==================== design 1
**Design 1: routed metal, one colour a layer**

(4 px per um)
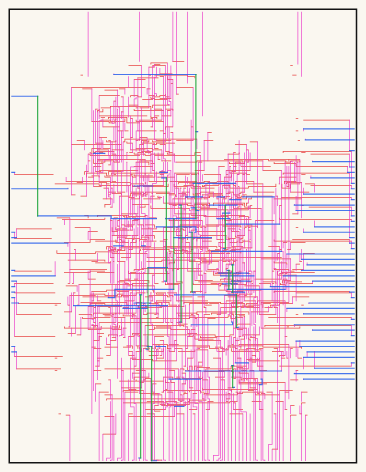

===== src/rtl/frogger_pkg.sv =====
// Shared types and board constants for the frogger game controller.
package frogger_pkg;

  typedef enum logic [1:0] {
    StPlay,
    StHit,
    StWin,
    StOver
  } state_e;

  localparam logic [2:0]  START_ROW = 3'd0;
  localparam logic [2:0]  GOAL_ROW  = 3'd7;
  localparam logic [15:0] START_COL = 16'h0100;

  // Rows that carry traffic; every other row is safe.
  localparam logic [2:0] LANE_ROW_1 = 3'd1;
  localparam logic [2:0] LANE_ROW_3 = 3'd3;
  localparam logic [2:0] LANE_ROW_5 = 3'd5;
  localparam logic [2:0] LANE_ROW_6 = 3'd6;

endpackage


===== src/rtl/btn_edge.sv =====
// Rising-edge detector for one synchronised button level.
module btn_edge (
  input  logic clk,
  input  logic reset,
  input  logic level_i,
  output logic pulse_o
);

  logic prev_q, prev_d;

  // Next previous-level value is simply the current level.
  always_comb begin
    prev_d = level_i;
  end

  // Reset loads the live level: the register clears when the button is up, and a
  // button held through reset deassertion is treated as already seen.
  always_ff @(posedge clk) begin
    if (reset) begin
      prev_q <= level_i;
    end else begin
      prev_q <= prev_d;
    end
  end

  assign pulse_o = level_i & ~prev_q;

endmodule


===== src/rtl/frog_controller.sv =====
// Frog position, lives and game-end controller for the frogger board.
module frog_controller
  import frogger_pkg::*;
#(
  parameter int unsigned LIVES    = 3,
  parameter int unsigned HIT_HOLD = 4
) (
  input  logic        clk,
  input  logic        reset,
  input  logic        up,
  input  logic        down,
  input  logic        left,
  input  logic        right,
  input  logic [15:0] car1,
  input  logic [15:0] car3,
  input  logic [15:0] car5,
  input  logic [15:0] car6,
  output integer      displayRow,
  output logic [15:0] displayPattern,
  output logic [1:0]  lives,
  output logic        win,
  output logic        lose
);

  logic [3:0] pulses;  // {up, down, left, right}

  btn_edge u_edge_up (
    .clk     (clk),
    .reset   (reset),
    .level_i (up),
    .pulse_o (pulses[3])
  );

  btn_edge u_edge_down (
    .clk     (clk),
    .reset   (reset),
    .level_i (down),
    .pulse_o (pulses[2])
  );

  btn_edge u_edge_left (
    .clk     (clk),
    .reset   (reset),
    .level_i (left),
    .pulse_o (pulses[1])
  );

  btn_edge u_edge_right (
    .clk     (clk),
    .reset   (reset),
    .level_i (right),
    .pulse_o (pulses[0])
  );

  state_e      state_q, state_d;
  logic [2:0]  row_q, row_d;
  logic [15:0] pat_q, pat_d;
  logic [1:0]  lives_q, lives_d;
  logic        win_q, win_d;
  logic        lose_q, lose_d;
  logic [3:0]  hold_q, hold_d;

  logic [15:0] lane_cars;
  logic        collide;
  logic        single_pulse;

  // Car vector of the row the frog currently occupies; safe rows see no cars.
  always_comb begin
    lane_cars = 16'h0000;
    unique case (row_q)
      LANE_ROW_1: lane_cars = car1;
      LANE_ROW_3: lane_cars = car3;
      LANE_ROW_5: lane_cars = car5;
      LANE_ROW_6: lane_cars = car6;
      default:    lane_cars = 16'h0000;
    endcase
  end

  assign collide      = |(lane_cars & pat_q);
  assign single_pulse = (pulses != 4'b0000) && ((pulses & (pulses - 4'd1)) == 4'b0000);

  // State register.
  always_ff @(posedge clk) begin
    if (reset) begin
      state_q <= StPlay;
      row_q   <= START_ROW;
      pat_q   <= START_COL;
      lives_q <= 2'(LIVES);
      win_q   <= 1'b0;
      lose_q  <= 1'b0;
      hold_q  <= 4'd0;
    end else begin
      state_q <= state_d;
      row_q   <= row_d;
      pat_q   <= pat_d;
      lives_q <= lives_d;
      win_q   <= win_d;
      lose_q  <= lose_d;
      hold_q  <= hold_d;
    end
  end

  // Next-state logic: collision beats movement; only a lone pulse moves the frog.
  always_comb begin
    state_d = state_q;
    row_d   = row_q;
    pat_d   = pat_q;
    lives_d = lives_q;
    win_d   = win_q;
    lose_d  = lose_q;
    hold_d  = hold_q;
    unique case (state_q)
      StPlay: begin
        if (collide) begin
          if (lives_q > 2'd1) begin
            lives_d = lives_q - 2'd1;
            hold_d  = 4'(HIT_HOLD);
            state_d = StHit;
          end else begin
            lives_d = 2'd0;
            lose_d  = 1'b1;
            state_d = StOver;
          end
        end else if (single_pulse) begin
          unique case (pulses)
            4'b1000: begin
              row_d = row_q + 3'd1;
              if (row_q == GOAL_ROW - 3'd1) begin
                win_d   = 1'b1;
                state_d = StWin;
              end
            end
            4'b0100: if (row_q != START_ROW) row_d = row_q - 3'd1;
            4'b0010: if (!pat_q[15]) pat_d = pat_q << 1;
            4'b0001: if (!pat_q[0]) pat_d = pat_q >> 1;
            default: ;
          endcase
        end
      end
      StHit: begin
        if (hold_q <= 4'd1) begin
          hold_d  = 4'd0;
          row_d   = START_ROW;
          pat_d   = START_COL;
          state_d = StPlay;
        end else begin
          hold_d = hold_q - 4'd1;
        end
      end
      StWin, StOver: ;
      default: state_d = StPlay;
    endcase
  end

  // Outputs come straight from the registers.
  always_comb begin
    displayRow     = {29'd0, row_q};
    displayPattern = pat_q;
    lives          = lives_q;
    win            = win_q;
    lose           = lose_q;
  end

endmodule

===== config.mk =====
export PLATFORM = sky130hd
export DESIGN_NAME = frog_controller
export DESIGN_NICKNAME = d
export VERILOG_FILES = /design/src/rtl/frogger_pkg.sv /design/src/rtl/btn_edge.sv /design/src/rtl/frog_controller.sv
export SDC_FILE = /design/constraint.sdc
export NUM_CORES = 1
export LEC_CHECK = 0
export CORE_ASPECT_RATIO = 1.4
export CORE_MARGIN = 10
export CORE_UTILIZATION = 42
export CTS_CLUSTER_DIAMETER = 40
export DETAILED_ROUTE_END_ITERATION = 8
export GPL_TIMING_DRIVEN = 0
export PLACE_DENSITY = 0.85
export RECOVER_POWER = 25
export SETUP_SLACK_MARGIN = 0.3
export SYNTH_ARGS = -nofsm -noshare
export SYNTH_HDL_FRONTEND = slang
export SYNTH_HIERARCHICAL = 1
export SYNTH_SLANG_ARGS = --single-unit

===== constraint.sdc =====
create_clock -name clk -period 4.09 [get_ports clk]
set_input_delay 0.6135 -clock clk [delete_from_list [all_inputs] [get_ports clk]]
set_output_delay 0.6135 -clock clk [all_outputs]
set_load 0.05 [all_outputs]

==================== design 2
### src/rtl/eq_pkg.sv
// eq_pkg: shared equalizer types and tap-count presets
package eq_pkg;
  typedef enum logic [1:0] {IDLE, SEQ, DRAIN, CAPT} seq_state_t;
  localparam int TAPS_LF = 1021;
  localparam int TAPS_HF = 1531;
endpackage

### src/rtl/fir_seq_ctrl_tap_cntr.sv
// tap_cntr: tap counter with a registered flag marking the final tap
module tap_cntr #(
  parameter int TAPS  = 1021,
  parameter int CNT_W = 11
) (
  input  logic clk,
  input  logic rst_n,
  input  logic clr,
  input  logic en,
  output logic last
);
  logic [CNT_W-1:0] count;
  logic [CNT_W-1:0] count_inc;
  assign count_inc = count + 1'b1;
  // last is precomputed from the next count so it is true while count==TAPS-1
  always_ff @(posedge clk or negedge rst_n) begin
    if (!rst_n) begin
      count <= '0;
      last  <= 1'b0;
    end else if (clr) begin
      count <= '0;
      last  <= (TAPS == 1);
    end else if (en) begin
      count <= count_inc;
      last  <= (count_inc == CNT_W'(TAPS - 1));
    end
  end
endmodule

### src/rtl/fir_seq_ctrl.sv
// fir_seq_ctrl: sequences one FIR pass per primed sample and captures the L/R result
module fir_seq_ctrl
  import eq_pkg::*;
#(
  parameter int TAPS  = TAPS_LF,
  parameter int CNT_W = 11
) (
  input  logic        clk,
  input  logic        rst_n,
  input  logic        smpl_vld,
  input  logic        q_full,
  input  logic        clr_ovr,
  input  logic [15:0] lft_filt,
  input  logic [15:0] rght_filt,
  output logic        sequencing,
  output logic        busy,
  output logic [15:0] lft_out,
  output logic [15:0] rght_out,
  output logic        out_vld,
  output logic        overrun
);
  seq_state_t state, state_nxt;
  logic cnt_clr, last;
  tap_cntr #(.TAPS(TAPS), .CNT_W(CNT_W)) u_tap_cntr (
    .clk   (clk),
    .rst_n (rst_n),
    .clr   (cnt_clr),
    .en    (state == SEQ),
    .last  (last)
  );
  always_comb begin
    state_nxt = state;
    cnt_clr   = 1'b0;
    case (state)
      IDLE: begin
        cnt_clr   = smpl_vld && q_full;
        state_nxt = cnt_clr ? SEQ : IDLE;
      end
      SEQ:     state_nxt = last ? DRAIN : SEQ;
      DRAIN:   state_nxt = CAPT;
      default: state_nxt = IDLE;
    endcase
  end
  assign busy = (state != IDLE);
  // sequencing comes straight from a flop so the filter's edge detect sees no glitches
  always_ff @(posedge clk or negedge rst_n) begin
    if (!rst_n) begin
      state      <= IDLE;
      sequencing <= 1'b0;
      lft_out    <= '0;
      rght_out   <= '0;
      out_vld    <= 1'b0;
      overrun    <= 1'b0;
    end else begin
      state      <= state_nxt;
      sequencing <= (state_nxt == SEQ);
      out_vld    <= (state == CAPT);
      overrun    <= (smpl_vld && busy) || (overrun && !clr_ovr);
      if (state == CAPT) begin
        lft_out  <= lft_filt;
        rght_out <= rght_filt;
      end
    end
  end
endmodule

### config.mk
export PLATFORM = sky130hd
export DESIGN_NAME = fir_seq_ctrl
export DESIGN_NICKNAME = d
export VERILOG_FILES = /design/src/rtl/eq_pkg.sv /design/src/rtl/fir_seq_ctrl_tap_cntr.sv /design/src/rtl/fir_seq_ctrl.sv
export SDC_FILE = /design/constraint.sdc
export NUM_CORES = 1
export LEC_CHECK = 0
export CAP_MARGIN = 40
export CORE_MARGIN = 5
export CORE_UTILIZATION = 32
export DETAILED_ROUTE_END_ITERATION = 6
export GPL_TIMING_DRIVEN = 0
export MAX_ROUTING_LAYER = met4
export SLEW_MARGIN = 20
export SYNTH_ARGS = -nofsm -noshare
export SYNTH_HDL_FRONTEND = slang
export SYNTH_SLANG_ARGS = --single-unit
### constraint.sdc
create_clock -name clk -period 2.1 [get_ports clk]
set_input_delay 0.42 -clock clk [delete_from_list [all_inputs] [get_ports clk]]
set_output_delay 0.42 -clock clk [all_outputs]
set_load 0.01 [all_outputs]
==================== design 3
===== src/rtl/mux8_serial_ctrl.sv =====
// mux8_serial_ctrl: steps an external 8:1 mux through a captured byte, forwards and cross-checks the serial stream.
module mux8_serial_ctrl #(
  parameter int DIV = 4,
  parameter bit MSB_FIRST = 0
) (
  input  logic       clk,
  input  logic       rst,
  input  logic       in_valid,
  input  logic [7:0] in_data,
  output logic       in_ready,
  input  logic       abort,
  output logic [7:0] ch,
  output logic [2:0] sel,
  input  logic       mux_out,
  output logic       ser_out,
  output logic       ser_valid,
  output logic [2:0] bit_idx,
  output logic       busy,
  output logic       done,
  output logic       err,
  input  logic       err_clr
);
  typedef enum logic [1:0] {IDLE, SHIFT, DONE} state_t;
  state_t state;
  logic [7:0] div_cnt;
  logic tick, fin;
  logic [2:0] sel_nxt;
  assign tick = state == SHIFT && div_cnt == 8'(DIV - 1);
  assign fin = tick && bit_idx == 3'd7;
  assign sel_nxt = MSB_FIRST ? sel - 3'd1 : sel + 3'd1;
  assign ser_out = ser_valid & mux_out;
  always_ff @(posedge clk) begin
    if (rst) begin
      state <= IDLE;
      ch <= '0;
      sel <= '0;
      bit_idx <= '0;
      div_cnt <= '0;
      ser_valid <= 1'b0;
      busy <= 1'b0;
      done <= 1'b0;
      err <= 1'b0;
      in_ready <= 1'b0;
    end else begin
      // a mismatch outranks a simultaneous clear
      err <= (tick && mux_out != ch[sel]) || (err && !err_clr);
      done <= 1'b0;
      case (state)
        IDLE:
          if (in_valid && in_ready) begin
            state <= SHIFT;
            ch <= in_data;
            sel <= MSB_FIRST ? 3'd7 : 3'd0;
            bit_idx <= '0;
            div_cnt <= '0;
            in_ready <= 1'b0;
            ser_valid <= 1'b1;
            busy <= 1'b1;
          end else in_ready <= 1'b1;
        SHIFT:
          if (abort) begin
            state <= IDLE;
            sel <= '0;
            ser_valid <= 1'b0;
            busy <= 1'b0;
            in_ready <= 1'b1;
          end else if (fin) begin
            state <= DONE;
            div_cnt <= '0;
            ser_valid <= 1'b0;
            done <= 1'b1;
          end else if (tick) begin
            div_cnt <= '0;
            sel <= sel_nxt;
            bit_idx <= bit_idx + 3'd1;
          end else div_cnt <= div_cnt + 8'd1;
        default: begin
          state <= IDLE;
          busy <= 1'b0;
          in_ready <= 1'b1;
        end
      endcase
    end
  end
endmodule


===== config.mk =====
export PLATFORM = sky130hd
export DESIGN_NAME = mux8_serial_ctrl
export DESIGN_NICKNAME = d
export VERILOG_FILES = /design/src/rtl/mux8_serial_ctrl.sv
export SDC_FILE = /design/constraint.sdc
export NUM_CORES = 1
export LEC_CHECK = 0
export CORE_ASPECT_RATIO = 0.9
export CORE_MARGIN = 3
export CORE_UTILIZATION = 45
export DETAILED_ROUTE_END_ITERATION = 10
export GPL_TIMING_DRIVEN = 0
export PLACE_DENSITY = 0.74
export SYNTH_ARGS = -nofsm -noshare
export SYNTH_HDL_FRONTEND = slang
export SYNTH_SLANG_ARGS = --single-unit

===== constraint.sdc =====
create_clock -name clk -period 1.9 [get_ports clk]
set_clock_uncertainty 0.1 [all_clocks]
set_input_delay 0.38 -clock clk [delete_from_list [all_inputs] [get_ports clk]]
set_output_delay 0.38 -clock clk [all_outputs]
set_load 0.05 [all_outputs]

==================== design 4
**src/rtl/uart_pkg.sv**
```systemverilog
// Shared types and constants for the UART transmit scheduler and its baud generator.
package uart_pkg;

   localparam int UART_DATA_W     = 8;
   localparam int UART_OVERSAMPLE = 16;

   typedef enum logic [1:0] {
      IDLE,
      ISSUE,
      WAIT_START,
      WAIT_DONE
   } uart_sched_state_e;

   // Parity disabled drives a constant 1 so uart_tx sees an idle-level bit.
   function automatic logic calc_parity(input logic [UART_DATA_W-1:0] data,
                                        input logic                   enable,
                                        input logic                   odd);
      return enable ? ((^data) ^ odd) : 1'b1;
   endfunction

endpackage

```
**src/rtl/uart_baud_gen.sv**
```systemverilog
// Programmable divider producing the one-cycle x16 oversample tick for the UART pair.
module uart_baud_gen #(
   parameter int DIV_W = 16
) (
   input  logic             clk_i,
   input  logic             rst_i,
   input  logic             enable,
   input  logic [DIV_W-1:0] baud_div,
   output logic             tick
);

   logic [DIV_W-1:0] r_cnt;
   logic             r_tick;
   logic             w_wrap;

   // Using >= lets a shrinking divisor wrap on the very next cycle instead of overrunning.
   assign w_wrap = (baud_div <= DIV_W'(1)) || (r_cnt >= baud_div - DIV_W'(1));

   // NOTE: sequential state uses non-blocking assignments so every register samples pre-edge values.
   always_ff @(posedge clk_i or posedge rst_i) begin
      if (rst_i) begin
         r_cnt  <= '0;
         r_tick <= 1'b0;
      end else if (!enable) begin
         r_cnt  <= '0;
         r_tick <= 1'b0;
      end else if (w_wrap) begin
         r_cnt  <= '0;
         r_tick <= 1'b1;
      end else begin
         r_cnt  <= r_cnt + DIV_W'(1);
         r_tick <= 1'b0;
      end
   end

   assign tick = r_tick;

endmodule

```
**src/rtl/uart_tx_sched.sv**
```systemverilog
// Round-robin arbiter sharing one uart_tx serializer among NUM_REQ byte requesters.
module uart_tx_sched
   import uart_pkg::*;
#(
   parameter  int NUM_REQ = 4,
   parameter  int DIV_W   = 16,
   localparam int ID_W    = $clog2(NUM_REQ)
) (
   input  logic                           clk_i,
   input  logic                           rst_i,
   input  logic                           tx_enable,
   input  logic                           parity_enable,
   input  logic                           parity_odd,
   input  logic [DIV_W-1:0]               baud_div,
   output logic                           tick_baud_x16,
   input  logic [NUM_REQ-1:0]             req_valid,
   input  logic [NUM_REQ*UART_DATA_W-1:0] req_data,
   output logic [NUM_REQ-1:0]             req_ready,
   output logic [NUM_REQ-1:0]             tx_done,
   output logic                           busy,
   output logic [ID_W-1:0]                grant_id,
   output logic                           uart_wr,
   output logic [UART_DATA_W-1:0]         uart_wr_data,
   output logic                           uart_wr_parity,
   input  logic                           uart_idle
);

   uart_sched_state_e      r_state;
   logic [ID_W-1:0]        r_ptr;
   logic [ID_W-1:0]        r_grant_id;
   logic [NUM_REQ-1:0]     r_req_ready;
   logic [NUM_REQ-1:0]     r_tx_done;
   logic                   r_uart_wr;
   logic [UART_DATA_W-1:0] r_uart_wr_data;
   logic                   r_uart_wr_parity;

   logic [ID_W-1:0]        w_pick;
   logic [UART_DATA_W-1:0] w_pick_data;
   logic                   w_any;
   logic                   w_start;

   // Scans downward so the requester closest after ptr is the last (winning) assignment.
   function automatic logic [ID_W-1:0] rr_pick(input logic [NUM_REQ-1:0] valid,
                                               input logic [ID_W-1:0]    ptr);
      logic [ID_W-1:0] sel;
      int              idx;
      sel = ptr;
      for (int i = NUM_REQ; i >= 1; i--) begin
         idx = (int'(ptr) + i) % NUM_REQ;
         if (valid[idx]) sel = ID_W'(idx);
      end
      return sel;
   endfunction

   uart_baud_gen #(
      .DIV_W(DIV_W)
   ) u_baud_gen (
      .clk_i   (clk_i),
      .rst_i   (rst_i),
      .enable  (tx_enable),
      .baud_div(baud_div),
      .tick    (tick_baud_x16)
   );

   assign w_any       = |req_valid;
   assign w_pick      = rr_pick(req_valid, r_ptr);
   assign w_pick_data = req_data[int'(w_pick)*UART_DATA_W +: UART_DATA_W];
   assign w_start     = tx_enable && uart_idle && w_any;

   always_ff @(posedge clk_i or posedge rst_i) begin
      if (rst_i) begin
         r_state          <= IDLE;
         r_ptr            <= ID_W'(NUM_REQ - 1);
         r_grant_id       <= '0;
         r_req_ready      <= '0;
         r_tx_done        <= '0;
         r_uart_wr        <= 1'b0;
         r_uart_wr_data   <= '0;
         r_uart_wr_parity <= 1'b0;
      end else begin
         // NOTE: strobes default low each cycle so they can only ever be one-cycle pulses.
         r_uart_wr   <= 1'b0;
         r_req_ready <= '0;
         r_tx_done   <= '0;
         if (r_state != IDLE && !tx_enable) begin
            r_state <= IDLE;
         end else begin
            case (r_state)
               IDLE: begin
                  if (w_start) begin
                     r_grant_id       <= w_pick;
                     r_ptr            <= w_pick;
                     r_uart_wr_data   <= w_pick_data;
                     r_uart_wr_parity <= calc_parity(w_pick_data, parity_enable, parity_odd);
                     r_uart_wr        <= 1'b1;
                     r_req_ready      <= NUM_REQ'(1) << w_pick;
                     r_state          <= ISSUE;
                  end
               end
               ISSUE:      r_state <= WAIT_START;
               // uart_idle still reads high for one cycle after the load strobe.
               WAIT_START: r_state <= WAIT_DONE;
               WAIT_DONE: begin
                  if (uart_idle) begin
                     r_tx_done <= NUM_REQ'(1) << r_grant_id;
                     r_state   <= IDLE;
                  end
               end
               default:    r_state <= IDLE;
            endcase
         end
      end
   end

   assign busy           = (r_state != IDLE);
   assign grant_id       = r_grant_id;
   assign req_ready      = r_req_ready;
   assign tx_done        = r_tx_done;
   assign uart_wr        = r_uart_wr;
   assign uart_wr_data   = r_uart_wr_data;
   assign uart_wr_parity = r_uart_wr_parity;

endmodule

```
**config.mk**
```make
export PLATFORM = sky130hd
export DESIGN_NAME = uart_tx_sched
export DESIGN_NICKNAME = d
export VERILOG_FILES = /design/src/rtl/uart_pkg.sv /design/src/rtl/uart_baud_gen.sv /design/src/rtl/uart_tx_sched.sv
export SDC_FILE = /design/constraint.sdc
export NUM_CORES = 1
export LEC_CHECK = 0
export CAP_MARGIN = 20
export CORE_ASPECT_RATIO = 1.25
export CORE_MARGIN = 8
export CORE_UTILIZATION = 51
export DETAILED_ROUTE_END_ITERATION = 8
export HOLD_SLACK_MARGIN = 0.08
export PLACE_DENSITY_LB_ADDON = 0.3
export SKIP_LAST_GASP = 1
export SLEW_MARGIN = 20
export SYNTH_ARGS = -nofsm -noshare
export SYNTH_HDL_FRONTEND = slang
export SYNTH_SLANG_ARGS = --single-unit
export TNS_END_PERCENT = 10
```
**constraint.sdc**
```tcl
create_clock -name clk_i -period 7.3 [get_ports clk_i]
set_clock_uncertainty 0.15 [all_clocks]
set_input_delay 0.73 -clock clk_i [delete_from_list [all_inputs] [get_ports clk_i]]
set_output_delay 0.73 -clock clk_i [all_outputs]
set_load 0.02 [all_outputs]
```
**Design 4: routed metal, one colour a layer**

(4 px per um)
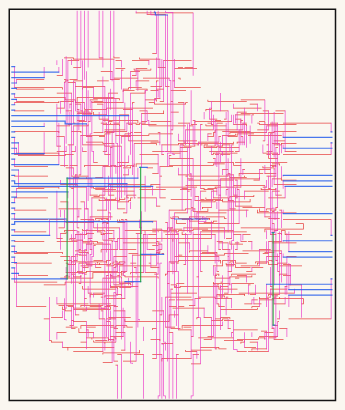
legend:
  blue:
    layer: met3
    wire_length: 460 um
  green:
    layer: met4
    wire_length: 76.8 um
  magenta:
    layer: met2
    wire_length: 3190 um
  red:
    layer: met1
    wire_length: 2660 um
WL/cell: 15.10 um
GRT Util Overall: 0.1698

==> reports/results.ini, design 4 <==
[layout]
nets = 440
utilization = 0.7114
synthToLayoutAreaGrowth_pct = 34.43
largest_register = u_baud_gen.r_cnt
logic_gate_count = 223
fin_area_um2 = 3640

[floorplanning]
dieHeight_um = 97.47
nWellTaps = 62
die_w_um = 81.17

[setup_path]
crit_cells = 11
crit_path_start = baud_div[2]
ff2ff_setup_slack_ns = 4.29
crit_slowest_cell = clkdlybuf4s50_1
worstSetupEndpointType = flop
startpoint_type = input pin

[final_timing]
fmax_mhz = 251.7
hold_slack_ns = 0.3247
drv_slew = 0

[power_and_ir_drop]
pwr-share-comb = 0.515
peakVddDrop_v = 0.0002391
power.group.top = combinational logic
power.leakage_uw = 0.001628

[placement]
placed_area_um2 = 3542
dp_slack_ns = 3.013

[synthesis]
postSynthAreaPerCell_um2 = 9.601
top_area_cell = dfrtp_1
synth_flops = 41
ys_top_cells_by_count = dfrtp_1 (39), nand2_1 (39), ha_1 (22)
synthMuxAreaShare = 0.07024
syn_area_um2 = 2708
ys_seq_share = 0.3799
synthCells = 282
ys_sh_xor = 0.1183

[global_routing]
grt_max_degree = 42
grt_pass1_wl_mm = 10.92
grt_overflow = 0
antenna_found_initial = 0

[drt]
routed_wl_mm = 6.389

[worst_hold_path]
hold_start = uart_wr_data[7]

[status]
status = finished, final reports clean

[clocking]
clk_pin_slew_ns = 0.07

design 4: placed cells by master (no fill, tap or decap), types with 4 or more instances in the layout:
master and instances:
a21oi_1 10, mux2_2 5, o21ai_0 8, inv_1 8
xnor2_1 21, nand2_1 39, nor2_1 20, clkbuf_8 6
mux2i_1 4, nor3_1 9, dfrtp_1 39, nand3_1 10
ha_1 22, a21o_1 10, clkdlybuf4s50_1 79, xor2_1 13
a211oi_1 15
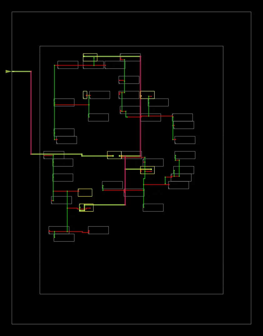
**Above:** design 1 (clock wiring as the flow saved it).
clk_buf instances: 7
flop count: 33
clock sink total: 33
clock network power: 250 uW
Late-Pin Clk Latency: 0.29 ns

**Design 1: local utilization**

(3 px per um) The die is cut into 9 by 11 equal tiles; white is low, dark blue is high, 0 to 100% covered.
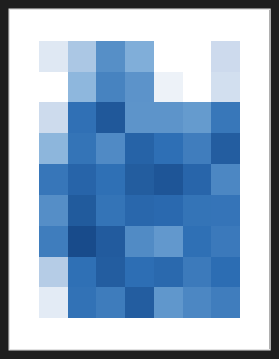
nearly empty tiles: 40%
emptiest ninth of the die: upper right
mean over tiles: 38%
densest ninth of the die: centre
Core Region: 5946 um^2
Final Util: 0.6385
FP Util: 0.4367

## Picture notes: 'routed metal, one colour a layer' of design 1
legend:
  red:
    layer: met1
    wire_length: 3230 um
  blue:
    layer: met3
    wire_length: 778 um
  green:
    layer: met4
    wire_length: 280 um
  magenta:
    layer: met2
    wire_length: 4850 um
final WL: 9.141 mm
GRT Util Overall: 0.1751
via count: 2899

==> reports/results.ini, design 1 <==
[status]
status = finished, final reports clean

[floorplanning]
dieArea_um2 = 9771
nWellTaps = 70
num_rows = 33
die_w_um = 86.45

[setup_path]
cp_data_arrival_time_ns = 3.68
crit_top_cell = o32ai_1
crit_cells = 10
startpoint_type = flop
ff2ff_setup_slack_ns = 0.56
r2r-end = displayPattern[10]
worstSetupEndpointType = flop

[drt]
firstDrtPassIters = 6
drtIter0Drc = 265

[layout]
lay_top_cells = clkdlybuf4s50_1 (78), dfxtp_1 (33), buf_4 (30)
nets = 515
finalNonFillerCells = 507
fillCellCount = 523
final-clk-cell-share = 0.02274
flop_area_um2 = 660.6

[clocking]
htreeDepth = 2
numCtsBuffers = 5
cts_tree = built

[synthesis]
yosys_area_um2 = 2596
top_logic_kind = AND-OR/OR-AND gates
synth_warnings = 6

[global_routing]
grt_max_degree = 11
grt_pass1_wl_mm = 13.99
grt_pass1_vias = 2836

[final_timing]
drv_slew = 0
final.setup.worst_slack_ns = 0.5588
period_minus_slack_ns = 3.531
hold_slack_ns = 0.4716
setup_viol = 0
finalClockPeriodUsage = 0.8634

[placement]
place_hpwl_mm = 7.414
placed_area_um2 = 3710
placedCellCount = 500

[run]
cap_violations = 0
log.warning_count = 31

[power_and_ir_drop]
power.group.top = registers
pwr-share-comb = 0.320
p_clk_frac = 0.290
power.density_nw_per_um2 = 226.9

[worst_hold_path]
hold_path.class = flop to flop

[design 1: metal layers]
metal | track usage | vias to the layer above | part of all wire
li1 | - | 1366 | -
met5 | 0 | - | 0
met3 | 0.05097 | 30 | 0.085
met2 | 0.3144 | 154 | 0.53
met4 | 0.08126 | 0 | 0.031
met1 | 0.1794 | 1349 | 0.35
[design 1: cell usage after synthesis, drive strengths merged, types with 4 or more instances]
master	number
a22oi	14
o21ai	12
o32ai	17
clkbuf	11
buf	37
nor3	20
ha	8
nor2	7
a22o	8
nor2b	10
dfxtp	33
nand2	19
inv	24
a21oi	21
a31o	4
a222oi	6
**Design 2: register map, names as in the netlist**

(4 px per um) Other sequential cells in the stronger grey, the rest of the logic in the fainter grey.
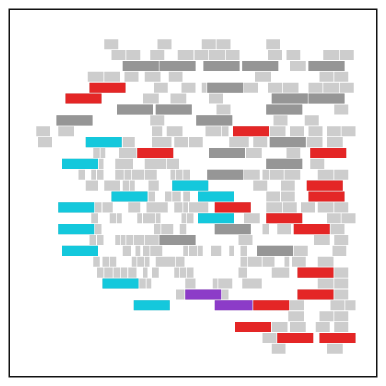
legend:
  red:
    signal: `lft_out`
    flops: 16
  cyan:
    signal: `u_tap_cntr.count`
    flops: 11
  purple:
    signal: `state`
    flops: 2
Final Util: 0.4726
Seq power: 1140 uW

==> reports/results.ini, design 2 <==
[status]
status = finished, final reports clean

[layout]
dominant-cell-class = sequential cells
logic_gate_count = 111
logic_area_um2 = 835.8
layout-drive-gt1-share = 0.1937
layout_top_cell = clkdlybuf4s50_1
antenna_cells = 0

[drt]
routed_wl_mm = 4.685

[synthesis]
ff_type = dfrtp_1
synth_warnings = 0
synth-adder-area-share = 0.01177
synth_top_area_share = 0.5768
ys_sh_xor = 0.01236

[floorplanning]
dieHeight_um = 91.51

[setup_path]
ff2ff_path_depth = 7
worstPathMaxFanout = 6
crit_slowest_cell = dfrtp_1

[final_timing]
drv_slew = 0
tightest_slew_ns = 0.6249
max-slew-margin-rel = 0.5834
fmax_mhz = 514.9

[run]
cap_violations = 0

[clocking]
htreeDepth = 2

[placement]
place_hpwl_mm = 3.368

[global_routing]
grt_overflow = 0
use_met1 = 0.1756

## design 2: worst max-delay path, delay by kind of cell (launching register included)
family | cells | cell delay, ns
flops | 1 | 0.44
fa+ha+maj | 1 | 0.28
simple gates | 2 | 0.43
buf+inv | 1 | 0.12
compound gates | 3 | 0.61
## design 2: power breakdown
group | internal (uW) | switching [uW]
combinational | 259 | 215
sequential | 1050 | 97.9
clock | 237 | 324
## design 2: repair_timing
action,CTS,global route
endpoints found under the setup margin,1,2
gates resized,0,3
hold endpoints to repair,0,0
**Design 3: register map, names as in the netlist**

(8 px per um) Other sequential cells in the stronger grey, the rest of the logic in the fainter grey.
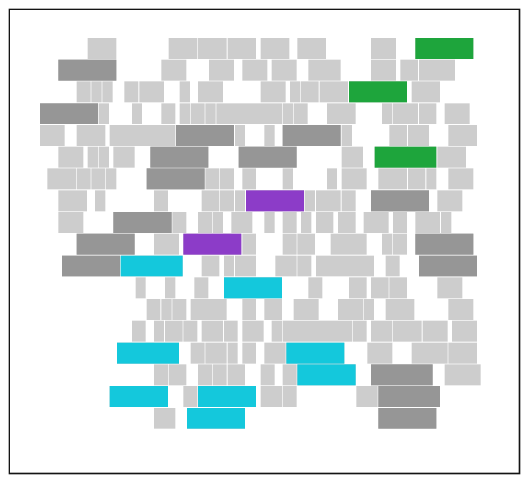
legend:
  green:
    signal: `sel`
    flops: 3
  cyan:
    signal: `div_cnt`
    flops: 8
  purple:
    signal: `state`
    flops: 2
not coloured: 16
fraction of area in registers: 0.3319
Seq power: 643 uW
Final Util: 0.6331

==> reports/results.ini, design 3 <==
[floorplanning]
io_pins = 34

[synthesis]
synth_flops = 29
top_area_cell = dfxtp_1
ys_sh_simple = 0.2412
ys_cells = 149
ff_type = dfxtp_1
synth-edff-count = 0
yosysUniqueCellTypes = 38
synth_top_area_share = 0.4320
most_common_cell = dfxtp_1

[placement]
placedCellCount = 222
placed_area_um2 = 1728

[global_routing]
use_met1 = 0.2391
grt_use_met3 = 0.05233
grtUsageTotal = 0.1898
met2_usage = 0.2932

[clocking]
htreeDepth = 2

[setup_path]
regToRegStartpoint = div_cnt[2]
worstSetupEndpointType = output port
worstSetupPathType = input pin to output port
cp_data_arrival_time_ns = 1.37
slowest_delay_ns = 0.49
r2r-end = bit_idx[2]
crit_cells = 3

[power_and_ir_drop]
power.group.top = registers
swShare = 0.2884
peakVddDrop_v = 0.0004538

[status]
status = finished, final reports clean

[final_timing]
rsz0062_at_grt = false
tightest_slew_ns = 0.4983

[drt]
route.met3.wl_um = 141
drtIter0Drc = 93
routed_via_density = 5.610

[layout]
flop_area_um2 = 586.8

## design 3: placed cells by master, fill, tap and decap left out, types with 4 or more instances in the layout
master,netlist,final
a21oi_1,24,24
a32o_1,4,4
clkbuf_1,4,7
clkbuf_4,0,5
clkdlybuf4s50_1,0,13
dfxtp_1,29,24
dfxtp_2,0,5
dlygate4sd2_1,0,19
ha_1,4,4
inv_1,4,4
nand2_1,20,20
nand3_1,6,6
nand4_1,4,4
nor2_1,4,4
nor3_1,4,4
o31ai_1,4,4
or3_1,4,4

==> screenshots <==
Supply network.
Plate I
(4 px per um) Pins as bars on the die edge. Tap cells in grey.
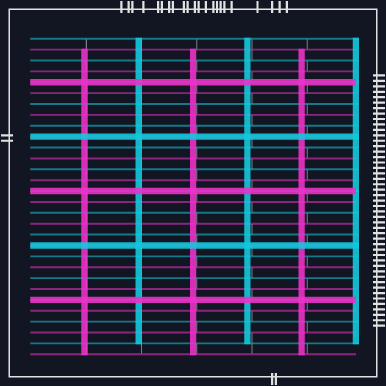
Plate II
(4 px per um) Pins as bars on the die edge. Tap cells in grey.
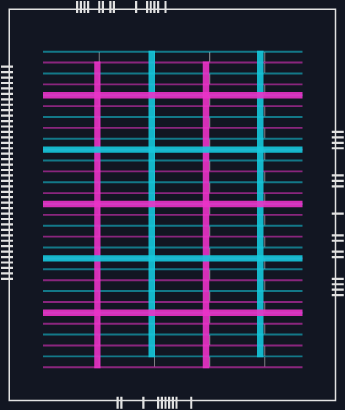
Plate III
(6 px per um) Pins as bars on the die edge. Tap cells in grey.
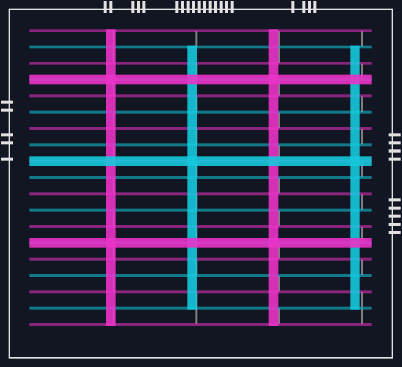
design 2 -> Plate I
design 4 -> Plate II
design 3 -> Plate III
The one with the smallest die is Plate III.
The one with the fewest pins is Plate III.

Key to Plate II:
legend:
  cyan:
    net: VDD
  magenta:
    net: VSS
tap cells: 62
rows: 29
met5 straps: 5
met1 rails: 30
signal pins: 80


==================== design 5
**Design 5: register map, names as in the netlist**

(4 px per um) Other sequential cells in the stronger grey, the rest of the logic in the fainter grey.
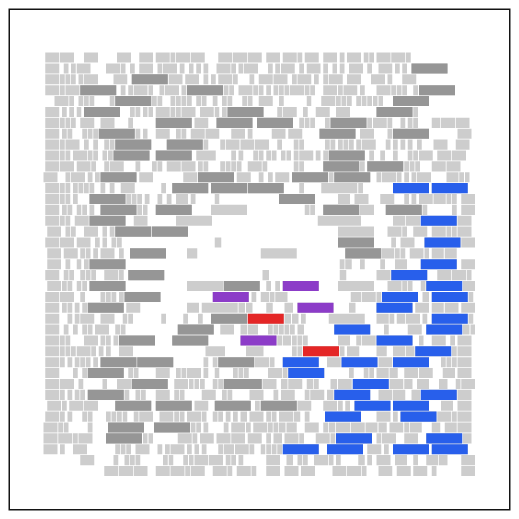

--- src/rtl/cache_port_arbiter.sv ---
// cache_port_arbiter
//
// Shares a single-ported CacheMemory between two requesters. Port 0 is
// instruction fetch and port 1 is data load/store. The arbiter takes one request
// at a time over a valid/ready handshake and chooses between the ports
// round-robin. It drives the cache for CACHE_LATENCY cycles, then returns a
// one-cycle response to the granted port.
//
// Parameters:
//   ADDR_WIDTH     request/cache address width
//   DATA_WIDTH     read/write data width
//   CACHE_LATENCY  cycles from cache address issue to valid cache_read_data (1..15)
//
// Ports:
//   clk, rst                 rising-edge clock, asynchronous active-high reset
//   req_valid[1:0]           per-port request valid
//   req_ready[1:0]           per-port accept pulse (IDLE only, at most one hot)
//   req_addr0/1              per-port address
//   req_write_enable[1:0]    per-port write flag (1 = store)
//   req_write_data0/1        per-port store data
//   resp_valid[1:0]          per-port one-cycle response pulse
//   resp_data                read data (0 for writes), held until the next capture
//   cache_addr               CacheMemory address
//   cache_write_enable       CacheMemory write enable
//   cache_write_data         CacheMemory write data
//   cache_read_data          CacheMemory read data
//
// Optional feature (macro CACHE_ARB_STATS_EN):
//   grant_count0/1           completed handshakes per port (saturating)
//   conflict_count           IDLE cycles with both ports valid (saturating)

module cache_port_arbiter #(
    parameter int unsigned ADDR_WIDTH    = 32,
    parameter int unsigned DATA_WIDTH    = 32,
    parameter int unsigned CACHE_LATENCY = 1
) (
    input  logic                  clk,
    input  logic                  rst,
    input  logic [1:0]            req_valid,
    output logic [1:0]            req_ready,
    input  logic [ADDR_WIDTH-1:0] req_addr0,
    input  logic [ADDR_WIDTH-1:0] req_addr1,
    input  logic [1:0]            req_write_enable,
    input  logic [DATA_WIDTH-1:0] req_write_data0,
    input  logic [DATA_WIDTH-1:0] req_write_data1,
    output logic [1:0]            resp_valid,
    output logic [DATA_WIDTH-1:0] resp_data,
    output logic [ADDR_WIDTH-1:0] cache_addr,
    output logic                  cache_write_enable,
    output logic [DATA_WIDTH-1:0] cache_write_data,
    input  logic [DATA_WIDTH-1:0] cache_read_data
`ifdef CACHE_ARB_STATS_EN
    ,
    output logic [31:0]           grant_count0,
    output logic [31:0]           grant_count1,
    output logic [31:0]           conflict_count
`endif
);

    localparam int unsigned CNT_WIDTH = 4;
    localparam logic [CNT_WIDTH-1:0] CNT_INIT = CNT_WIDTH'(CACHE_LATENCY - 1);
    localparam logic [CNT_WIDTH-1:0] CNT_ONE  = 1;

    typedef enum logic [1:0] {
        StIdle,
        StAccess,
        StRespond
    } state_t;

    state_t               state_q, state_d;
    logic                 last_grant_q;  // also names the port of the transaction in flight
    logic                 is_write_q;    // write flag kept for the whole access
    logic [CNT_WIDTH-1:0] cnt_q;
    logic                 grant;
    logic                 handshake;

    // Single requester wins outright; on a conflict the port not served last wins.
    always_comb begin
        if (req_valid == 2'b11) begin
            grant = ~last_grant_q;
        end else begin
            grant = req_valid[1];
        end
    end

    always_ff @(posedge clk or posedge rst) begin
        if (rst) begin
            state_q <= StIdle;
        end else begin
            state_q <= state_d;
        end
    end

    always_comb begin
        state_d    = state_q;
        req_ready  = 2'b00;
        resp_valid = 2'b00;
        handshake  = 1'b0;
        case (state_q)
            StIdle: begin
                // Ready is asserted only toward a valid port, so ready implies handshake.
                if ((req_valid != 2'b00) && !rst) begin
                    req_ready[grant] = 1'b1;
                    handshake        = 1'b1;
                    state_d          = StAccess;
                end
            end
            StAccess: begin
                if (cnt_q == '0) begin
                    state_d = StRespond;
                end
            end
            StRespond: begin
                resp_valid[last_grant_q] = 1'b1;
                state_d                  = StIdle;
            end
            default: begin
                state_d = StIdle;
            end
        endcase
    end

    always_ff @(posedge clk or posedge rst) begin
        if (rst) begin
            last_grant_q       <= 1'b1;
            is_write_q         <= 1'b0;
            cnt_q              <= '0;
            cache_addr         <= '0;
            cache_write_enable <= 1'b0;
            cache_write_data   <= '0;
            resp_data          <= '0;
        end else if (handshake) begin
            last_grant_q       <= grant;
            is_write_q         <= req_write_enable[grant];
            cnt_q              <= CNT_INIT;
            cache_addr         <= grant ? req_addr1 : req_addr0;
            cache_write_enable <= req_write_enable[grant];
            cache_write_data   <= grant ? req_write_data1 : req_write_data0;
        end else if (state_q == StAccess) begin
            // The write strobe lasts only the first access cycle.
            cache_write_enable <= 1'b0;
            if (cnt_q == '0) begin
                resp_data <= is_write_q ? '0 : cache_read_data;
            end else begin
                cnt_q <= cnt_q - CNT_ONE;
            end
        end
    end

`ifdef CACHE_ARB_STATS_EN
    always_ff @(posedge clk or posedge rst) begin
        if (rst) begin
            grant_count0   <= '0;
            grant_count1   <= '0;
            conflict_count <= '0;
        end else begin
            if (handshake && !grant && (grant_count0 != '1)) begin
                grant_count0 <= grant_count0 + 32'd1;
            end
            if (handshake && grant && (grant_count1 != '1)) begin
                grant_count1 <= grant_count1 + 32'd1;
            end
            if ((state_q == StIdle) && (req_valid == 2'b11) && (conflict_count != '1)) begin
                conflict_count <= conflict_count + 32'd1;
            end
        end
    end
`endif

endmodule

--- config.mk ---
export PLATFORM = sky130hd
export DESIGN_NAME = cache_port_arbiter
export DESIGN_NICKNAME = d
export VERILOG_FILES = /design/src/rtl/cache_port_arbiter.sv
export SDC_FILE = /design/constraint.sdc
export NUM_CORES = 1
export LEC_CHECK = 0
export ABC_AREA = 1
export CORE_MARGIN = 8
export CORE_UTILIZATION = 43
export DETAILED_ROUTE_END_ITERATION = 10
export MAX_ROUTING_LAYER = met4
export PLACE_DENSITY = 0.9
export SLEW_MARGIN = 20
export SYNTH_ARGS = -nofsm -noshare
export SYNTH_HDL_FRONTEND = slang
export SYNTH_SLANG_ARGS = --single-unit
--- constraint.sdc ---
create_clock -name clk -period 8.5 [get_ports clk]
set_input_delay 1.275 -clock clk [delete_from_list [all_inputs] [get_ports clk]]
set_output_delay 1.275 -clock clk [all_outputs]
set_load 0.01 [all_outputs]
==================== design 6
[src/rtl/cache_refill_ctrl.sv]
// Direct-mapped line cache controller: hit/miss lookup, whole-line refill on read miss,
// write-through stores without allocation, and saturating hit/miss statistics.
module cache_refill_ctrl #(
  parameter int DATA_WIDTH = 8,
  parameter int ADDR_WIDTH = 16,
  parameter int NUM_LINES  = 16,
  parameter int LINE_WORDS = 4
) (
  input  logic                  clk,
  input  logic                  reset,
  input  logic                  cpu_req,
  input  logic                  cpu_we,
  input  logic [ADDR_WIDTH-1:0] cpu_addr,
  input  logic [DATA_WIDTH-1:0] cpu_wdata,
  output logic                  cpu_ready,
  output logic                  cpu_done,
  output logic [DATA_WIDTH-1:0] cpu_rdata,
  output logic                  cpu_hit,
  input  logic                  flush,
  output logic                  mem_req,
  output logic                  mem_we,
  output logic [ADDR_WIDTH-1:0] mem_addr,
  output logic [DATA_WIDTH-1:0] mem_wdata,
  input  logic                  mem_ack,
  input  logic [DATA_WIDTH-1:0] mem_rdata,
  output logic [15:0]           hit_cnt,
  output logic [15:0]           miss_cnt
);
  localparam int IDX_W = $clog2(NUM_LINES);
  localparam int OFF_W = $clog2(LINE_WORDS);
  localparam int TAG_W = ADDR_WIDTH - IDX_W - OFF_W;
  localparam int DA_W  = IDX_W + OFF_W;

  typedef enum logic [2:0] {S_IDLE, S_LOOKUP, S_REFILL, S_WTHRU, S_DONE} state_t;

  state_t                state_reg, state_next;
  logic [ADDR_WIDTH-1:0] addr_reg;
  logic                  we_reg;
  logic [DATA_WIDTH-1:0] wdata_reg;
  logic                  hit_reg;
  logic                  first_reg;
  logic                  gap_reg;
  logic                  rdata_seen_reg;
  logic [OFF_W-1:0]      word_reg;
  logic [15:0]           hit_cnt_reg, miss_cnt_reg;

  logic [TAG_W-1:0]      tag_mem  [NUM_LINES];
  logic [DATA_WIDTH-1:0] data_mem [NUM_LINES*LINE_WORDS];
  logic [DATA_WIDTH-1:0] ram_rd;
  logic [NUM_LINES-1:0]  valid_reg;

  logic [TAG_W-1:0]      addr_tag;
  logic [IDX_W-1:0]      addr_idx;
  logic [OFF_W-1:0]      addr_off;
  logic                  lookup_hit;

  logic                  accept, flush_clear, refill_last, rd_en;
  logic                  ram_we;
  logic [DA_W-1:0]       ram_waddr;
  logic [DATA_WIDTH-1:0] ram_wdata;

  assign addr_tag   = addr_reg[ADDR_WIDTH-1 -: TAG_W];
  assign addr_idx   = addr_reg[OFF_W +: IDX_W];
  assign addr_off   = addr_reg[OFF_W-1:0];
  assign lookup_hit = valid_reg[addr_idx] && (tag_mem[addr_idx] == addr_tag);
  assign rd_en      = (state_reg == S_LOOKUP) && !we_reg && lookup_hit;

  assign cpu_done  = (state_reg == S_DONE);
  assign cpu_rdata = rdata_seen_reg ? ram_rd : '0;
  assign cpu_hit   = hit_reg;
  assign hit_cnt   = hit_cnt_reg;
  assign miss_cnt  = miss_cnt_reg;

  always_comb begin
    state_next  = state_reg;
    cpu_ready   = 1'b0;
    mem_req     = 1'b0;
    mem_we      = 1'b0;
    mem_addr    = '0;
    mem_wdata   = '0;
    accept      = 1'b0;
    flush_clear = 1'b0;
    refill_last = 1'b0;
    ram_we      = 1'b0;
    ram_waddr   = '0;
    ram_wdata   = '0;
    case (state_reg)
      S_IDLE: begin
        if (flush) begin
          flush_clear = 1'b1;
        end else begin
          cpu_ready = 1'b1;
          if (cpu_req) begin
            accept     = 1'b1;
            state_next = S_LOOKUP;
          end
        end
      end
      S_LOOKUP: begin
        if (we_reg) begin
          if (lookup_hit) begin
            ram_we    = 1'b1;
            ram_waddr = {addr_idx, addr_off};
            ram_wdata = wdata_reg;
          end
          state_next = S_WTHRU;
        end else if (lookup_hit) begin
          state_next = S_DONE;
        end else begin
          state_next = S_REFILL;
        end
      end
      S_REFILL: begin
        // gap_reg forces the one idle cycle between consecutive word reads
        if (!gap_reg) begin
          mem_req  = 1'b1;
          mem_addr = {addr_tag, addr_idx, word_reg};
          if (mem_ack) begin
            ram_we    = 1'b1;
            ram_waddr = {addr_idx, word_reg};
            ram_wdata = mem_rdata;
            if (word_reg == OFF_W'(LINE_WORDS-1)) begin
              refill_last = 1'b1;
              state_next  = S_LOOKUP;
            end
          end
        end
      end
      S_WTHRU: begin
        mem_req   = 1'b1;
        mem_we    = 1'b1;
        mem_addr  = addr_reg;
        mem_wdata = wdata_reg;
        if (mem_ack) state_next = S_DONE;
      end
      S_DONE:  state_next = S_IDLE;
      default: state_next = S_IDLE;
    endcase
  end

  always_ff @(posedge clk or posedge reset) begin
    if (reset) begin
      state_reg      <= S_IDLE;
      addr_reg       <= '0;
      we_reg         <= 1'b0;
      wdata_reg      <= '0;
      hit_reg        <= 1'b0;
      first_reg      <= 1'b0;
      gap_reg        <= 1'b0;
      rdata_seen_reg <= 1'b0;
      word_reg       <= '0;
      hit_cnt_reg    <= '0;
      miss_cnt_reg   <= '0;
    end else begin
      state_reg <= state_next;
      if (accept) begin
        addr_reg  <= cpu_addr;
        we_reg    <= cpu_we;
        wdata_reg <= cpu_wdata;
        first_reg <= 1'b1;
      end
      if (rd_en) rdata_seen_reg <= 1'b1;
      if (state_reg == S_LOOKUP) begin
        first_reg <= 1'b0;
        word_reg  <= '0;
        gap_reg   <= 1'b0;
        // the re-lookup after a refill must not overwrite the miss verdict
        if (first_reg) begin
          hit_reg <= lookup_hit;
          if (lookup_hit) begin
            if (hit_cnt_reg != 16'hFFFF) hit_cnt_reg <= hit_cnt_reg + 16'd1;
          end else begin
            if (miss_cnt_reg != 16'hFFFF) miss_cnt_reg <= miss_cnt_reg + 16'd1;
          end
        end
      end
      if (state_reg == S_REFILL) begin
        if (gap_reg) begin
          gap_reg <= 1'b0;
        end else if (mem_ack) begin
          gap_reg  <= 1'b1;
          word_reg <= word_reg + OFF_W'(1);
        end
      end
    end
  end

  always_ff @(posedge clk) begin
    if (refill_last) tag_mem[addr_idx] <= addr_tag;
  end

  always_ff @(posedge clk) begin
    if (ram_we) data_mem[ram_waddr] <= ram_wdata;
    if (rd_en) ram_rd <= data_mem[{addr_idx, addr_off}];
  end

  for (genvar gi = 0; gi < NUM_LINES; gi++) begin : g_line
    logic valid_bit;
    always_ff @(posedge clk or posedge reset) begin
      if (reset) begin
        valid_bit <= 1'b0;
      end else if (flush_clear) begin
        valid_bit <= 1'b0;
      end else if (refill_last && (addr_idx == IDX_W'(gi))) begin
        valid_bit <= 1'b1;
      end
    end
    assign valid_reg[gi] = valid_bit;
  end
endmodule

[config.mk]
export PLATFORM = sky130hd
export DESIGN_NAME = cache_refill_ctrl
export DESIGN_NICKNAME = d
export VERILOG_FILES = /design/src/rtl/cache_refill_ctrl.sv
export SDC_FILE = /design/constraint.sdc
export NUM_CORES = 1
export LEC_CHECK = 0
export CORE_ASPECT_RATIO = 1.25
export CORE_MARGIN = 3
export CORE_UTILIZATION = 65
export CTS_BUF_LIST = sky130_fd_sc_hd__clkbuf_2
export DETAILED_ROUTE_END_ITERATION = 10
export HOLD_SLACK_MARGIN = 0.1
export PLACE_DENSITY = 0.92
export SETUP_SLACK_MARGIN = 0.5
export SLEW_MARGIN = 25
export SYNTH_ARGS = -nofsm -noshare
export SYNTH_HDL_FRONTEND = slang
export SYNTH_SLANG_ARGS = --single-unit
export TNS_END_PERCENT = 20
[constraint.sdc]
create_clock -name clk -period 7.3 [get_ports clk]
set_clock_uncertainty 0.2 [all_clocks]
set_input_delay 1.095 -clock clk [delete_from_list [all_inputs] [get_ports clk]]
set_output_delay 1.095 -clock clk [all_outputs]
set_load 0.005 [all_outputs]
==================== design 7
**src/rtl/dataram_pkg.sv**
```systemverilog
// Shared definitions for the bit-addressable data RAM: op codes, FSM states, bit decode.
package dataram_pkg;

    localparam logic [2:0] OP_BYTE_RD = 3'b000;
    localparam logic [2:0] OP_BYTE_WR = 3'b001;
    localparam logic [2:0] OP_BIT_RD  = 3'b010;
    localparam logic [2:0] OP_BIT_WR  = 3'b011;
    localparam logic [2:0] OP_SETB    = 3'b100;
    localparam logic [2:0] OP_CLRB    = 3'b101;
    localparam logic [2:0] OP_CPLB    = 3'b110;
    localparam logic [2:0] OP_RSVD    = 3'b111;

    typedef enum logic [1:0] {
        ST_INIT,
        ST_IDLE,
        ST_RMW
    } state_t;

    // Byte holding a given bit address; DW is a power of two so the divide is a shift.
    function automatic int bit2byte(input int bitAddr, input int base, input int dwLog2);
        return base + (bitAddr >> dwLog2);
    endfunction

endpackage

```
**src/rtl/dataram_sp.sv**
```systemverilog
// Single-port synchronous RAM, one-cycle registered read, write-first on a write cycle.
module dataram_sp #(
    parameter int DW = 8,
    parameter int AW = 8
) (
    input  logic          clk,
    input  logic          i_we,
    input  logic [AW-1:0] i_addr,
    input  logic [DW-1:0] i_wdata,
    output logic [DW-1:0] o_rdata
);
    logic [DW-1:0] r_mem [2**AW];
    logic [DW-1:0] r_q;

    always_ff @(posedge clk) begin
        if (i_we) begin
            r_mem[i_addr] <= i_wdata;
            r_q           <= i_wdata;
        end else begin
            r_q <= r_mem[i_addr];
        end
    end

    assign o_rdata = r_q;

endmodule

```
**src/rtl/bit_data_ram.sv**
```systemverilog
// MCU internal data RAM: byte space, banked Rn access and a bit-addressable region.
// Define DATARAM_BITOPS_EN to enable setb/clr/cpl read-modify-write bit ops.
module bit_data_ram
    import dataram_pkg::*;
#(
    parameter int DW       = 8,
    parameter int AW       = 8,
    parameter int BITBASE  = 'h20,
    parameter int BITBYTES = 16
) (
    input  logic          clk,
    input  logic          rst_n,
    input  logic          req,
    output logic          ready,
    input  logic [2:0]    op,
    input  logic          rn_en,
    input  logic [1:0]    bank_sel,
    input  logic [AW-1:0] addr,
    input  logic [DW-1:0] wdata,
    input  logic          wbit,
    output logic [DW-1:0] rdata,
    output logic          rbit,
    output logic          rvalid,
    output logic          err
);
    localparam int DEPTH     = 2**AW;
    localparam int BW        = $clog2(DW);
    localparam int BIT_LIMIT = BITBYTES * DW;

    state_t        r_state, w_nextState;
    logic [AW-1:0] r_initCnt;

    logic          w_accept, w_isByteOp, w_isBitOp, w_isBitRmw, w_bitOob, w_illegal;
    logic [AW-1:0] w_byteAddr, w_bitByte;
    logic [BW-1:0] w_bitIdx;

    logic          w_ramWe;
    logic [AW-1:0] w_ramAddr;
    logic [DW-1:0] w_ramWdata, w_ramQ, w_merged;

    logic [AW-1:0] r_rmwAddr;
    logic [2:0]    r_rmwOp;
    logic [BW-1:0] r_rmwIdx;
    logic          r_rmwBit;

    logic          r_pendByteRd, r_pendBitRd, r_pendErr;
    logic [BW-1:0] r_pendIdx;
    logic [DW-1:0] r_rdata;
    logic          r_rbit, r_rvalid, r_err;

    always_comb begin
        w_isBitRmw = (op == OP_BIT_WR);
`ifdef DATARAM_BITOPS_EN
        w_isBitRmw = w_isBitRmw || (op == OP_SETB) || (op == OP_CLRB) || (op == OP_CPLB);
`endif
    end

    assign w_accept   = req && ready;
    assign w_isByteOp = (op == OP_BYTE_RD) || (op == OP_BYTE_WR);
    assign w_isBitOp  = w_isBitRmw || (op == OP_BIT_RD);
    assign w_bitOob   = int'(addr) >= BIT_LIMIT;
    assign w_illegal  = (!w_isByteOp && !w_isBitOp) || (w_isBitOp && w_bitOob);
    assign w_bitByte  = AW'(bit2byte(int'(addr), BITBASE, BW));
    assign w_bitIdx   = addr[BW-1:0];
    assign w_byteAddr = rn_en ? AW'({bank_sel, addr[2:0]}) : addr;

    always_ff @(posedge clk or negedge rst_n) begin
        if (!rst_n) begin
            r_state   <= ST_INIT;
            r_initCnt <= '0;
        end else begin
            r_state <= w_nextState;
            if (r_state == ST_INIT) begin
                r_initCnt <= r_initCnt + 1'b1;
            end
        end
    end

    always_comb begin
        w_nextState = r_state;
        case (r_state)
            ST_INIT: if (r_initCnt == AW'(DEPTH - 1)) w_nextState = ST_IDLE;
            ST_IDLE: if (w_accept && w_isBitRmw && !w_bitOob) w_nextState = ST_RMW;
            ST_RMW:  w_nextState = ST_IDLE;
            default: w_nextState = ST_INIT;
        endcase
    end

    always_comb begin
        ready = (r_state == ST_IDLE);
    end

    // The RAM port is shared by the clear sweep, the RMW write-back and normal requests.
    always_comb begin
        w_ramWe    = 1'b0;
        w_ramAddr  = w_isByteOp ? w_byteAddr : w_bitByte;
        w_ramWdata = wdata;
        case (r_state)
            ST_INIT: begin
                w_ramWe    = 1'b1;
                w_ramAddr  = r_initCnt;
                w_ramWdata = '0;
            end
            ST_RMW: begin
                w_ramWe    = 1'b1;
                w_ramAddr  = r_rmwAddr;
                w_ramWdata = w_merged;
            end
            default: w_ramWe = w_accept && (op == OP_BYTE_WR);
        endcase
    end

    always_comb begin
        w_merged = w_ramQ;
        case (r_rmwOp)
            OP_BIT_WR: w_merged[r_rmwIdx] = r_rmwBit;
`ifdef DATARAM_BITOPS_EN
            OP_SETB:   w_merged[r_rmwIdx] = 1'b1;
            OP_CLRB:   w_merged[r_rmwIdx] = 1'b0;
            OP_CPLB:   w_merged[r_rmwIdx] = ~w_ramQ[r_rmwIdx];
`endif
            default:   w_merged = w_ramQ;
        endcase
    end

    dataram_sp #(
        .DW(DW),
        .AW(AW)
    ) u_ram (
        .clk    (clk),
        .i_we   (w_ramWe),
        .i_addr (w_ramAddr),
        .i_wdata(w_ramWdata),
        .o_rdata(w_ramQ)
    );

    // Reads and errors are flagged at accept and surface one edge later, once the RAM output is valid.
    always_ff @(posedge clk or negedge rst_n) begin
        if (!rst_n) begin
            r_rmwAddr    <= '0;
            r_rmwOp      <= OP_RSVD;
            r_rmwIdx     <= '0;
            r_rmwBit     <= 1'b0;
            r_pendByteRd <= 1'b0;
            r_pendBitRd  <= 1'b0;
            r_pendErr    <= 1'b0;
            r_pendIdx    <= '0;
            r_rdata      <= '0;
            r_rbit       <= 1'b0;
            r_rvalid     <= 1'b0;
            r_err        <= 1'b0;
        end else begin
            r_pendByteRd <= w_accept && (op == OP_BYTE_RD);
            r_pendBitRd  <= w_accept && (op == OP_BIT_RD) && !w_bitOob;
            r_pendErr    <= w_accept && w_illegal;
            r_pendIdx    <= w_bitIdx;
            if (w_accept && w_isBitRmw && !w_bitOob) begin
                r_rmwAddr <= w_bitByte;
                r_rmwOp   <= op;
                r_rmwIdx  <= w_bitIdx;
                r_rmwBit  <= wbit;
            end
            r_rvalid <= r_pendByteRd || r_pendBitRd;
            r_err    <= r_pendErr;
            if (r_pendByteRd) begin
                r_rdata <= w_ramQ;
            end
            if (r_pendBitRd) begin
                r_rbit <= w_ramQ[r_pendIdx];
            end
        end
    end

    assign rdata  = r_rdata;
    assign rbit   = r_rbit;
    assign rvalid = r_rvalid;
    assign err    = r_err;

endmodule

```
**config.mk**
```make
export PLATFORM = sky130hd
export DESIGN_NAME = bit_data_ram
export DESIGN_NICKNAME = d
export VERILOG_FILES = /design/src/rtl/dataram_pkg.sv /design/src/rtl/dataram_sp.sv /design/src/rtl/bit_data_ram.sv
export SDC_FILE = /design/constraint.sdc
export NUM_CORES = 2
export LEC_CHECK = 0
export CORE_MARGIN = 5
export CORE_UTILIZATION = 47
export DETAILED_ROUTE_END_ITERATION = 16
export GPL_TIMING_DRIVEN = 0
export SYNTH_ARGS = -nofsm -noshare
export SYNTH_HDL_FRONTEND = slang
export SYNTH_SLANG_ARGS = --single-unit
```
**constraint.sdc**
```tcl
create_clock -name clk -period 12 [get_ports clk]
set_input_delay 1.2 -clock clk [delete_from_list [all_inputs] [get_ports clk]]
set_output_delay 1.2 -clock clk [all_outputs]
set_load 0.01 [all_outputs]
```
**Design 7: register map, names as in the netlist**

(1 px per um) Other sequential cells in the stronger grey, the rest of the logic in the fainter grey.
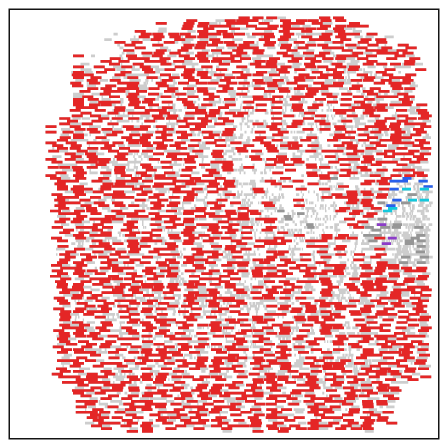
legend:
  cyan:
    signal: `r_rmwAddr`
    flops: 6
    where: middle right
  red:
    signal: `u_ram.r_mem`
    flops: 2048
    where: spread over the die
  purple:
    signal: `r_rmwIdx`
    flops: 3
  blue:
    signal: `r_initCnt`
    flops: 8
    where: middle right
Seq power: 8550 uW
Seq. cell area: 62660 um^2
Final Util: 0.5382
fraction of area in registers: 0.6698

**Design 7: local utilization**

The die is cut into 21 by 21 equal tiles; white is low, dark blue is high, 0 to 100% covered.
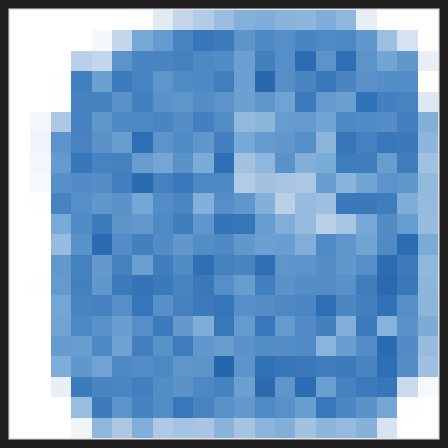
tiles over 75% full: 2.9%
fullest tile: 78%
emptiest ninth of the die: upper left
mean over tiles: 49%
nearly empty tiles: 13%
Core Region: 173800 um^2
FP Util: 0.4727

==> reports/results.ini, design 7 <==
[placement]
io_buffer_count = 37
dp_slack_ns = 4.836

[layout]
synthToLayoutAreaGrowth_pct = 13.87
nets = 4415
logic_area_um2 = 18130
bufAreaShareNonClock = 0.03414
layout_top_cell = edfxtp_1

[setup_path]
ff2ff_setup_slack_ns = 4.25
ff2ff_path_depth = 15
cp.required_ns = 12.72
cp_top_family = buffers and inverters
worstPathMaxFanout = 38

[final_timing]
drv_slew = 52
tightest_slew_ns = 1.649
report.final.hold_viol_count = 0

[synthesis]
yosysUniqueCellTypes = 89
ys_sh_simple = 0.03532
top_logic_kind = multiplexers

[power_and_ir_drop]
powerComb_uw = 9660
peakVddDrop_v = 0.0002026
pwr-share-comb = 0.392
power.leakage_uw = 0.02990

[global_routing]
grt_max_degree = 44
grt_pass1_vias = 44700

[drt]
firstDrtPassIters = 8
top_layer = met5
routed_via_density = 7.066
met2_wirelength_mm = 137.0

[worst_hold_path]
hold_start = r_pendErr
hold_path.class = flop to flop

[status]
status = complete, but fails checks
violations = max-capacitance violations, max-slew violations

[clocking]
post_cts_resized = 0

[run]
cap_violations = 5
log.warning_count = 27

[floorplanning]
dieHeight_um = 428.1
num_rows = 153

[design 7: cell usage after synthesis, drive strengths merged, types with 9 or more instances]
master,number
a221oi,16
mux4,430
nor2,310
a22oi,95
o22ai,46
mux2,35
nor2b,27
nand3,36
o21ai,38
buf,141
a211oi,20
mux2i,206
o221ai,9
nor4,15
dfrtp,37
nand2b,13
a21oi,63
inv,12
edfxtp,2048
o211ai,19
nor3,31
nand4,10
nand2,134
and2,14
a22o,27
clkbuf,99
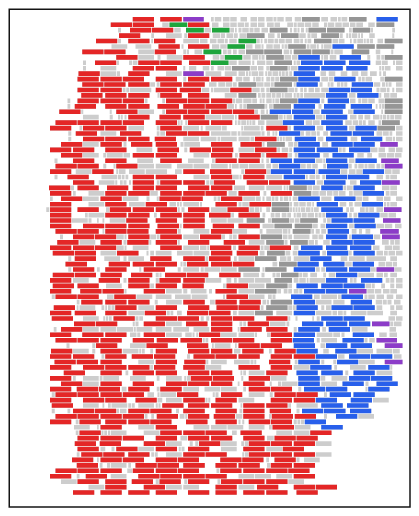
**Above:** design 6 (register map, names as in the netlist).
(2 px per um) Other sequential cells in the stronger grey, the rest of the logic in the fainter grey.
legend:
  blue:
    signal: `tag_mem`
    flops: 160
  green:
    signal: `wdata_reg`
    flops: 8
    where: top centre
  purple:
    signal: `addr_reg`
    flops: 16
  red:
    signal: `data_mem`
    flops: 512
Final Util: 0.7331
Seq. cell area: 22480 um^2

==> reports/results.ini, design 6 <==
[status]
status = finished, final reports clean

[drt]
ant_nets = 0
met2_wirelength_mm = 38.53
route.met3.wl_mm = 7.435
drtIter0Drc = 2240
routed_via_density = 6.902

[global_routing]
grt_max_degree = 76
grt_use_met3 = 0.05790
use_met1 = 0.3782
grt_pass1_vias = 17250

[final_timing]
rsz0062_at_grt = false
final.setup.worst_slack_ns = 1.488
tightest_slew_ns = 1.102

[power_and_ir_drop]
power.leakage_uw = 0.01162

[setup_path]
crit_path_end = data_mem[33][1]
crit_cells = 9
crit_slowest_cell = nor2b_1

[synthesis]
synth_warnings = 0
topCellsByArea = edfxtp_1 (67%), mux4_2 (14%), dfrtp_1 (6.7%)

[placement]
routabilityCongestion = 0.8410

[clocking]
post_cts_resized = 0
cts_buffer_depth = 3

[worst_hold_path]
hold_path.class = input pin to flop

design 6: stage by stage:
step | cells | total power, uW | area (um^2)
floorplan | 1531 | 7945 | 30470
global placement | 2177 | 8986 | 32220
detailed placement | 2179 | 9196 | 32330
CTS | 2467 | 11740 | 33830
global route | 2469 | 12220 | 33900
finish | 2470 | 11820 | 33900
design 6: final cells by class:
class                           count  area share
Inverter                           13    0.001476
Tap cell                          585     0.02159
Timing Repair Buffer              145     0.04156
Sequential cell                   762      0.6632
Antenna cell                        3   0.0002214
Clock buffer                      226     0.03336
Multi-Input combinational cell    675      0.2282
Clock inverter                     61     0.01037
**Design 5: clock wiring as the flow saved it**

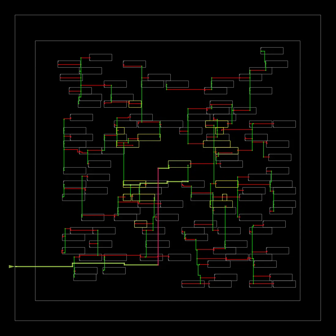
CTS Buf Count: 9
clock sink total: 105
clock network power: 424 uW
worst clock skew: 0.01249 ns
clk_buf instances: 11

## Picture notes: 'register map, names as in the netlist' of design 5
legend:
  red:
    signal: `state_q`
    flops: 2
  purple:
    signal: `cnt_q`
    flops: 4
    where: centre
  blue:
    signal: `resp_data`
    flops: 32
not coloured: 67
Seq. cell area: 2629 um^2
Seq power: 708 uW
fraction of area in registers: 0.3272

==> reports/results.ini, design 5 <==
[global_routing]
grt_pass1_wl_mm = 26.54

[final_timing]
hold_slack_ns = 0.4779
max-slew-margin-rel = 0.3188
finalSetupTns_ns = 0
fmax_mhz = 197.7

[floorplanning]
dieHeight_um = 124.8
die_w_um = 124.8
io_pins = 267

[drt]
drtIter0Drc = 353
met1_length_mm = 6.880

[clocking]
htreeDepth = 3
post_cts_resized = 0
cts_buffer_depth = 2

[synthesis]
yosys_area_um2 = 5087
postSynthAreaPerCell_um2 = 7.492
syn_area_um2 = 5087

[run]
log.warning_count = 26

[power_and_ir_drop]
peakVddDrop_v = 0.0001520
power.leakage_uw = 0.004026

[status]
status = finished, final reports clean

[setup_path]
cp_data_arrival_time_ns = 3.78

[layout]
n_all_buffers = 271
utilization = 0.7007

-- design 5: worst paths after layout --
| path | startpoint | endpoint | slack (ns) | cells past startpoint |
|---|---|---|---|---|
| worst max-delay path | rst | req_ready[0] | 3.44 | 5 |
| worst min-delay path | cache_write_data[21] | cache_write_data[21] | 0.48 | 2 |
| worst max register to register | state_q[0] | is_write_q | 5.59 | 6 |
| worst min register to register | cache_write_data[21] | cache_write_data[21] | 0.48 | 2 |
| max in group asynchronous | rst | cache_write_data[21] | 5.95 | 3 |
| min in group asynchronous | rst | cache_write_data[25] | 1.39 | 2 |

==================== design 8
**Design 8: clock wiring as the flow saved it**

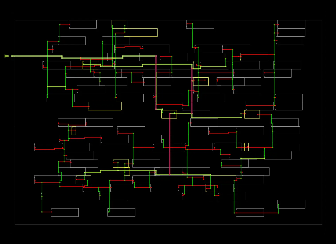

$ cat config.mk
export PLATFORM = sky130hd
export DESIGN_NAME = serial_add_sequencer_flat
export DESIGN_NICKNAME = d
export VERILOG_FILES = /design/src/rtl/serial_add_sequencer_if.sv /design/src/rtl/serial_add_sequencer.sv /design/src/flat_wrapper.sv
export SDC_FILE = /design/constraint.sdc
export NUM_CORES = 1
export LEC_CHECK = 0
export CORE_ASPECT_RATIO = 0.7
export CORE_UTILIZATION = 49
export DETAILED_ROUTE_END_ITERATION = 12
export GPL_TIMING_DRIVEN = 0
export PLACE_DENSITY = 0.81
export SLEW_MARGIN = 20
export SYNTH_ARGS = -nofsm -noshare
export SYNTH_HDL_FRONTEND = slang
export SYNTH_SLANG_ARGS = --single-unit
$ cat constraint.sdc
create_clock -name clk -period 1.7 [get_ports clk]
set_clock_uncertainty 0.1 [all_clocks]
set_input_delay 0.34 -clock clk [delete_from_list [all_inputs] [get_ports clk]]
set_output_delay 0.34 -clock clk [all_outputs]
set_load 0.02 [all_outputs]
$ cat src/rtl/serial_add_sequencer_if.sv
// Operand/result bus plus the 1-bit adder-cell link for serial_add_sequencer.
// The master drives the request and returns the adder cell's outputs.
// The slave (the sequencer) drives the cell inputs and the results.
interface serial_add_sequencer_if #(
  parameter int unsigned WIDTH = 24
);

  // Request
  logic             start;
  logic             sub;
  logic [WIDTH-1:0] op_a;
  logic [WIDTH-1:0] op_b;

  // External 1-bit full-adder cell
  logic             adder_a;
  logic             adder_b;
  logic             adder_cin;
  logic             adder_sum;
  logic             adder_cout;

  // Response
  logic             busy;
  logic             done;
  logic [WIDTH-1:0] result;
  logic             carry_out;
  logic             overflow;
  logic             zero;

  modport master (
    output start, sub, op_a, op_b, adder_sum, adder_cout,
    input  adder_a, adder_b, adder_cin,
    input  busy, done, result, carry_out, overflow, zero
  );

  modport slave (
    input  start, sub, op_a, op_b, adder_sum, adder_cout,
    output adder_a, adder_b, adder_cin,
    output busy, done, result, carry_out, overflow, zero
  );

endinterface

$ cat src/rtl/serial_add_sequencer.sv
// Bit-serial add/subtract controller driving one external 1-bit full adder,
// LSB first. An operation takes WIDTH cycles in SHIFT, then a one-cycle DONE.
// CNT_W must satisfy 2**CNT_W >= WIDTH.
// Optional macro SERIAL_ADD_FLAGS_EN builds the Overflow/Zero flag logic;
// without it both flags are tied low.
module serial_add_sequencer #(
  parameter int unsigned WIDTH = 24,
  parameter int unsigned CNT_W = 5
) (
  input  logic                 clk,
  input  logic                 rst_n,
  serial_add_sequencer_if.slave bus
);

  localparam logic [CNT_W-1:0] LAST_BIT = CNT_W'(WIDTH - 1);

  typedef enum logic [1:0] {
    IDLE  = 2'd0,
    SHIFT = 2'd1,
    DONE  = 2'd2
  } state_t;

  state_t           state_q;
  state_t           state_d;

  logic [WIDTH-1:0] a_q;
  logic [WIDTH-1:0] b_q;
  logic [WIDTH-1:0] res_q;
  logic             sub_q;
  logic             carry_q;
  logic [CNT_W-1:0] cnt_q;
  logic             busy_q;
  logic             done_q;
  logic             carry_out_q;
  logic             overflow_q;
  logic             zero_q;

  logic             accept_c;
  logic             in_shift_c;
  logic             last_c;
  logic             adder_a_c;
  logic             adder_b_c;
  logic             adder_cin_c;

  // State register
  always_ff @(posedge clk or negedge rst_n) begin
    if (!rst_n) begin
      state_q <= IDLE;
    end else begin
      state_q <= state_d;
    end
  end

  // Next-state decode; a new Start is taken in IDLE and in DONE
  always_comb begin
    state_d    = state_q;
    accept_c   = 1'b0;
    in_shift_c = 1'b0;
    last_c     = 1'b0;
    unique case (state_q)
      IDLE: begin
        if (bus.start) begin
          accept_c = 1'b1;
          state_d  = SHIFT;
        end
      end
      SHIFT: begin
        in_shift_c = 1'b1;
        if (cnt_q == LAST_BIT) begin
          last_c  = 1'b1;
          state_d = DONE;
        end
      end
      DONE: begin
        if (bus.start) begin
          accept_c = 1'b1;
          state_d  = SHIFT;
        end else begin
          state_d  = IDLE;
        end
      end
      default: begin
        state_d = IDLE;
      end
    endcase
  end

  // Adder-cell drive: current bit pair and carry, quiet outside SHIFT
  always_comb begin
    adder_a_c   = 1'b0;
    adder_b_c   = 1'b0;
    adder_cin_c = 1'b0;
    if (in_shift_c) begin
      adder_a_c   = a_q[0];
      adder_b_c   = b_q[0] ^ sub_q;
      adder_cin_c = carry_q;
    end
  end

  // Operand capture, bit shifting, carry chain and completion handshake
  always_ff @(posedge clk or negedge rst_n) begin
    if (!rst_n) begin
      a_q         <= '0;
      b_q         <= '0;
      res_q       <= '0;
      sub_q       <= 1'b0;
      carry_q     <= 1'b0;
      cnt_q       <= '0;
      busy_q      <= 1'b0;
      done_q      <= 1'b0;
      carry_out_q <= 1'b0;
    end else begin
      done_q <= last_c;
      if (accept_c) begin
        a_q     <= bus.op_a;
        b_q     <= bus.op_b;
        sub_q   <= bus.sub;
        carry_q <= bus.sub;
        cnt_q   <= '0;
        busy_q  <= 1'b1;
      end else if (in_shift_c) begin
        res_q   <= {bus.adder_sum, res_q[WIDTH-1:1]};
        a_q     <= {1'b0, a_q[WIDTH-1:1]};
        b_q     <= {1'b0, b_q[WIDTH-1:1]};
        carry_q <= bus.adder_cout;
        cnt_q   <= cnt_q + CNT_W'(1);
        if (last_c) begin
          carry_out_q <= bus.adder_cout;
          busy_q      <= 1'b0;
        end
      end
    end
  end

`ifdef SERIAL_ADD_FLAGS_EN
  // Status flags: sampled on the final bit; held until the next operation ends
  always_ff @(posedge clk or negedge rst_n) begin
    if (!rst_n) begin
      overflow_q <= 1'b0;
      zero_q     <= 1'b0;
    end else if (last_c) begin
      overflow_q <= adder_cin_c ^ bus.adder_cout;
      zero_q     <= ({bus.adder_sum, res_q[WIDTH-1:1]} == '0);
    end
  end
`else
  // Flag logic not built
  always_comb begin
    overflow_q = 1'b0;
    zero_q     = 1'b0;
  end
`endif

  assign bus.adder_a   = adder_a_c;
  assign bus.adder_b   = adder_b_c;
  assign bus.adder_cin = adder_cin_c;
  assign bus.busy      = busy_q;
  assign bus.done      = done_q;
  assign bus.result    = res_q;
  assign bus.carry_out = carry_out_q;
  assign bus.overflow  = overflow_q;
  assign bus.zero      = zero_q;

endmodule

$ cat src/flat_wrapper.sv
// flat-port wrapper written by rule: the top's interface ports become plain ports
module serial_add_sequencer_flat 
#(
  parameter int unsigned WIDTH = 24,
  parameter int unsigned CNT_W = 5
)
  (clk, rst_n, bus_start, bus_sub, bus_op_a, bus_op_b, bus_adder_sum, bus_adder_cout, bus_adder_a, bus_adder_b, bus_adder_cin, bus_busy, bus_done, bus_result, bus_carry_out, bus_overflow, bus_zero);
  serial_add_sequencer_if #(.WIDTH(WIDTH)) bus_i ();
  input  logic clk;
  input  logic rst_n;
  input wire logic [$bits(bus_i.start)-1:0] bus_start;
  input wire logic [$bits(bus_i.sub)-1:0] bus_sub;
  input wire logic [$bits(bus_i.op_a)-1:0] bus_op_a;
  input wire logic [$bits(bus_i.op_b)-1:0] bus_op_b;
  input wire logic [$bits(bus_i.adder_sum)-1:0] bus_adder_sum;
  input wire logic [$bits(bus_i.adder_cout)-1:0] bus_adder_cout;
  output wire logic [$bits(bus_i.adder_a)-1:0] bus_adder_a;
  output wire logic [$bits(bus_i.adder_b)-1:0] bus_adder_b;
  output wire logic [$bits(bus_i.adder_cin)-1:0] bus_adder_cin;
  output wire logic [$bits(bus_i.busy)-1:0] bus_busy;
  output wire logic [$bits(bus_i.done)-1:0] bus_done;
  output wire logic [$bits(bus_i.result)-1:0] bus_result;
  output wire logic [$bits(bus_i.carry_out)-1:0] bus_carry_out;
  output wire logic [$bits(bus_i.overflow)-1:0] bus_overflow;
  output wire logic [$bits(bus_i.zero)-1:0] bus_zero;
  assign bus_i.start = bus_start;
  assign bus_i.sub = bus_sub;
  assign bus_i.op_a = bus_op_a;
  assign bus_i.op_b = bus_op_b;
  assign bus_i.adder_sum = bus_adder_sum;
  assign bus_i.adder_cout = bus_adder_cout;
  assign bus_adder_a = bus_i.adder_a;
  assign bus_adder_b = bus_i.adder_b;
  assign bus_adder_cin = bus_i.adder_cin;
  assign bus_busy = bus_i.busy;
  assign bus_done = bus_i.done;
  assign bus_result = bus_i.result;
  assign bus_carry_out = bus_i.carry_out;
  assign bus_overflow = bus_i.overflow;
  assign bus_zero = bus_i.zero;
  serial_add_sequencer #(.WIDTH(WIDTH), .CNT_W(CNT_W)) u_core (.clk(clk), .rst_n(rst_n), .bus(bus_i));
endmodule
==================== design 9
**src/rtl/fetch_pkg.sv**
```systemverilog
`default_nettype none
// +----------------------------------------------------------------------------+
// | fetch_pkg : shared constants and helpers for the instruction fetch queue    |
// | Rev 1.0   : initial release                                                 |
// +----------------------------------------------------------------------------+
package fetch_pkg;

   localparam int INST_W = 32;

   // Pointer width for a power-of-two queue; never narrower than one bit.
   function automatic int ptr_w(input int depth);
      return (depth > 1) ? $clog2(depth) : 1;
   endfunction

   function automatic logic [INST_W-1:0] bswap32(input logic [INST_W-1:0] d);
      return {d[7:0], d[15:8], d[23:16], d[31:24]};
   endfunction

endpackage
`default_nettype wire

```
**src/rtl/fetch_queue_mem.sv**
```systemverilog
`default_nettype none
// +----------------------------------------------------------------------------+
// | fetch_queue_mem : DEPTH x WIDTH register array, one write, async read port  |
// | Rev 1.0         : initial release                                           |
// +----------------------------------------------------------------------------+
module fetch_queue_mem
   import fetch_pkg::*;
#(
   parameter int DEPTH = 4,
   parameter int WIDTH = 62
) (
   input  logic                    clk,
   input  logic                    we,
   input  logic [ptr_w(DEPTH)-1:0] waddr,
   input  logic [WIDTH-1:0]        wdata,
   input  logic [ptr_w(DEPTH)-1:0] raddr,
   output logic [WIDTH-1:0]        rdata
);

   logic [WIDTH-1:0] r_mem [DEPTH];

   // Contents are don't-care after reset, so the array carries no reset.
   always_ff @(posedge clk) begin
      if (we) begin
         r_mem[waddr] <= wdata;
      end
   end

   assign rdata = r_mem[raddr];

endmodule
`default_nettype wire

```
**src/rtl/fetch_queue.sv**
```systemverilog
`default_nettype none
// +----------------------------------------------------------------------------+
// | fetch_queue : instruction prefetch queue with req/ack fetch and redirect    |
// |               Optional build macro: FETCH_QUEUE_BYTESWAP_EN                 |
// | Rev 1.0     : initial release                                               |
// +----------------------------------------------------------------------------+
module fetch_queue
   import fetch_pkg::*;
#(
   parameter int                DEPTH    = 4,
   parameter int                ADDR_W   = 30,
   parameter logic [ADDR_W-1:0] RESET_PC = '0
) (
   input  logic              clk,
   input  logic              sync_rst,
   input  logic              clk_en,
   input  logic              jmp,
   input  logic [ADDR_W-1:0] jmp_target,
   output logic              imem_req,
   output logic [ADDR_W-1:0] imem_address,
   input  logic              imem_ack,
   input  logic [INST_W-1:0] imem_data,
   output logic              out_valid,
   output logic [INST_W-1:0] out_inst,
   output logic [ADDR_W-1:0] out_pc,
   input  logic              out_ready
);

   localparam int              PTR_W   = ptr_w(DEPTH);
   localparam int              ENTRY_W = ADDR_W + INST_W;
   localparam logic [PTR_W:0]  c_full  = (PTR_W+1)'(DEPTH);

   logic [ADDR_W-1:0]  r_fetch_pc;
   logic [PTR_W-1:0]   r_rd_ptr;
   logic [PTR_W-1:0]   r_wr_ptr;
   logic [PTR_W:0]     r_count;

   logic               w_push;
   logic               w_pop;
   logic [INST_W-1:0]  w_inst;
   logic [ENTRY_W-1:0] w_rd_entry;

`ifdef FETCH_QUEUE_BYTESWAP_EN
   assign w_inst = bswap32(imem_data);
`else
   assign w_inst = imem_data;
`endif

   // A full queue blocks the request even if decode pops this cycle.
   assign imem_req     = clk_en && !sync_rst && !jmp && (r_count != c_full);
   assign imem_address = r_fetch_pc;
   assign out_valid    = (r_count != '0);

   assign w_push = imem_req && imem_ack;
   assign w_pop  = clk_en && !jmp && out_valid && out_ready;

   always_ff @(posedge clk) begin
      if (sync_rst) begin
         r_fetch_pc <= RESET_PC;
         r_rd_ptr   <= '0;
         r_wr_ptr   <= '0;
         r_count    <= '0;
      end else if (clk_en) begin
         if (jmp) begin
            r_fetch_pc <= jmp_target;
            r_rd_ptr   <= '0;
            r_wr_ptr   <= '0;
            r_count    <= '0;
         end else begin
            if (w_push) begin
               r_wr_ptr   <= r_wr_ptr + PTR_W'(1);
               r_fetch_pc <= r_fetch_pc + ADDR_W'(1);
            end
            if (w_pop) begin
               r_rd_ptr <= r_rd_ptr + PTR_W'(1);
            end
            r_count <= r_count + (PTR_W+1)'(w_push) - (PTR_W+1)'(w_pop);
         end
      end
   end

   fetch_queue_mem #(
      .DEPTH (DEPTH),
      .WIDTH (ENTRY_W)
   ) u_mem (
      .clk   (clk),
      .we    (w_push),
      .waddr (r_wr_ptr),
      .wdata ({r_fetch_pc, w_inst}),
      .raddr (r_rd_ptr),
      .rdata (w_rd_entry)
   );

   assign out_pc   = w_rd_entry[ENTRY_W-1:INST_W];
   assign out_inst = w_rd_entry[INST_W-1:0];

endmodule
`default_nettype wire

```
**config.mk**
```make
export PLATFORM = sky130hd
export DESIGN_NAME = fetch_queue
export DESIGN_NICKNAME = d
export VERILOG_FILES = /design/src/rtl/fetch_pkg.sv /design/src/rtl/fetch_queue_mem.sv /design/src/rtl/fetch_queue.sv
export SDC_FILE = /design/constraint.sdc
export NUM_CORES = 1
export LEC_CHECK = 0
export CORE_ASPECT_RATIO = 1.75
export CORE_MARGIN = 10
export CORE_UTILIZATION = 40
export CTS_CLUSTER_SIZE = 8
export DETAILED_ROUTE_END_ITERATION = 8
export SLEW_MARGIN = 20
export SYNTH_ARGS = -nofsm -noshare
export SYNTH_HDL_FRONTEND = slang
export SYNTH_HIERARCHICAL = 1
export SYNTH_SLANG_ARGS = --single-unit
export TNS_END_PERCENT = 30
```
**constraint.sdc**
```tcl
create_clock -name clk -period 7.35 [get_ports clk]
set_input_delay 1.1025 -clock clk [delete_from_list [all_inputs] [get_ports clk]]
set_output_delay 1.1025 -clock clk [all_outputs]
set_load 0.01 [all_outputs]
```
==================== design 10
===== src/rtl/hazard_pkg.sv =====
// Shared encodings for the pipeline hazard unit.
// Forward-select codes, the unused-source Tuse marker and stage Tnew values.
package hazard_pkg;

  typedef enum logic [1:0] {
    FWD_GRF = 2'b00,
    FWD_E   = 2'b01,
    FWD_M   = 2'b10,
    FWD_W   = 2'b11
  } fwd_e;

  localparam logic [1:0] TUSE_NONE   = 2'b11;
  localparam logic [1:0] TNEW_NOW    = 2'd0;
  localparam logic [1:0] TNEW_LOAD_E = 2'd2;
  localparam logic [1:0] TNEW_LOAD_M = 2'd1;

endpackage


===== src/rtl/md_busy_timer.sv =====
// Busy timer for the multi-cycle HI/LO unit.
// A start loads the op latency; the count then drains one per cycle.
module md_busy_timer #(
  parameter int MULT_CYCLES = 5,
  parameter int DIV_CYCLES  = 10,
  localparam int MAXC = (DIV_CYCLES > MULT_CYCLES) ? DIV_CYCLES : MULT_CYCLES,
  localparam int CW   = $clog2(MAXC + 1)
) (
  input  logic          clk,
  input  logic          reset_n,
  input  logic          start,
  input  logic          is_div,
  output logic          busy,
  output logic [CW-1:0] cnt
);

  localparam logic [CW-1:0] MUL_LD = CW'(MULT_CYCLES);
  localparam logic [CW-1:0] DIV_LD = CW'(DIV_CYCLES);

  // A start always reloads, even over a running count.
  always_ff @(posedge clk or negedge reset_n) begin
    if (!reset_n) begin
      cnt <= '0;
    end else if (start) begin
      cnt <= is_div ? DIV_LD : MUL_LD;
    end else if (cnt != '0) begin
      cnt <= cnt - CW'(1);
    end
  end

  assign busy = start | (cnt != '0);

endmodule


===== src/rtl/hazard_ctrl_md.sv =====
// Hazard unit: Tuse/Tnew stalls, D-stage forward selects,
// HI/LO busy interlock and saturating stall counters.
module hazard_ctrl_md
  import hazard_pkg::*;
#(
  parameter int AW          = 5,
  parameter int TW          = 2,
  parameter int MULT_CYCLES = 5,
  parameter int DIV_CYCLES  = 10,
  parameter int CNT_W       = 32
) (
  input  logic             clk,
  input  logic             reset_n,
  input  logic [AW-1:0]    D_A1,
  input  logic [AW-1:0]    D_A2,
  input  logic [TW-1:0]    D_rs_Tuse,
  input  logic [TW-1:0]    D_rt_Tuse,
  input  logic             D_is_md,
  input  logic [AW-1:0]    E_A3,
  input  logic [AW-1:0]    M_A3,
  input  logic [AW-1:0]    W_A3,
  input  logic             E_RegWrite,
  input  logic             M_RegWrite,
  input  logic             W_RegWrite,
  input  logic [TW-1:0]    E_Tnew,
  input  logic [TW-1:0]    M_Tnew,
  input  logic             E_md_start,
  input  logic             E_md_is_div,
  input  logic             cnt_clr,
  output logic             stall,
  output logic             md_busy,
  output logic [1:0]       D_rs_fwd,
  output logic [1:0]       D_rt_fwd,
  output logic [CNT_W-1:0] stall_cnt,
  output logic [CNT_W-1:0] md_stall_cnt
);

  localparam int MAXC = (DIV_CYCLES > MULT_CYCLES) ? DIV_CYCLES : MULT_CYCLES;
  localparam int MCW  = $clog2(MAXC + 1);

  logic rs_e, rs_m, rs_w;
  logic rt_e, rt_m, rt_w;
  logic rs_stall, rt_stall;
  logic data_stall, md_stall;
  logic e_now, m_now;
  fwd_e rs_sel, rt_sel;
  logic [MCW-1:0] md_cnt_unused;

  // Register 0 is hard-wired, so it never matches a producer.
  assign rs_e = E_RegWrite & (D_A1 == E_A3) & (D_A1 != '0);
  assign rs_m = M_RegWrite & (D_A1 == M_A3) & (D_A1 != '0);
  assign rs_w = W_RegWrite & (D_A1 == W_A3) & (D_A1 != '0);
  assign rt_e = E_RegWrite & (D_A2 == E_A3) & (D_A2 != '0);
  assign rt_m = M_RegWrite & (D_A2 == M_A3) & (D_A2 != '0);
  assign rt_w = W_RegWrite & (D_A2 == W_A3) & (D_A2 != '0);

  assign rs_stall = (rs_e & (D_rs_Tuse < E_Tnew))
                  | (rs_m & (D_rs_Tuse < M_Tnew));
  assign rt_stall = (rt_e & (D_rt_Tuse < E_Tnew))
                  | (rt_m & (D_rt_Tuse < M_Tnew));

  assign e_now = (E_Tnew == '0);
  assign m_now = (M_Tnew == '0);

  // Nearest producer wins; if not ready, do not fall through.
  always_comb begin
    rs_sel = FWD_GRF;
    if (rs_e) begin
      rs_sel = e_now ? FWD_E : FWD_GRF;
    end else if (rs_m) begin
      rs_sel = m_now ? FWD_M : FWD_GRF;
    end else if (rs_w) begin
      rs_sel = FWD_W;
    end
  end

  always_comb begin
    rt_sel = FWD_GRF;
    if (rt_e) begin
      rt_sel = e_now ? FWD_E : FWD_GRF;
    end else if (rt_m) begin
      rt_sel = m_now ? FWD_M : FWD_GRF;
    end else if (rt_w) begin
      rt_sel = FWD_W;
    end
  end

  assign D_rs_fwd = rs_sel;
  assign D_rt_fwd = rt_sel;

  md_busy_timer #(
    .MULT_CYCLES (MULT_CYCLES),
    .DIV_CYCLES  (DIV_CYCLES)
  ) u_md_timer (
    .clk     (clk),
    .reset_n (reset_n),
    .start   (E_md_start),
    .is_div  (E_md_is_div),
    .busy    (md_busy),
    .cnt     (md_cnt_unused)
  );

  assign data_stall = rs_stall | rt_stall;
  assign md_stall   = D_is_md & md_busy;
  assign stall      = data_stall | md_stall;

  always_ff @(posedge clk or negedge reset_n) begin
    if (!reset_n) begin
      stall_cnt    <= '0;
      md_stall_cnt <= '0;
    end else if (cnt_clr) begin
      stall_cnt    <= '0;
      md_stall_cnt <= '0;
    end else begin
      if (stall && (stall_cnt != '1))
        stall_cnt <= stall_cnt + CNT_W'(1);
      if (md_stall && (md_stall_cnt != '1))
        md_stall_cnt <= md_stall_cnt + CNT_W'(1);
    end
  end

endmodule

===== config.mk =====
export PLATFORM = sky130hd
export DESIGN_NAME = hazard_ctrl_md
export DESIGN_NICKNAME = d
export VERILOG_FILES = /design/src/rtl/hazard_pkg.sv /design/src/rtl/md_busy_timer.sv /design/src/rtl/hazard_ctrl_md.sv
export SDC_FILE = /design/constraint.sdc
export NUM_CORES = 1
export LEC_CHECK = 0
export ABC_AREA = 1
export CAP_MARGIN = 20
export CORE_MARGIN = 2
export CORE_UTILIZATION = 50
export DETAILED_ROUTE_END_ITERATION = 10
export GPL_ROUTABILITY_DRIVEN = 1
export GPL_TIMING_DRIVEN = 0
export PLACE_DENSITY = 0.89
export SETUP_SLACK_MARGIN = 0.02
export SYNTH_ARGS = -nofsm -noshare
export SYNTH_HDL_FRONTEND = slang
export SYNTH_SLANG_ARGS = --single-unit

===== constraint.sdc =====
create_clock -name clk -period 3.3 [get_ports clk]
set_input_delay 0.495 -clock clk [delete_from_list [all_inputs] [get_ports clk]]
set_output_delay 0.495 -clock clk [all_outputs]
set_load 0.02 [all_outputs]

==================== design 11
[config.mk]
export PLATFORM = sky130hd
export DESIGN_NAME = symbol_lock_aligner
export DESIGN_NICKNAME = d
export VERILOG_FILES = /design/src/rtl/symbol_lock_aligner.sv
export SDC_FILE = /design/constraint.sdc
export NUM_CORES = 1
export LEC_CHECK = 0
export CAP_MARGIN = 40
export CORE_MARGIN = 2
export CORE_UTILIZATION = 56
export CTS_CLUSTER_SIZE = 24
export DETAILED_ROUTE_END_ITERATION = 6
export PLACE_DENSITY = 0.89
export RECOVER_POWER = 50
export SETUP_SLACK_MARGIN = 0.1
export SLEW_MARGIN = 20
export SYNTH_ARGS = -nofsm -noshare
export SYNTH_HDL_FRONTEND = slang
export SYNTH_SLANG_ARGS = --single-unit
export TNS_END_PERCENT = 20
[constraint.sdc]
create_clock -name clk -period 2.6 [get_ports clk]
set_input_delay 0.26 -clock clk [delete_from_list [all_inputs] [get_ports clk]]
set_output_delay 0.26 -clock clk [all_outputs]
set_load 0.05 [all_outputs]
[src/rtl/symbol_lock_aligner.sv]
// Word alignment and symbol-lock FSM (HUNT/ACQ/LOCKED) behind the comma detector.
// Optional SYMBOL_ERR_CNT_EN adds the Err_Total lifetime error counter output.
module symbol_lock_aligner #(
  parameter int LOCK_COMMAS = 3,
  parameter int ERR_LIMIT   = 4,
  parameter int GOOD_RESET  = 16
) (
  input  logic       clk,
  input  logic       rst,
  input  logic [9:0] Data_Collected,
  input  logic       Comma_Pulse,
  output logic [9:0] Symbol_Out,
  output logic       Symbol_Valid,
  output logic       Symbol_Lock,
`ifdef SYMBOL_ERR_CNT_EN
  output logic [15:0] Err_Total,
`endif
  output logic       Symbol_Err
);

  localparam logic [3:0] LOCK_C   = 4'(LOCK_COMMAS);
  localparam logic [3:0] ERR_C    = 4'(ERR_LIMIT);
  localparam logic [7:0] GOOD_C   = 8'(GOOD_RESET);
  localparam logic [3:0] PH_LAST  = 4'd9;

  typedef enum logic [1:0] {HUNT, ACQ, LOCKED} state_t;

  state_t     state, state_nx;
  logic [3:0] ph, ph_nx;
  logic [3:0] comma_cnt, comma_cnt_nx;
  logic [3:0] err_cnt, err_cnt_nx;
  logic [7:0] good_run, good_run_nx;
  logic       sticky, sticky_nx;
  logic       cap_p0, err_p0;
  logic       boundary, pop_bad;
  logic [3:0] err_inc, comma_inc;
  logic [7:0] good_inc;

  function automatic logic [3:0] popcount10(input logic [9:0] v);
    logic [3:0] c;
    c = '0;
    for (int i = 0; i < 10; i++) c = c + {3'b000, v[i]};
    return c;
  endfunction

  function automatic logic [3:0] sat_inc4(input logic [3:0] v);
    return (v == 4'hF) ? v : v + 4'd1;
  endfunction

`ifdef SYMBOL_ERR_CNT_EN
  function automatic logic [15:0] sat_inc16(input logic [15:0] v);
    return (v == 16'hFFFF) ? v : v + 16'd1;
  endfunction
`endif

  assign boundary  = (state != HUNT) && (ph == 4'd0);
  assign pop_bad   = (popcount10(Data_Collected) < 4'd4) || (popcount10(Data_Collected) > 4'd6);
  assign err_inc   = sat_inc4(err_cnt);
  assign comma_inc = sat_inc4(comma_cnt);
  assign good_inc  = good_run + 8'd1;

  always_comb begin
    state_nx     = state;
    ph_nx        = (ph == PH_LAST) ? 4'd0 : ph + 4'd1;
    comma_cnt_nx = comma_cnt;
    err_cnt_nx   = err_cnt;
    good_run_nx  = good_run;
    sticky_nx    = sticky;
    cap_p0       = 1'b0;
    err_p0       = 1'b0;
    case (state)
      HUNT: begin
        ph_nx = 4'd0;
        if (Comma_Pulse) begin
          cap_p0       = 1'b1;
          ph_nx        = 4'd1;
          comma_cnt_nx = 4'd1;
          state_nx     = (LOCK_C == 4'd1) ? LOCKED : ACQ;
        end
      end
      ACQ: begin
        if (boundary) begin
          cap_p0 = 1'b1;
          if (Comma_Pulse) begin
            comma_cnt_nx = comma_inc;
            if (comma_inc >= LOCK_C) state_nx = LOCKED;
          end
        end else if (Comma_Pulse) begin
          // Off-phase comma during acquisition restarts the symbol grid here
          cap_p0       = 1'b1;
          ph_nx        = 4'd1;
          comma_cnt_nx = 4'd1;
        end
      end
      LOCKED: begin
        if (boundary) begin
          cap_p0    = 1'b1;
          sticky_nx = 1'b0;
          if (pop_bad || sticky) begin
            err_p0      = 1'b1;
            good_run_nx = 8'd0;
            err_cnt_nx  = err_inc;
            if (err_inc >= ERR_C) begin
              state_nx     = HUNT;
              ph_nx        = 4'd0;
              comma_cnt_nx = 4'd0;
              err_cnt_nx   = 4'd0;
            end
          end else if (good_inc == GOOD_C) begin
            good_run_nx = 8'd0;
            err_cnt_nx  = (err_cnt == 4'd0) ? 4'd0 : err_cnt - 4'd1;
          end else begin
            good_run_nx = good_inc;
          end
        end else if (Comma_Pulse) begin
          // Misphase comma is only reported with the next boundary symbol
          sticky_nx = 1'b1;
        end
      end
      default: state_nx = HUNT;
    endcase
  end

  // Stage p0 -> output registers
  always_ff @(posedge clk or posedge rst) begin
    if (rst) begin
      state        <= HUNT;
      ph           <= 4'd0;
      comma_cnt    <= 4'd0;
      err_cnt      <= 4'd0;
      good_run     <= 8'd0;
      sticky       <= 1'b0;
      Symbol_Out   <= 10'd0;
      Symbol_Valid <= 1'b0;
      Symbol_Err   <= 1'b0;
`ifdef SYMBOL_ERR_CNT_EN
      Err_Total    <= 16'd0;
`endif
    end else begin
      state        <= state_nx;
      ph           <= ph_nx;
      comma_cnt    <= comma_cnt_nx;
      err_cnt      <= err_cnt_nx;
      good_run     <= good_run_nx;
      sticky       <= sticky_nx;
      Symbol_Valid <= cap_p0;
      Symbol_Err   <= err_p0;
      if (cap_p0) Symbol_Out <= Data_Collected;
`ifdef SYMBOL_ERR_CNT_EN
      if (err_p0) Err_Total <= sat_inc16(Err_Total);
`endif
    end
  end

  assign Symbol_Lock = (state == LOCKED);

endmodule

==> gallery <==
Routed metal, one colour a layer.
image #1
(4 px per um)
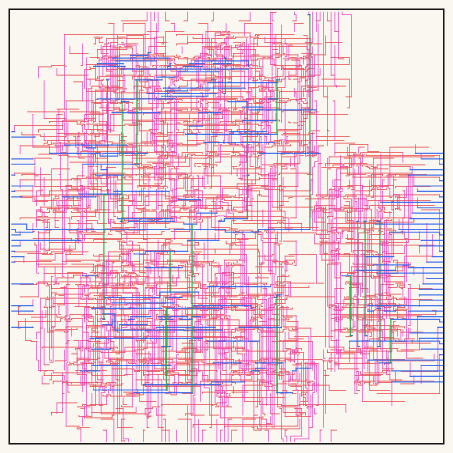
image #2
(2 px per um)
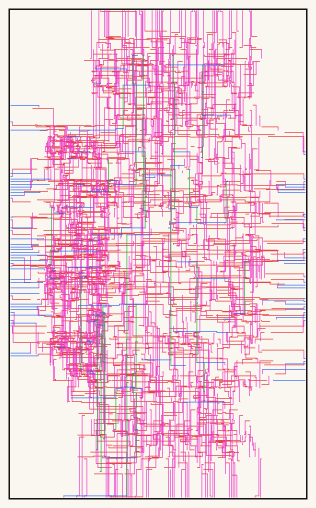
image #3
(4 px per um)
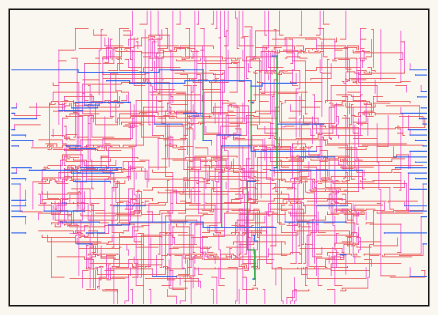
image #4
(8 px per um)
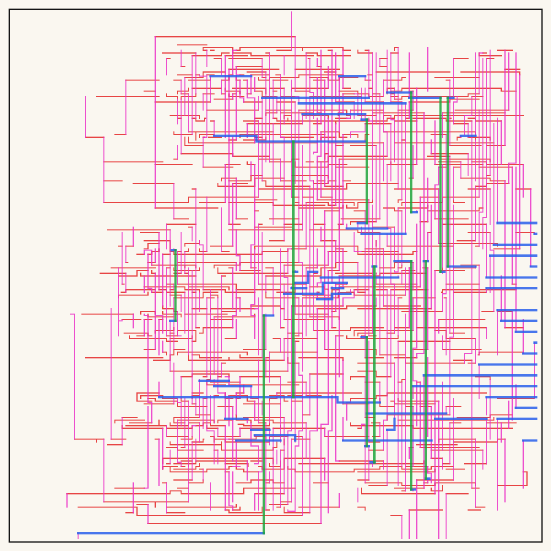
- image #2 = design 9
- image #1 = design 10
- image #4 = design 11
- image #3 = design 8
The one with the most wire is image #2.
The one with the least wire is image #4.

Key to image #4:
legend:
  red:
    layer: met1
    wire_length: 2360 um
  blue:
    layer: met3
    wire_length: 326 um
  green:
    layer: met4
    wire_length: 233 um
  magenta:
    layer: met2
    wire_length: 2890 um

**Design 10: clock wiring as the flow saved it**

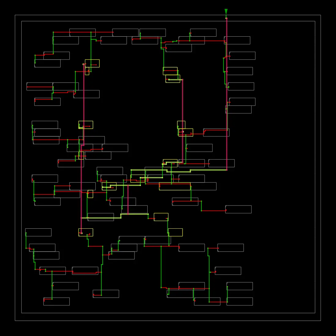
clock network power: 715 uW
worst clock skew: 0.01187 ns

==> reports/results.ini, design 10 <==
[power_and_ir_drop]
power.leakage_uw = 0.003233
power.density_nw_per_um2 = 275.1

[setup_path]
crit_slowest_cell = clkdlybuf4s50_1
worstPathMaxFanout = 4
startpoint_type = input pin
ff2ff_path_depth = 11
crit_path_end = D_rt_fwd[1]

[final_timing]
drv_slew = 0
report.final.hold_viol_count = 0

[floorplanning]
core-area_um2 = 10750
dieArea_um2 = 11720
fp-utilization = 0.5058

[layout]
logic_gate_count = 647
fillCellCount = 984
layout-drive-gt1-share = 0.07230
n_clock_buffer = 12
fin_area_um2 = 6924

[synthesis]
ys_sh_xor = 0.04351
synthAoiAreaFrac = 0.05525
topCellsByArea = dfrtp_1 (31%), nand2_1 (19%), nor2_1 (8.1%)

[clocking]
post_cts_resized = 2
htreeDepth = 3
cts.sinks = 68
cts_setup_buffers = 0
clkLatencyLatePin_ns = 0.36

[drt]
routed_via_density = 5.463
drtIter0Drc = 591
vias = 6130

[status]
status = finished, final reports clean

[run]
cap_violations = 0

[placement]
dp_slack_ns = -0.05726

[global_routing]
grt_pass1_vias = 5546
grt_max_degree = 69

design 10: state kept, by name, indices dropped and copies added (netlist names):
name / count
stall_cnt: 32
u_md_timer.cnt: 4
md_stall_cnt: 32
design 10: metal layers:
layer / up-vias / part of all wire / track usage
met5: - / 0 / 0
met4: 0 / 0.026 / 0.1071
met3: 37 / 0.086 / 0.04461
met2: 278 / 0.45 / 0.4546
met1: 2837 / 0.43 / 0.4034
li1: 2978 / - / -
design 10: worst max-delay path, delay by kind of cell:
family	cells	cell delay [ns]
AND/OR/NAND/NOR	3	0.34
buffers and inverters	3	1.29
AND-OR/OR-AND	2	0.46
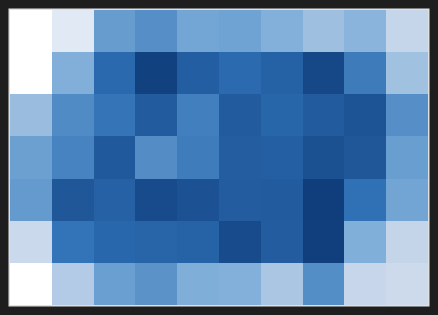
**Above:** design 8 (local utilization).
(4 px per um) The die is cut into 10 by 7 equal tiles; white is low, dark blue is high, 0 to 100% covered.
tiles over 75% full: 41%
mean over tiles: 62%
emptiest ninth of the die: upper left
Core Region: 6944 um^2
Final Util: 0.7023
FP Util: 0.5191

## Picture notes: 'clock wiring as the flow saved it' of design 8
flop count: 84
Late-Pin Clk Latency: 0.36 ns

==> reports/results.ini, design 8 <==
[power_and_ir_drop]
p_switching_uw = 3134
power.group.top = registers

[status]
violations = negative setup slack
status = complete, but fails checks

[setup_path]
worstSetupEndpointType = output port

[drt]
firstDrtPassIters = 5

[clocking]
cts_root_buf = clkbuf_8
cts_setup_buffers = 4

[layout]
bufAreaShareNonClock = 0.2134
sh_seq_area = 0.4310

[synthesis]
yosysUniqueCellTypes = 30
ys_sh_simple = 0.2513

[final_timing]
setup_viol = 2
final.setup.worst_slack_ns = -0.06377

[global_routing]
grt_pass1_wl_mm = 14.21

==> design 8: Yosys cell counts, types with 3 or more instances <==
master and n:
a22oi_1 3, o22ai_1 3, o21ai_0 3, buf_2 14
buf_4 10, nor2_1 45, nand3_1 6, nor3_1 3
and2_1 3, nand2_1 164, dfrtp_1 84, mux2i_1 3
a31oi_1 40
==> design 8: worst max-delay path, stage by stage (launching register included) <==
cell and delay [ns]:
dfrtp_1 0.44, and2b_2 0.26, and2_4 0.15, buf_6 0.12
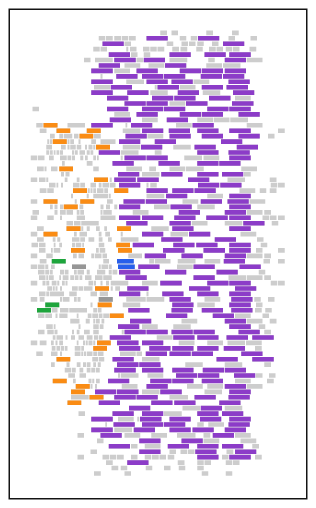
**Above:** design 9 (register map, names as in the netlist).
(2 px per um) Other sequential cells in the stronger grey, the rest of the logic in the fainter grey.
legend:
  green:
    signal: `r_count`
    flops: 3
  purple:
    signal: `u_mem/r_mem`
    flops: 248
  blue:
    signal: `r_rd_ptr`
    flops: 2
  orange:
    signal: `imem_address`
    flops: 30
not coloured: 2
Seq. cell area: 8195 um^2
Final Util: 0.5101
fraction of area in registers: 0.5653
Seq power: 1810 uW

==> reports/results.ini, design 9 <==
[status]
status = finished, final reports clean

[synthesis]
synth-edff-count = 248
top_area_cell = edfxtp_1
synthMuxAreaShare = 0.1259
ff_type = edfxtp_1
topCellsByArea = edfxtp_1 (65%), mux4_2 (12%), dfxtp_1 (6.5%)
synth_flops = 285

[drt]
routed_wl_mm = 27.15
wire_per_inst_um = 22.77
post-route-drc-count = 0
routed_via_density = 5.477

[clocking]
cts_hold_buf = 0
cts_root_buf = clkbuf_16
cts_setup_buffers = 0
post_cts_resized = 0

[final_timing]
period_minus_slack_ns = 4.206
tightest_slew_ns = 1.013
setup_viol = 0

[layout]
final-clk-cell-share = 0.07879
flops = 285
layout-drive-gt1-share = 0.1658
synthToLayoutAreaGrowth_pct = 26.44
layout_top_cell = edfxtp_1
fin_area_um2 = 14500
finalNonFillerCells = 1192
sh_comb_area = 0.2064

[setup_path]
worstSetupEndpointType = output port
ff2ff_setup_slack_ns = 4.60
ff2ff_path_depth = 12
crit_cells = 3
cp.required_ns = 6.25

[run]
log.warning_count = 26

[power_and_ir_drop]
p_switching_uw = 718.1
peakVddDrop_v = 0.0001363
power_frac_seq = 0.499
powerComb_uw = 158
p_total_uw = 3630

[floorplanning]
nWellTaps = 378
dieHeight_um = 244.0

[placement]
dp_slack_ns = 3.131
place_hpwl_mm = 17.61

[worst_hold_path]
hold_depth = 2
hold_start = r_count[0]

==> design 9: state kept, by name (all words and copies together) (netlist names) <==
register	count
u_mem/r_mem	248
imem_address	30
r_rd_ptr	2
r_count	3
r_wr_ptr	2
==> design 9: layer usage <==
metal | GRT usage | vias to the layer above | part of all wire
li1 | - | 2916 | -
met1 | 0.1697 | 3336 | 0.39
met2 | 0.2623 | 215 | 0.52
met3 | 0.03051 | 62 | 0.049
met4 | 0.07226 | 0 | 0.041
met5 | 0 | - | 0
**Design 11: clock wiring as the flow saved it**

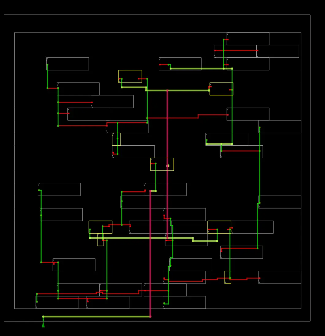
worst clock skew: 0.006899 ns
clock sink total: 35

==> reports/results.ini, design 11 <==
[final_timing]
final.setup.worst_slack_ns = -1.223
tightest_slew_ns = 1.935
setup_viol = 23
period_minus_slack_ns = 3.823
drv_slew = 36
max-slew-margin-rel = -0.2897
finalClockPeriodUsage = 1.470

[run]
cap_violations = 1

[synthesis]
syn_area_um2 = 2181
synth_nets = 256
topCellsByArea = dfrtp_1 (40%), ha_1 (6.9%), mux2_2 (5.7%)
yosysUniqueCellTypes = 45
ys_cells = 225
top_area_cell = dfrtp_1
yosys_area_um2 = 2181
ys_top_cells_by_count = dfrtp_1 (35), o21ai_0 (24), inv_1 (20)

[layout]
largest_reg_flops = 10
antenna_cells = 0
biggestRegsByFlops = Symbol_Out (10), good_run (8)

[clocking]
cts_setup_buffers = 4
cts_buffer_depth = 2
numCtsBuffers = 5
htreeDepth = 2

[floorplanning]
die_w_um = 66.41
dieArea_um2 = 4410
nWellTaps = 48

[global_routing]
grt_pass1_vias = 1886
grt_use_met3 = 0.08007
top_usage_layer = met2

[placement]
placedCellCount = 298
io_buffer_count = 25

[setup_path]
regToRegStartpoint = state[0]
cp.required_ns = 2.78
crit_slowest_cell = fa_1

[drt]
route.met3.wl_um = 326
routed_via_density = 6.109

[power_and_ir_drop]
swShare = 0.4715
pwr-share-comb = 0.611
power_frac_seq = 0.272
p_total_uw = 3335

[status]
status = complete, but fails checks
violations = max-capacitance violations, max-slew violations, negative setup slack

-- design 11: power groups by stage --
stage / combinational (uW) / clock, uW / sequential, uW
floorplan: 1020 / 0 / 1160
global placement: 1730 / 0 / 880
detailed placement: 1800 / 0 / 898
CTS: 1910 / 391 / 892
global route: 2170 / 430 / 926
finish: 2040 / 393 / 906
-- design 11: cells by family after synthesis --
kind of cell	synth area share
and+or+nand+nor	0.1595
AOI/OAI and AO/OA	0.1905
DFF	0.4016
buffers and inverters	0.05450
adders and majority gates	0.1239
muxes	0.06598
xor gates and xnor gates	0.004017

==================== design 12
**Design 12: met4 routing**

(6 px per um) Supply wires on this layer in grey. Cells faint in the background.
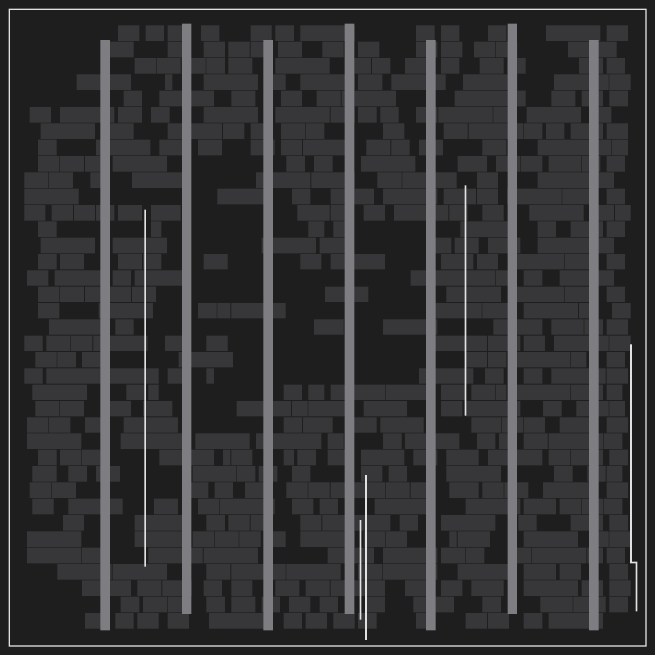

===== config.mk =====
export PLATFORM = sky130hd
export DESIGN_NAME = pipe_latch_gen
export DESIGN_NICKNAME = d
export VERILOG_FILES = /design/src/rtl/pipe_latch_pkg.sv /design/src/rtl/pipe_latch_stage.sv /design/src/rtl/pipe_latch_gen.sv
export SDC_FILE = /design/constraint.sdc
export NUM_CORES = 1
export LEC_CHECK = 0
export ABC_CLOCK_PERIOD_IN_PS = 1400
export CORE_MARGIN = 2
export CORE_UTILIZATION = 38
export CTS_CLUSTER_DIAMETER = 200
export CTS_CLUSTER_SIZE = 12
export DETAILED_ROUTE_END_ITERATION = 6
export PLACE_DENSITY_LB_ADDON = 0.3
export SYNTH_ARGS = -nofsm -noshare
export SYNTH_HDL_FRONTEND = slang
export SYNTH_SLANG_ARGS = --single-unit

===== constraint.sdc =====
create_clock -name CLK -period 1.4 [get_ports CLK]
set_input_delay 0.28 -clock CLK [delete_from_list [all_inputs] [get_ports CLK]]
set_output_delay 0.28 -clock CLK [all_outputs]
set_load 0.005 [all_outputs]

===== src/rtl/pipe_latch_pkg.sv =====
// pipe_latch_pkg: shared constants and control-field type for the generic pipeline latch.
`default_nettype none

package pipe_latch_pkg;

  localparam int REQ_RD_IDX     = 0;
  localparam int REQ_WR_IDX     = 1;
  localparam int PIPE_DEPTH_MAX = 4;
  localparam int PIPE_REQ_W     = 2;

  typedef struct packed {
    logic                  valid;
    logic [PIPE_REQ_W-1:0] req;
    logic                  halt;
  } stage_ctrl_t;

endpackage

`default_nettype wire


===== src/rtl/pipe_latch_stage.sv =====
// pipe_latch_stage: one register stage of the pipeline latch with kill > load > clear-request > hold.
`default_nettype none

module pipe_latch_stage
  import pipe_latch_pkg::*;
#(
  parameter int DATA_W = 96,
  parameter int REQ_W  = 2
) (
  input  logic              CLK,
  input  logic              nRST,
  input  logic              load_i,
  input  logic              kill_i,
  input  logic              clr_req_i,
  input  logic              valid_i,
  input  logic [REQ_W-1:0]  req_i,
  input  logic              halt_i,
  input  logic [DATA_W-1:0] data_i,
  output logic              valid_o,
  output logic [REQ_W-1:0]  req_o,
  output logic              halt_o,
  output logic [DATA_W-1:0] data_o
);

  logic              valid_q, valid_d;
  logic [REQ_W-1:0]  req_q, req_d;
  logic              halt_q, halt_d;
  logic [DATA_W-1:0] data_q, data_d;

  always_comb begin
    valid_d = valid_q;
    req_d   = req_q;
    halt_d  = halt_q;
    data_d  = data_q;
    if (kill_i) begin
      // Payload is deliberately kept so a flushed slot still shows its last data.
      valid_d = 1'b0;
      req_d   = '0;
      halt_d  = 1'b0;
    end else if (load_i) begin
      valid_d = valid_i;
      req_d   = req_i;
      halt_d  = halt_i;
      data_d  = data_i;
    end else if (clr_req_i) begin
      req_d   = '0;
    end
  end

  always_ff @(posedge CLK or negedge nRST) begin
    if (!nRST) begin
      valid_q <= 1'b0;
      req_q   <= '0;
      halt_q  <= 1'b0;
      data_q  <= '0;
    end else begin
      valid_q <= valid_d;
      req_q   <= req_d;
      halt_q  <= halt_d;
      data_q  <= data_d;
    end
  end

  assign valid_o = valid_q;
  assign req_o   = req_q;
  assign halt_o  = halt_q;
  assign data_o  = data_q;

endmodule

`default_nettype wire


===== src/rtl/pipe_latch_gen.sv =====
// pipe_latch_gen: DEPTH-stage inter-stage pipeline register with ack-cleared requests and sticky halt.
// Optional bubble/stall counters are enabled by defining PIPE_LATCH_STATS_EN.
`default_nettype none

module pipe_latch_gen
  import pipe_latch_pkg::*;
#(
  parameter int DATA_W = 96,
  parameter int REQ_W  = 2,
  parameter int DEPTH  = 1
) (
  input  logic              CLK,
  input  logic              nRST,
  input  logic              en,
  input  logic              flush,
  input  logic              ack,
  input  logic              in_valid,
  input  logic [REQ_W-1:0]  in_req,
  input  logic              in_halt,
  input  logic [DATA_W-1:0] in_data,
  output logic              out_valid,
  output logic [REQ_W-1:0]  out_req,
  output logic              out_halt,
  output logic [DATA_W-1:0] out_data
`ifdef PIPE_LATCH_STATS_EN
  ,
  output logic [31:0]       bubble_cnt,
  output logic [31:0]       stall_cnt
`endif
);

  if (DEPTH < 1 || DEPTH > PIPE_DEPTH_MAX) begin : g_bad_depth
    $error("pipe_latch_gen: DEPTH must be in 1..%0d", PIPE_DEPTH_MAX);
  end

  logic              stg_vin   [DEPTH];
  logic [REQ_W-1:0]  stg_rin   [DEPTH];
  logic              stg_hin   [DEPTH];
  logic [DATA_W-1:0] stg_din   [DEPTH];
  logic              stg_valid [DEPTH];
  logic [REQ_W-1:0]  stg_req   [DEPTH];
  logic              stg_halt  [DEPTH];
  logic [DATA_W-1:0] stg_data  [DEPTH];

  for (genvar k = 0; k < DEPTH; k++) begin : g_stage
    if (k == 0) begin : g_head
      // Bubbles must never issue a memory request.
      assign stg_vin[k] = in_valid;
      assign stg_rin[k] = in_valid ? in_req : '0;
      assign stg_hin[k] = in_halt;
      assign stg_din[k] = in_data;
    end else begin : g_body
      assign stg_vin[k] = stg_valid[k-1];
      assign stg_rin[k] = stg_req[k-1];
      assign stg_hin[k] = stg_halt[k-1];
      assign stg_din[k] = stg_data[k-1];
    end

    pipe_latch_stage #(
      .DATA_W (DATA_W),
      .REQ_W  (REQ_W)
    ) u_stage (
      .CLK       (CLK),
      .nRST      (nRST),
      .load_i    (en),
      .kill_i    (flush),
      .clr_req_i ((k == DEPTH - 1) ? ack : 1'b0),
      .valid_i   (stg_vin[k]),
      .req_i     (stg_rin[k]),
      .halt_i    (stg_hin[k]),
      .data_i    (stg_din[k]),
      .valid_o   (stg_valid[k]),
      .req_o     (stg_req[k]),
      .halt_o    (stg_halt[k]),
      .data_o    (stg_data[k])
    );
  end

  // Final-stage halt is latched here so a flush or later shift cannot drop it.
  logic halt_q;

  always_ff @(posedge CLK or negedge nRST) begin
    if (!nRST) begin
      halt_q <= 1'b0;
    end else if (stg_halt[DEPTH-1]) begin
      halt_q <= 1'b1;
    end
  end

  assign out_valid = stg_valid[DEPTH-1];
  assign out_req   = stg_req[DEPTH-1];
  assign out_halt  = halt_q | stg_halt[DEPTH-1];
  assign out_data  = stg_data[DEPTH-1];

`ifdef PIPE_LATCH_STATS_EN
  logic [31:0] bubble_cnt_q;
  logic [31:0] stall_cnt_q;
  logic        bubble_evt;
  logic        stall_evt;

  assign bubble_evt = flush | (en & ~stg_vin[DEPTH-1]);
  assign stall_evt  = ~en & ~flush & stg_valid[DEPTH-1];

  always_ff @(posedge CLK or negedge nRST) begin
    if (!nRST) begin
      bubble_cnt_q <= '0;
      stall_cnt_q  <= '0;
    end else begin
      if (bubble_evt && (bubble_cnt_q != 32'hFFFF_FFFF)) begin
        bubble_cnt_q <= bubble_cnt_q + 32'd1;
      end
      if (stall_evt && (stall_cnt_q != 32'hFFFF_FFFF)) begin
        stall_cnt_q <= stall_cnt_q + 32'd1;
      end
    end
  end

  assign bubble_cnt = bubble_cnt_q;
  assign stall_cnt  = stall_cnt_q;
`endif

endmodule

`default_nettype wire


==================== design 13
### src/rtl/pipe_pkg.sv
// pipe_pkg: MEM-stage state encoding and default bus-error fill value
package pipe_pkg;
    typedef enum logic [1:0] {
        IDLE = 2'd0,
        BUSY = 2'd1,
        DONE = 2'd2
    } mem_state_t;
    localparam logic [31:0] ERR_DATA_DEFAULT = 32'hDEADBEEF;
endpackage

### src/rtl/mem_timeout_cnt.sv
// mem_timeout_cnt: counts unacknowledged BUSY cycles, flags the last allowed one
module mem_timeout_cnt #(
    parameter int TIMEOUT = 16
) (
    input  logic clock,
    input  logic resetn,
    input  logic clr,
    input  logic en,
    output logic expire
);
    localparam int W = $clog2(TIMEOUT) + 1;
    logic [W-1:0] cnt;
    assign expire = cnt == W'(TIMEOUT - 1);
    // clear while idle, advance on each BUSY cycle without ack
    always_ff @(posedge clock or negedge resetn) begin
        if (!resetn) cnt <= '0;
        else if (clr) cnt <= '0;
        else if (en) cnt <= cnt + W'(1);
    end
endmodule

### src/rtl/pipe_mem_stage.sv
// pipe_mem_stage: MEM stage, drives the data-memory req/ack bus and stalls the pipe
module pipe_mem_stage
    import pipe_pkg::*;
#(
    parameter int          TIMEOUT  = 16,
    parameter logic [31:0] ERR_DATA = ERR_DATA_DEFAULT
) (
    input  logic        clock,
    input  logic        resetn,
    input  logic        mwreg,
    input  logic        mm2reg,
    input  logic        mwmem,
    input  logic [31:0] malu,
    input  logic [31:0] mb,
    input  logic [4:0]  mrn,
    input  logic        mem_ack,
    input  logic [31:0] mem_rdata,
    output logic        mem_req,
    output logic        mem_we,
    output logic [31:0] mem_addr,
    output logic [31:0] mem_wdata,
    output logic [31:0] mmo,
    output logic        wwreg,
    output logic [4:0]  wrn,
    output logic        mstall,
    output logic        maddr_err,
    output logic        mbus_err
);
    mem_state_t state;
    logic mem_op, access, misal, busy, expire;
    assign mem_op    = mm2reg | mwmem;
    assign access    = mem_op & (malu[1:0] == 2'b00);
    assign misal     = mem_op & (malu[1:0] != 2'b00);
    assign busy      = state == BUSY;
    assign mstall    = (state == IDLE & access) | busy;
    // mbus_err is only high in DONE, and mem_we still describes that access
    assign wwreg     = mwreg & ~mstall & ~misal & ~(mbus_err & ~mem_we);
    assign maddr_err = misal;
    assign wrn       = mrn;

    mem_timeout_cnt #(.TIMEOUT(TIMEOUT)) u_cnt (
        .clock  (clock),
        .resetn (resetn),
        .clr    (state == IDLE),
        .en     (busy & ~mem_ack & ~expire),
        .expire (expire)
    );

    // access sequencer: latch bus in IDLE, wait for ack or timeout in BUSY, release in DONE
    always_ff @(posedge clock or negedge resetn) begin
        if (!resetn) begin
            state     <= IDLE;
            mem_req   <= 1'b0;
            mem_we    <= 1'b0;
            mem_addr  <= '0;
            mem_wdata <= '0;
            mmo       <= '0;
            mbus_err  <= 1'b0;
        end else begin
            mbus_err <= 1'b0;
            case (state)
                IDLE: if (access) begin
                    mem_addr  <= malu;
                    mem_we    <= mwmem;
                    mem_wdata <= mb;
                    mem_req   <= 1'b1;
                    state     <= BUSY;
                end
                BUSY: if (mem_ack) begin
                    mem_req <= 1'b0;
                    if (!mem_we) mmo <= mem_rdata;
                    state   <= DONE;
                end else if (expire) begin
                    mem_req  <= 1'b0;
                    mbus_err <= 1'b1;
                    if (!mem_we) mmo <= ERR_DATA;
                    state    <= DONE;
                end
                default: state <= IDLE;
            endcase
        end
    end
endmodule

### config.mk
export PLATFORM = sky130hd
export DESIGN_NAME = pipe_mem_stage
export DESIGN_NICKNAME = d
export VERILOG_FILES = /design/src/rtl/pipe_pkg.sv /design/src/rtl/mem_timeout_cnt.sv /design/src/rtl/pipe_mem_stage.sv
export SDC_FILE = /design/constraint.sdc
export NUM_CORES = 1
export LEC_CHECK = 0
export CORE_MARGIN = 2
export CORE_UTILIZATION = 40
export CTS_CLUSTER_DIAMETER = 150
export DETAILED_ROUTE_END_ITERATION = 10
export PLACE_DENSITY = 0.92
export RECOVER_POWER = 25
export SYNTH_ARGS = -nofsm -noshare
export SYNTH_HDL_FRONTEND = slang
export SYNTH_SLANG_ARGS = --single-unit
### constraint.sdc
create_clock -name clock -period 5.9 [get_ports clock]
set_input_delay 1.475 -clock clock [delete_from_list [all_inputs] [get_ports clock]]
set_output_delay 1.475 -clock clock [all_outputs]
set_load 0.01 [all_outputs]
**Design 12: clock wiring as the flow saved it**

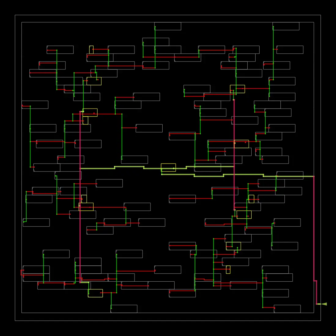
clock network power: 1540 uW
Late-Pin Clk Latency: 0.35 ns
CTS Buf Count: 9

## Picture notes: 'met4 routing' of design 12
main direction: vertical
share of all routed wire: 2.0%
longest straight run: 59.2 um
wire length on this layer: 186 um
via count: 2707
final WL: 9.549 mm

==> reports/results.ini, design 12 <==
[layout]
flops = 101
sh_seq_area = 0.3941
largest_reg_flops = 96
antenna_cells = 0

[synthesis]
topCellsByArea = dfrtp_1 (64%), mux2_2 (19%), mux2_4 (11%)
ys_cells = 220
top_logic_kind = multiplexers
synth_flops = 101
synthAoiAreaFrac = 0.003490
synthMuxAreaShare = 0.3068
postSynthAreaPerCell_um2 = 17.93
ff_type = dfrtp_1

[clocking]
cts_tree = built
cts.sinks = 101
cts_root_buf = clkbuf_8

[drt]
wire_per_inst_um = 16.13
firstDrtPassIters = 4
top_layer = met4

[run]
log.warning_count = 28

[power_and_ir_drop]
power.group.top = registers
swShare = 0.2424
power.leakage_uw = 0.002912

[floorplanning]
dieHeight_um = 105.9
core-area_um2 = 10180
fp-utilization = 0.3872

[global_routing]
grtUsageTotal = 0.1813
grt_overflow = 0
grt_pass1_vias = 2958
grt_max_degree = 34
met2_usage = 0.2834

[setup_path]
cp_top_family = flip-flops
cp_data_arrival_time_ns = 1.10
ff2ff_setup_slack_ns = 0.40
crit_cells = 2
crit_slowest_cell = dfrtp_1
worstPathMaxFanout = 2
crit_path_end = out_halt

[placement]
io_buffer_count = 204

[final_timing]
fmax_mhz = 725.0
period_minus_slack_ns = 1.379

[status]
status = finished, final reports clean

design 12: through the flow:
| step | total power, uW | setup slack [ns] | util | std cells | hold WS [ns] |
|---|---|---|---|---|---|
| after floorplan | 4193 | 0.2083 | - | 220 | -0.01559 |
| after global placement | 5504 | -0.3104 | 0.6173 | 565 | 0.2141 |
| after detailed placement | 5554 | -0.3270 | 0.6173 | 565 | 0.2194 |
| after CTS | 6888 | -0.01788 | 0.6297 | 592 | 0.3667 |
| after global routing | 7191 | -0.06457 | 0.6297 | 592 | 0.3684 |
| final | 6779 | 0.02078 | 0.6297 | 592 | 0.3707 |
**Design 13: met4 routing**

(6 px per um) Supply wires on this layer in grey. Cells faint in the background.
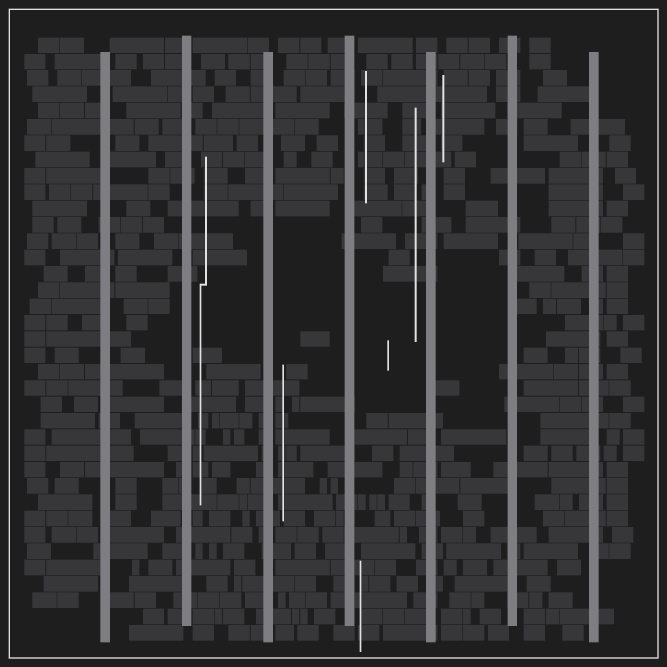
share of all routed wire: 1.7%
main direction: vertical
wire length on this layer: 179 um
longest straight run: 38.8 um
final WL: 10.49 mm
via count: 3076

==> reports/results.ini, design 13 <==
[status]
status = complete, but fails checks
violations = max-capacitance violations, max-slew violations

[synthesis]
ys_seq_share = 0.6145
ff_type = dfrtp_1
most_common_cell = dfrtp_1
synthCells = 301
postSynthAreaPerCell_um2 = 14.34
synth_warnings = 0

[setup_path]
worstSetupPathType = input pin to output port
startpoint_type = input pin
worstPathMaxFanout = 3

[placement]
place_hpwl_mm = 7.775
placedCellCount = 623
io_buffer_count = 203

[worst_hold_path]
hold_depth = 1

[drt]
routed_via_density = 4.814
ant_nets = 0
route.met3.wl_um = 708
met2_wirelength_mm = 5.631

[run]
cap_violations = 1
log.warning_count = 26

[clocking]
cts.sinks = 106
post_cts_resized = 0
cts_hold_buf = 0

[final_timing]
final.setup.worst_slack_ns = 1.211
period_minus_slack_ns = 4.689
drv_slew = 54

[global_routing]
grt_use_met3 = 0.04903

[layout]
n_all_buffers = 207
logic_gate_count = 164
flop_area_um2 = 2653
logic_area_um2 = 1510
antenna_cells = 0
bufAreaShareNonClock = 0.3098
flops = 106

[power_and_ir_drop]
power.leakage_uw = 0.002748

[floorplanning]
nWellTaps = 136

-- design 13: critical path, stage by stage --
cell and delay (ns):
clkdlybuf4s50_1 0.40, nor2_1 0.18, or4b_4 0.50, and3b_1 0.19, clkdlybuf4s50_1 0.48
-- design 13: state kept, by name (all words and copies together) (netlist names) --
| signal | count |
|---|---|
| mem_we | 1 |
| mem_req | 1 |
| u_cnt.cnt | 5 |
| mem_addr | 32 |
| state | 2 |
| mem_wdata | 32 |
| mmo | 32 |
| mbus_err | 1 |

==> layout pictures side by side <==
Routed metal, one colour a layer.
(4 px per um)
panel A
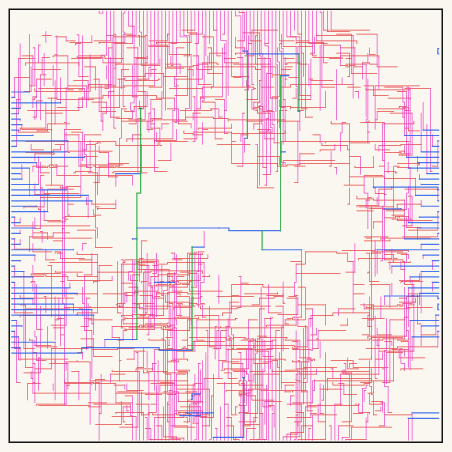
panel B
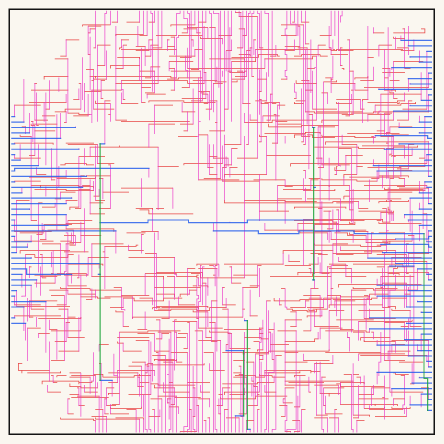
For design 13, see panel A.
For design 12, see panel B.

Key to panel A:
legend:
  magenta:
    layer: met2
    wire_length: 5630 um
  green:
    layer: met4
    wire_length: 179 um
  red:
    layer: met1
    wire_length: 3970 um
  blue:
    layer: met3
    wire_length: 709 um



## Gallery

Clock wiring as the flow saved it.
shot_01.png
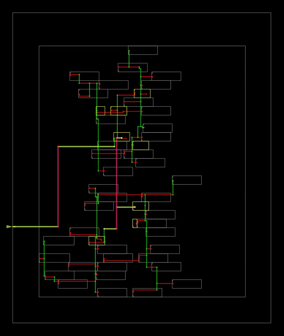
shot_02.png
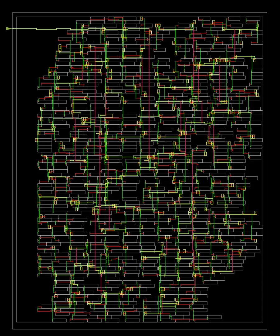
shot_03.png
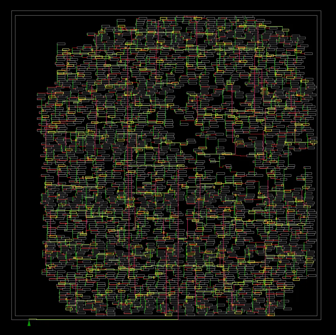
shot_04.png
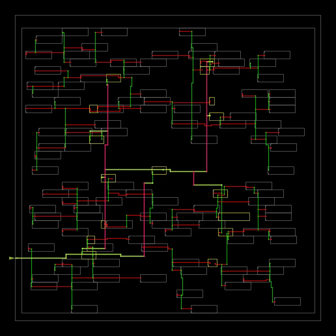
shot_05.png
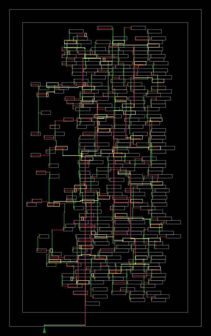
shot_06.png
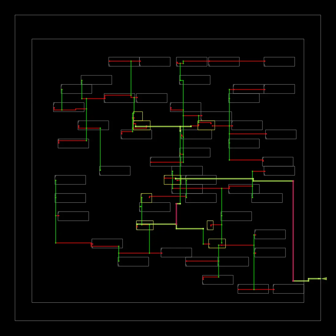
- most sequential cells: shot_03.png
shot_03.png comes from design 7.
shot_04.png comes from design 13.
shot_02.png comes from design 6.
shot_01.png comes from design 4.
shot_05.png comes from design 9.
shot_06.png comes from design 2.


## Gallery

Met4 routing.
picture 1
(8 px per um) Supply wires on this layer in grey. Cells faint in the background.
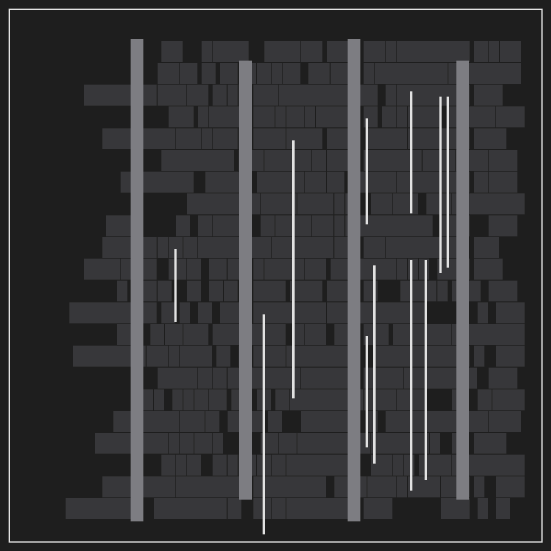
picture 2
(6 px per um) Supply wires on this layer in grey. Cells faint in the background.
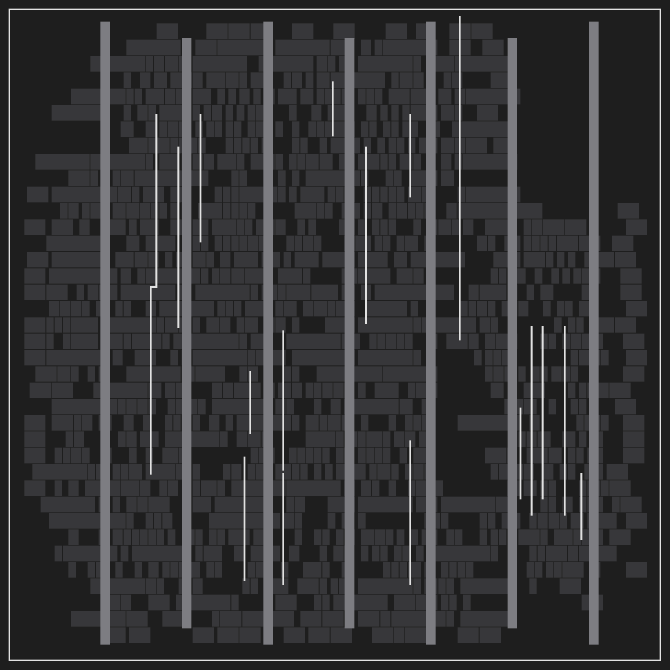
picture 3
(1.5 px per um) Supply wires on this layer in grey. Cells faint in the background.
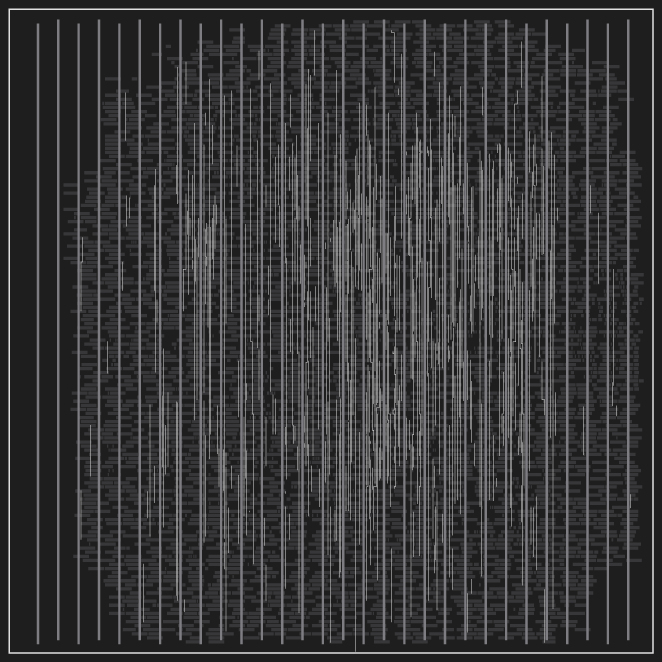
picture 4
(2 px per um) Supply wires on this layer in grey. Cells faint in the background.
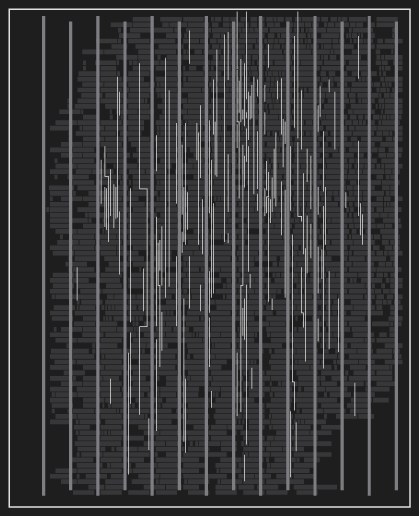
picture 5
(3 px per um) Supply wires on this layer in grey. Cells faint in the background.
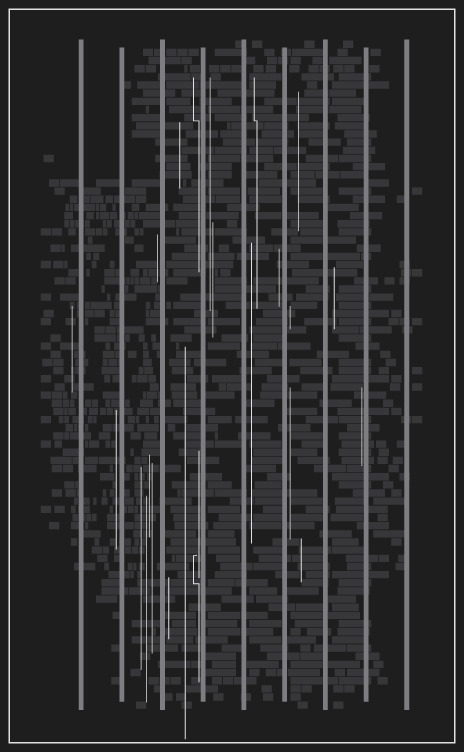
picture 6
(4 px per um) Supply wires on this layer in grey. Cells faint in the background.
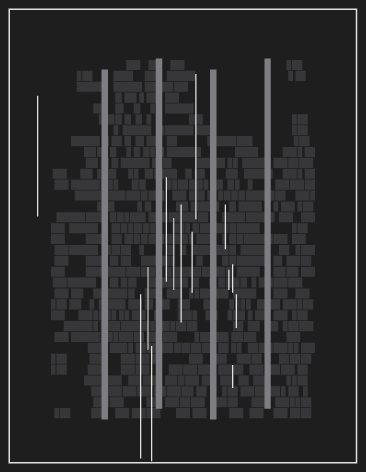
design 9 -> picture 5
design 6 -> picture 4
design 7 -> picture 3
design 10 -> picture 2
design 11 -> picture 1
design 1 -> picture 6

No activity file was given, so power comes from the tool's default toggle rates.
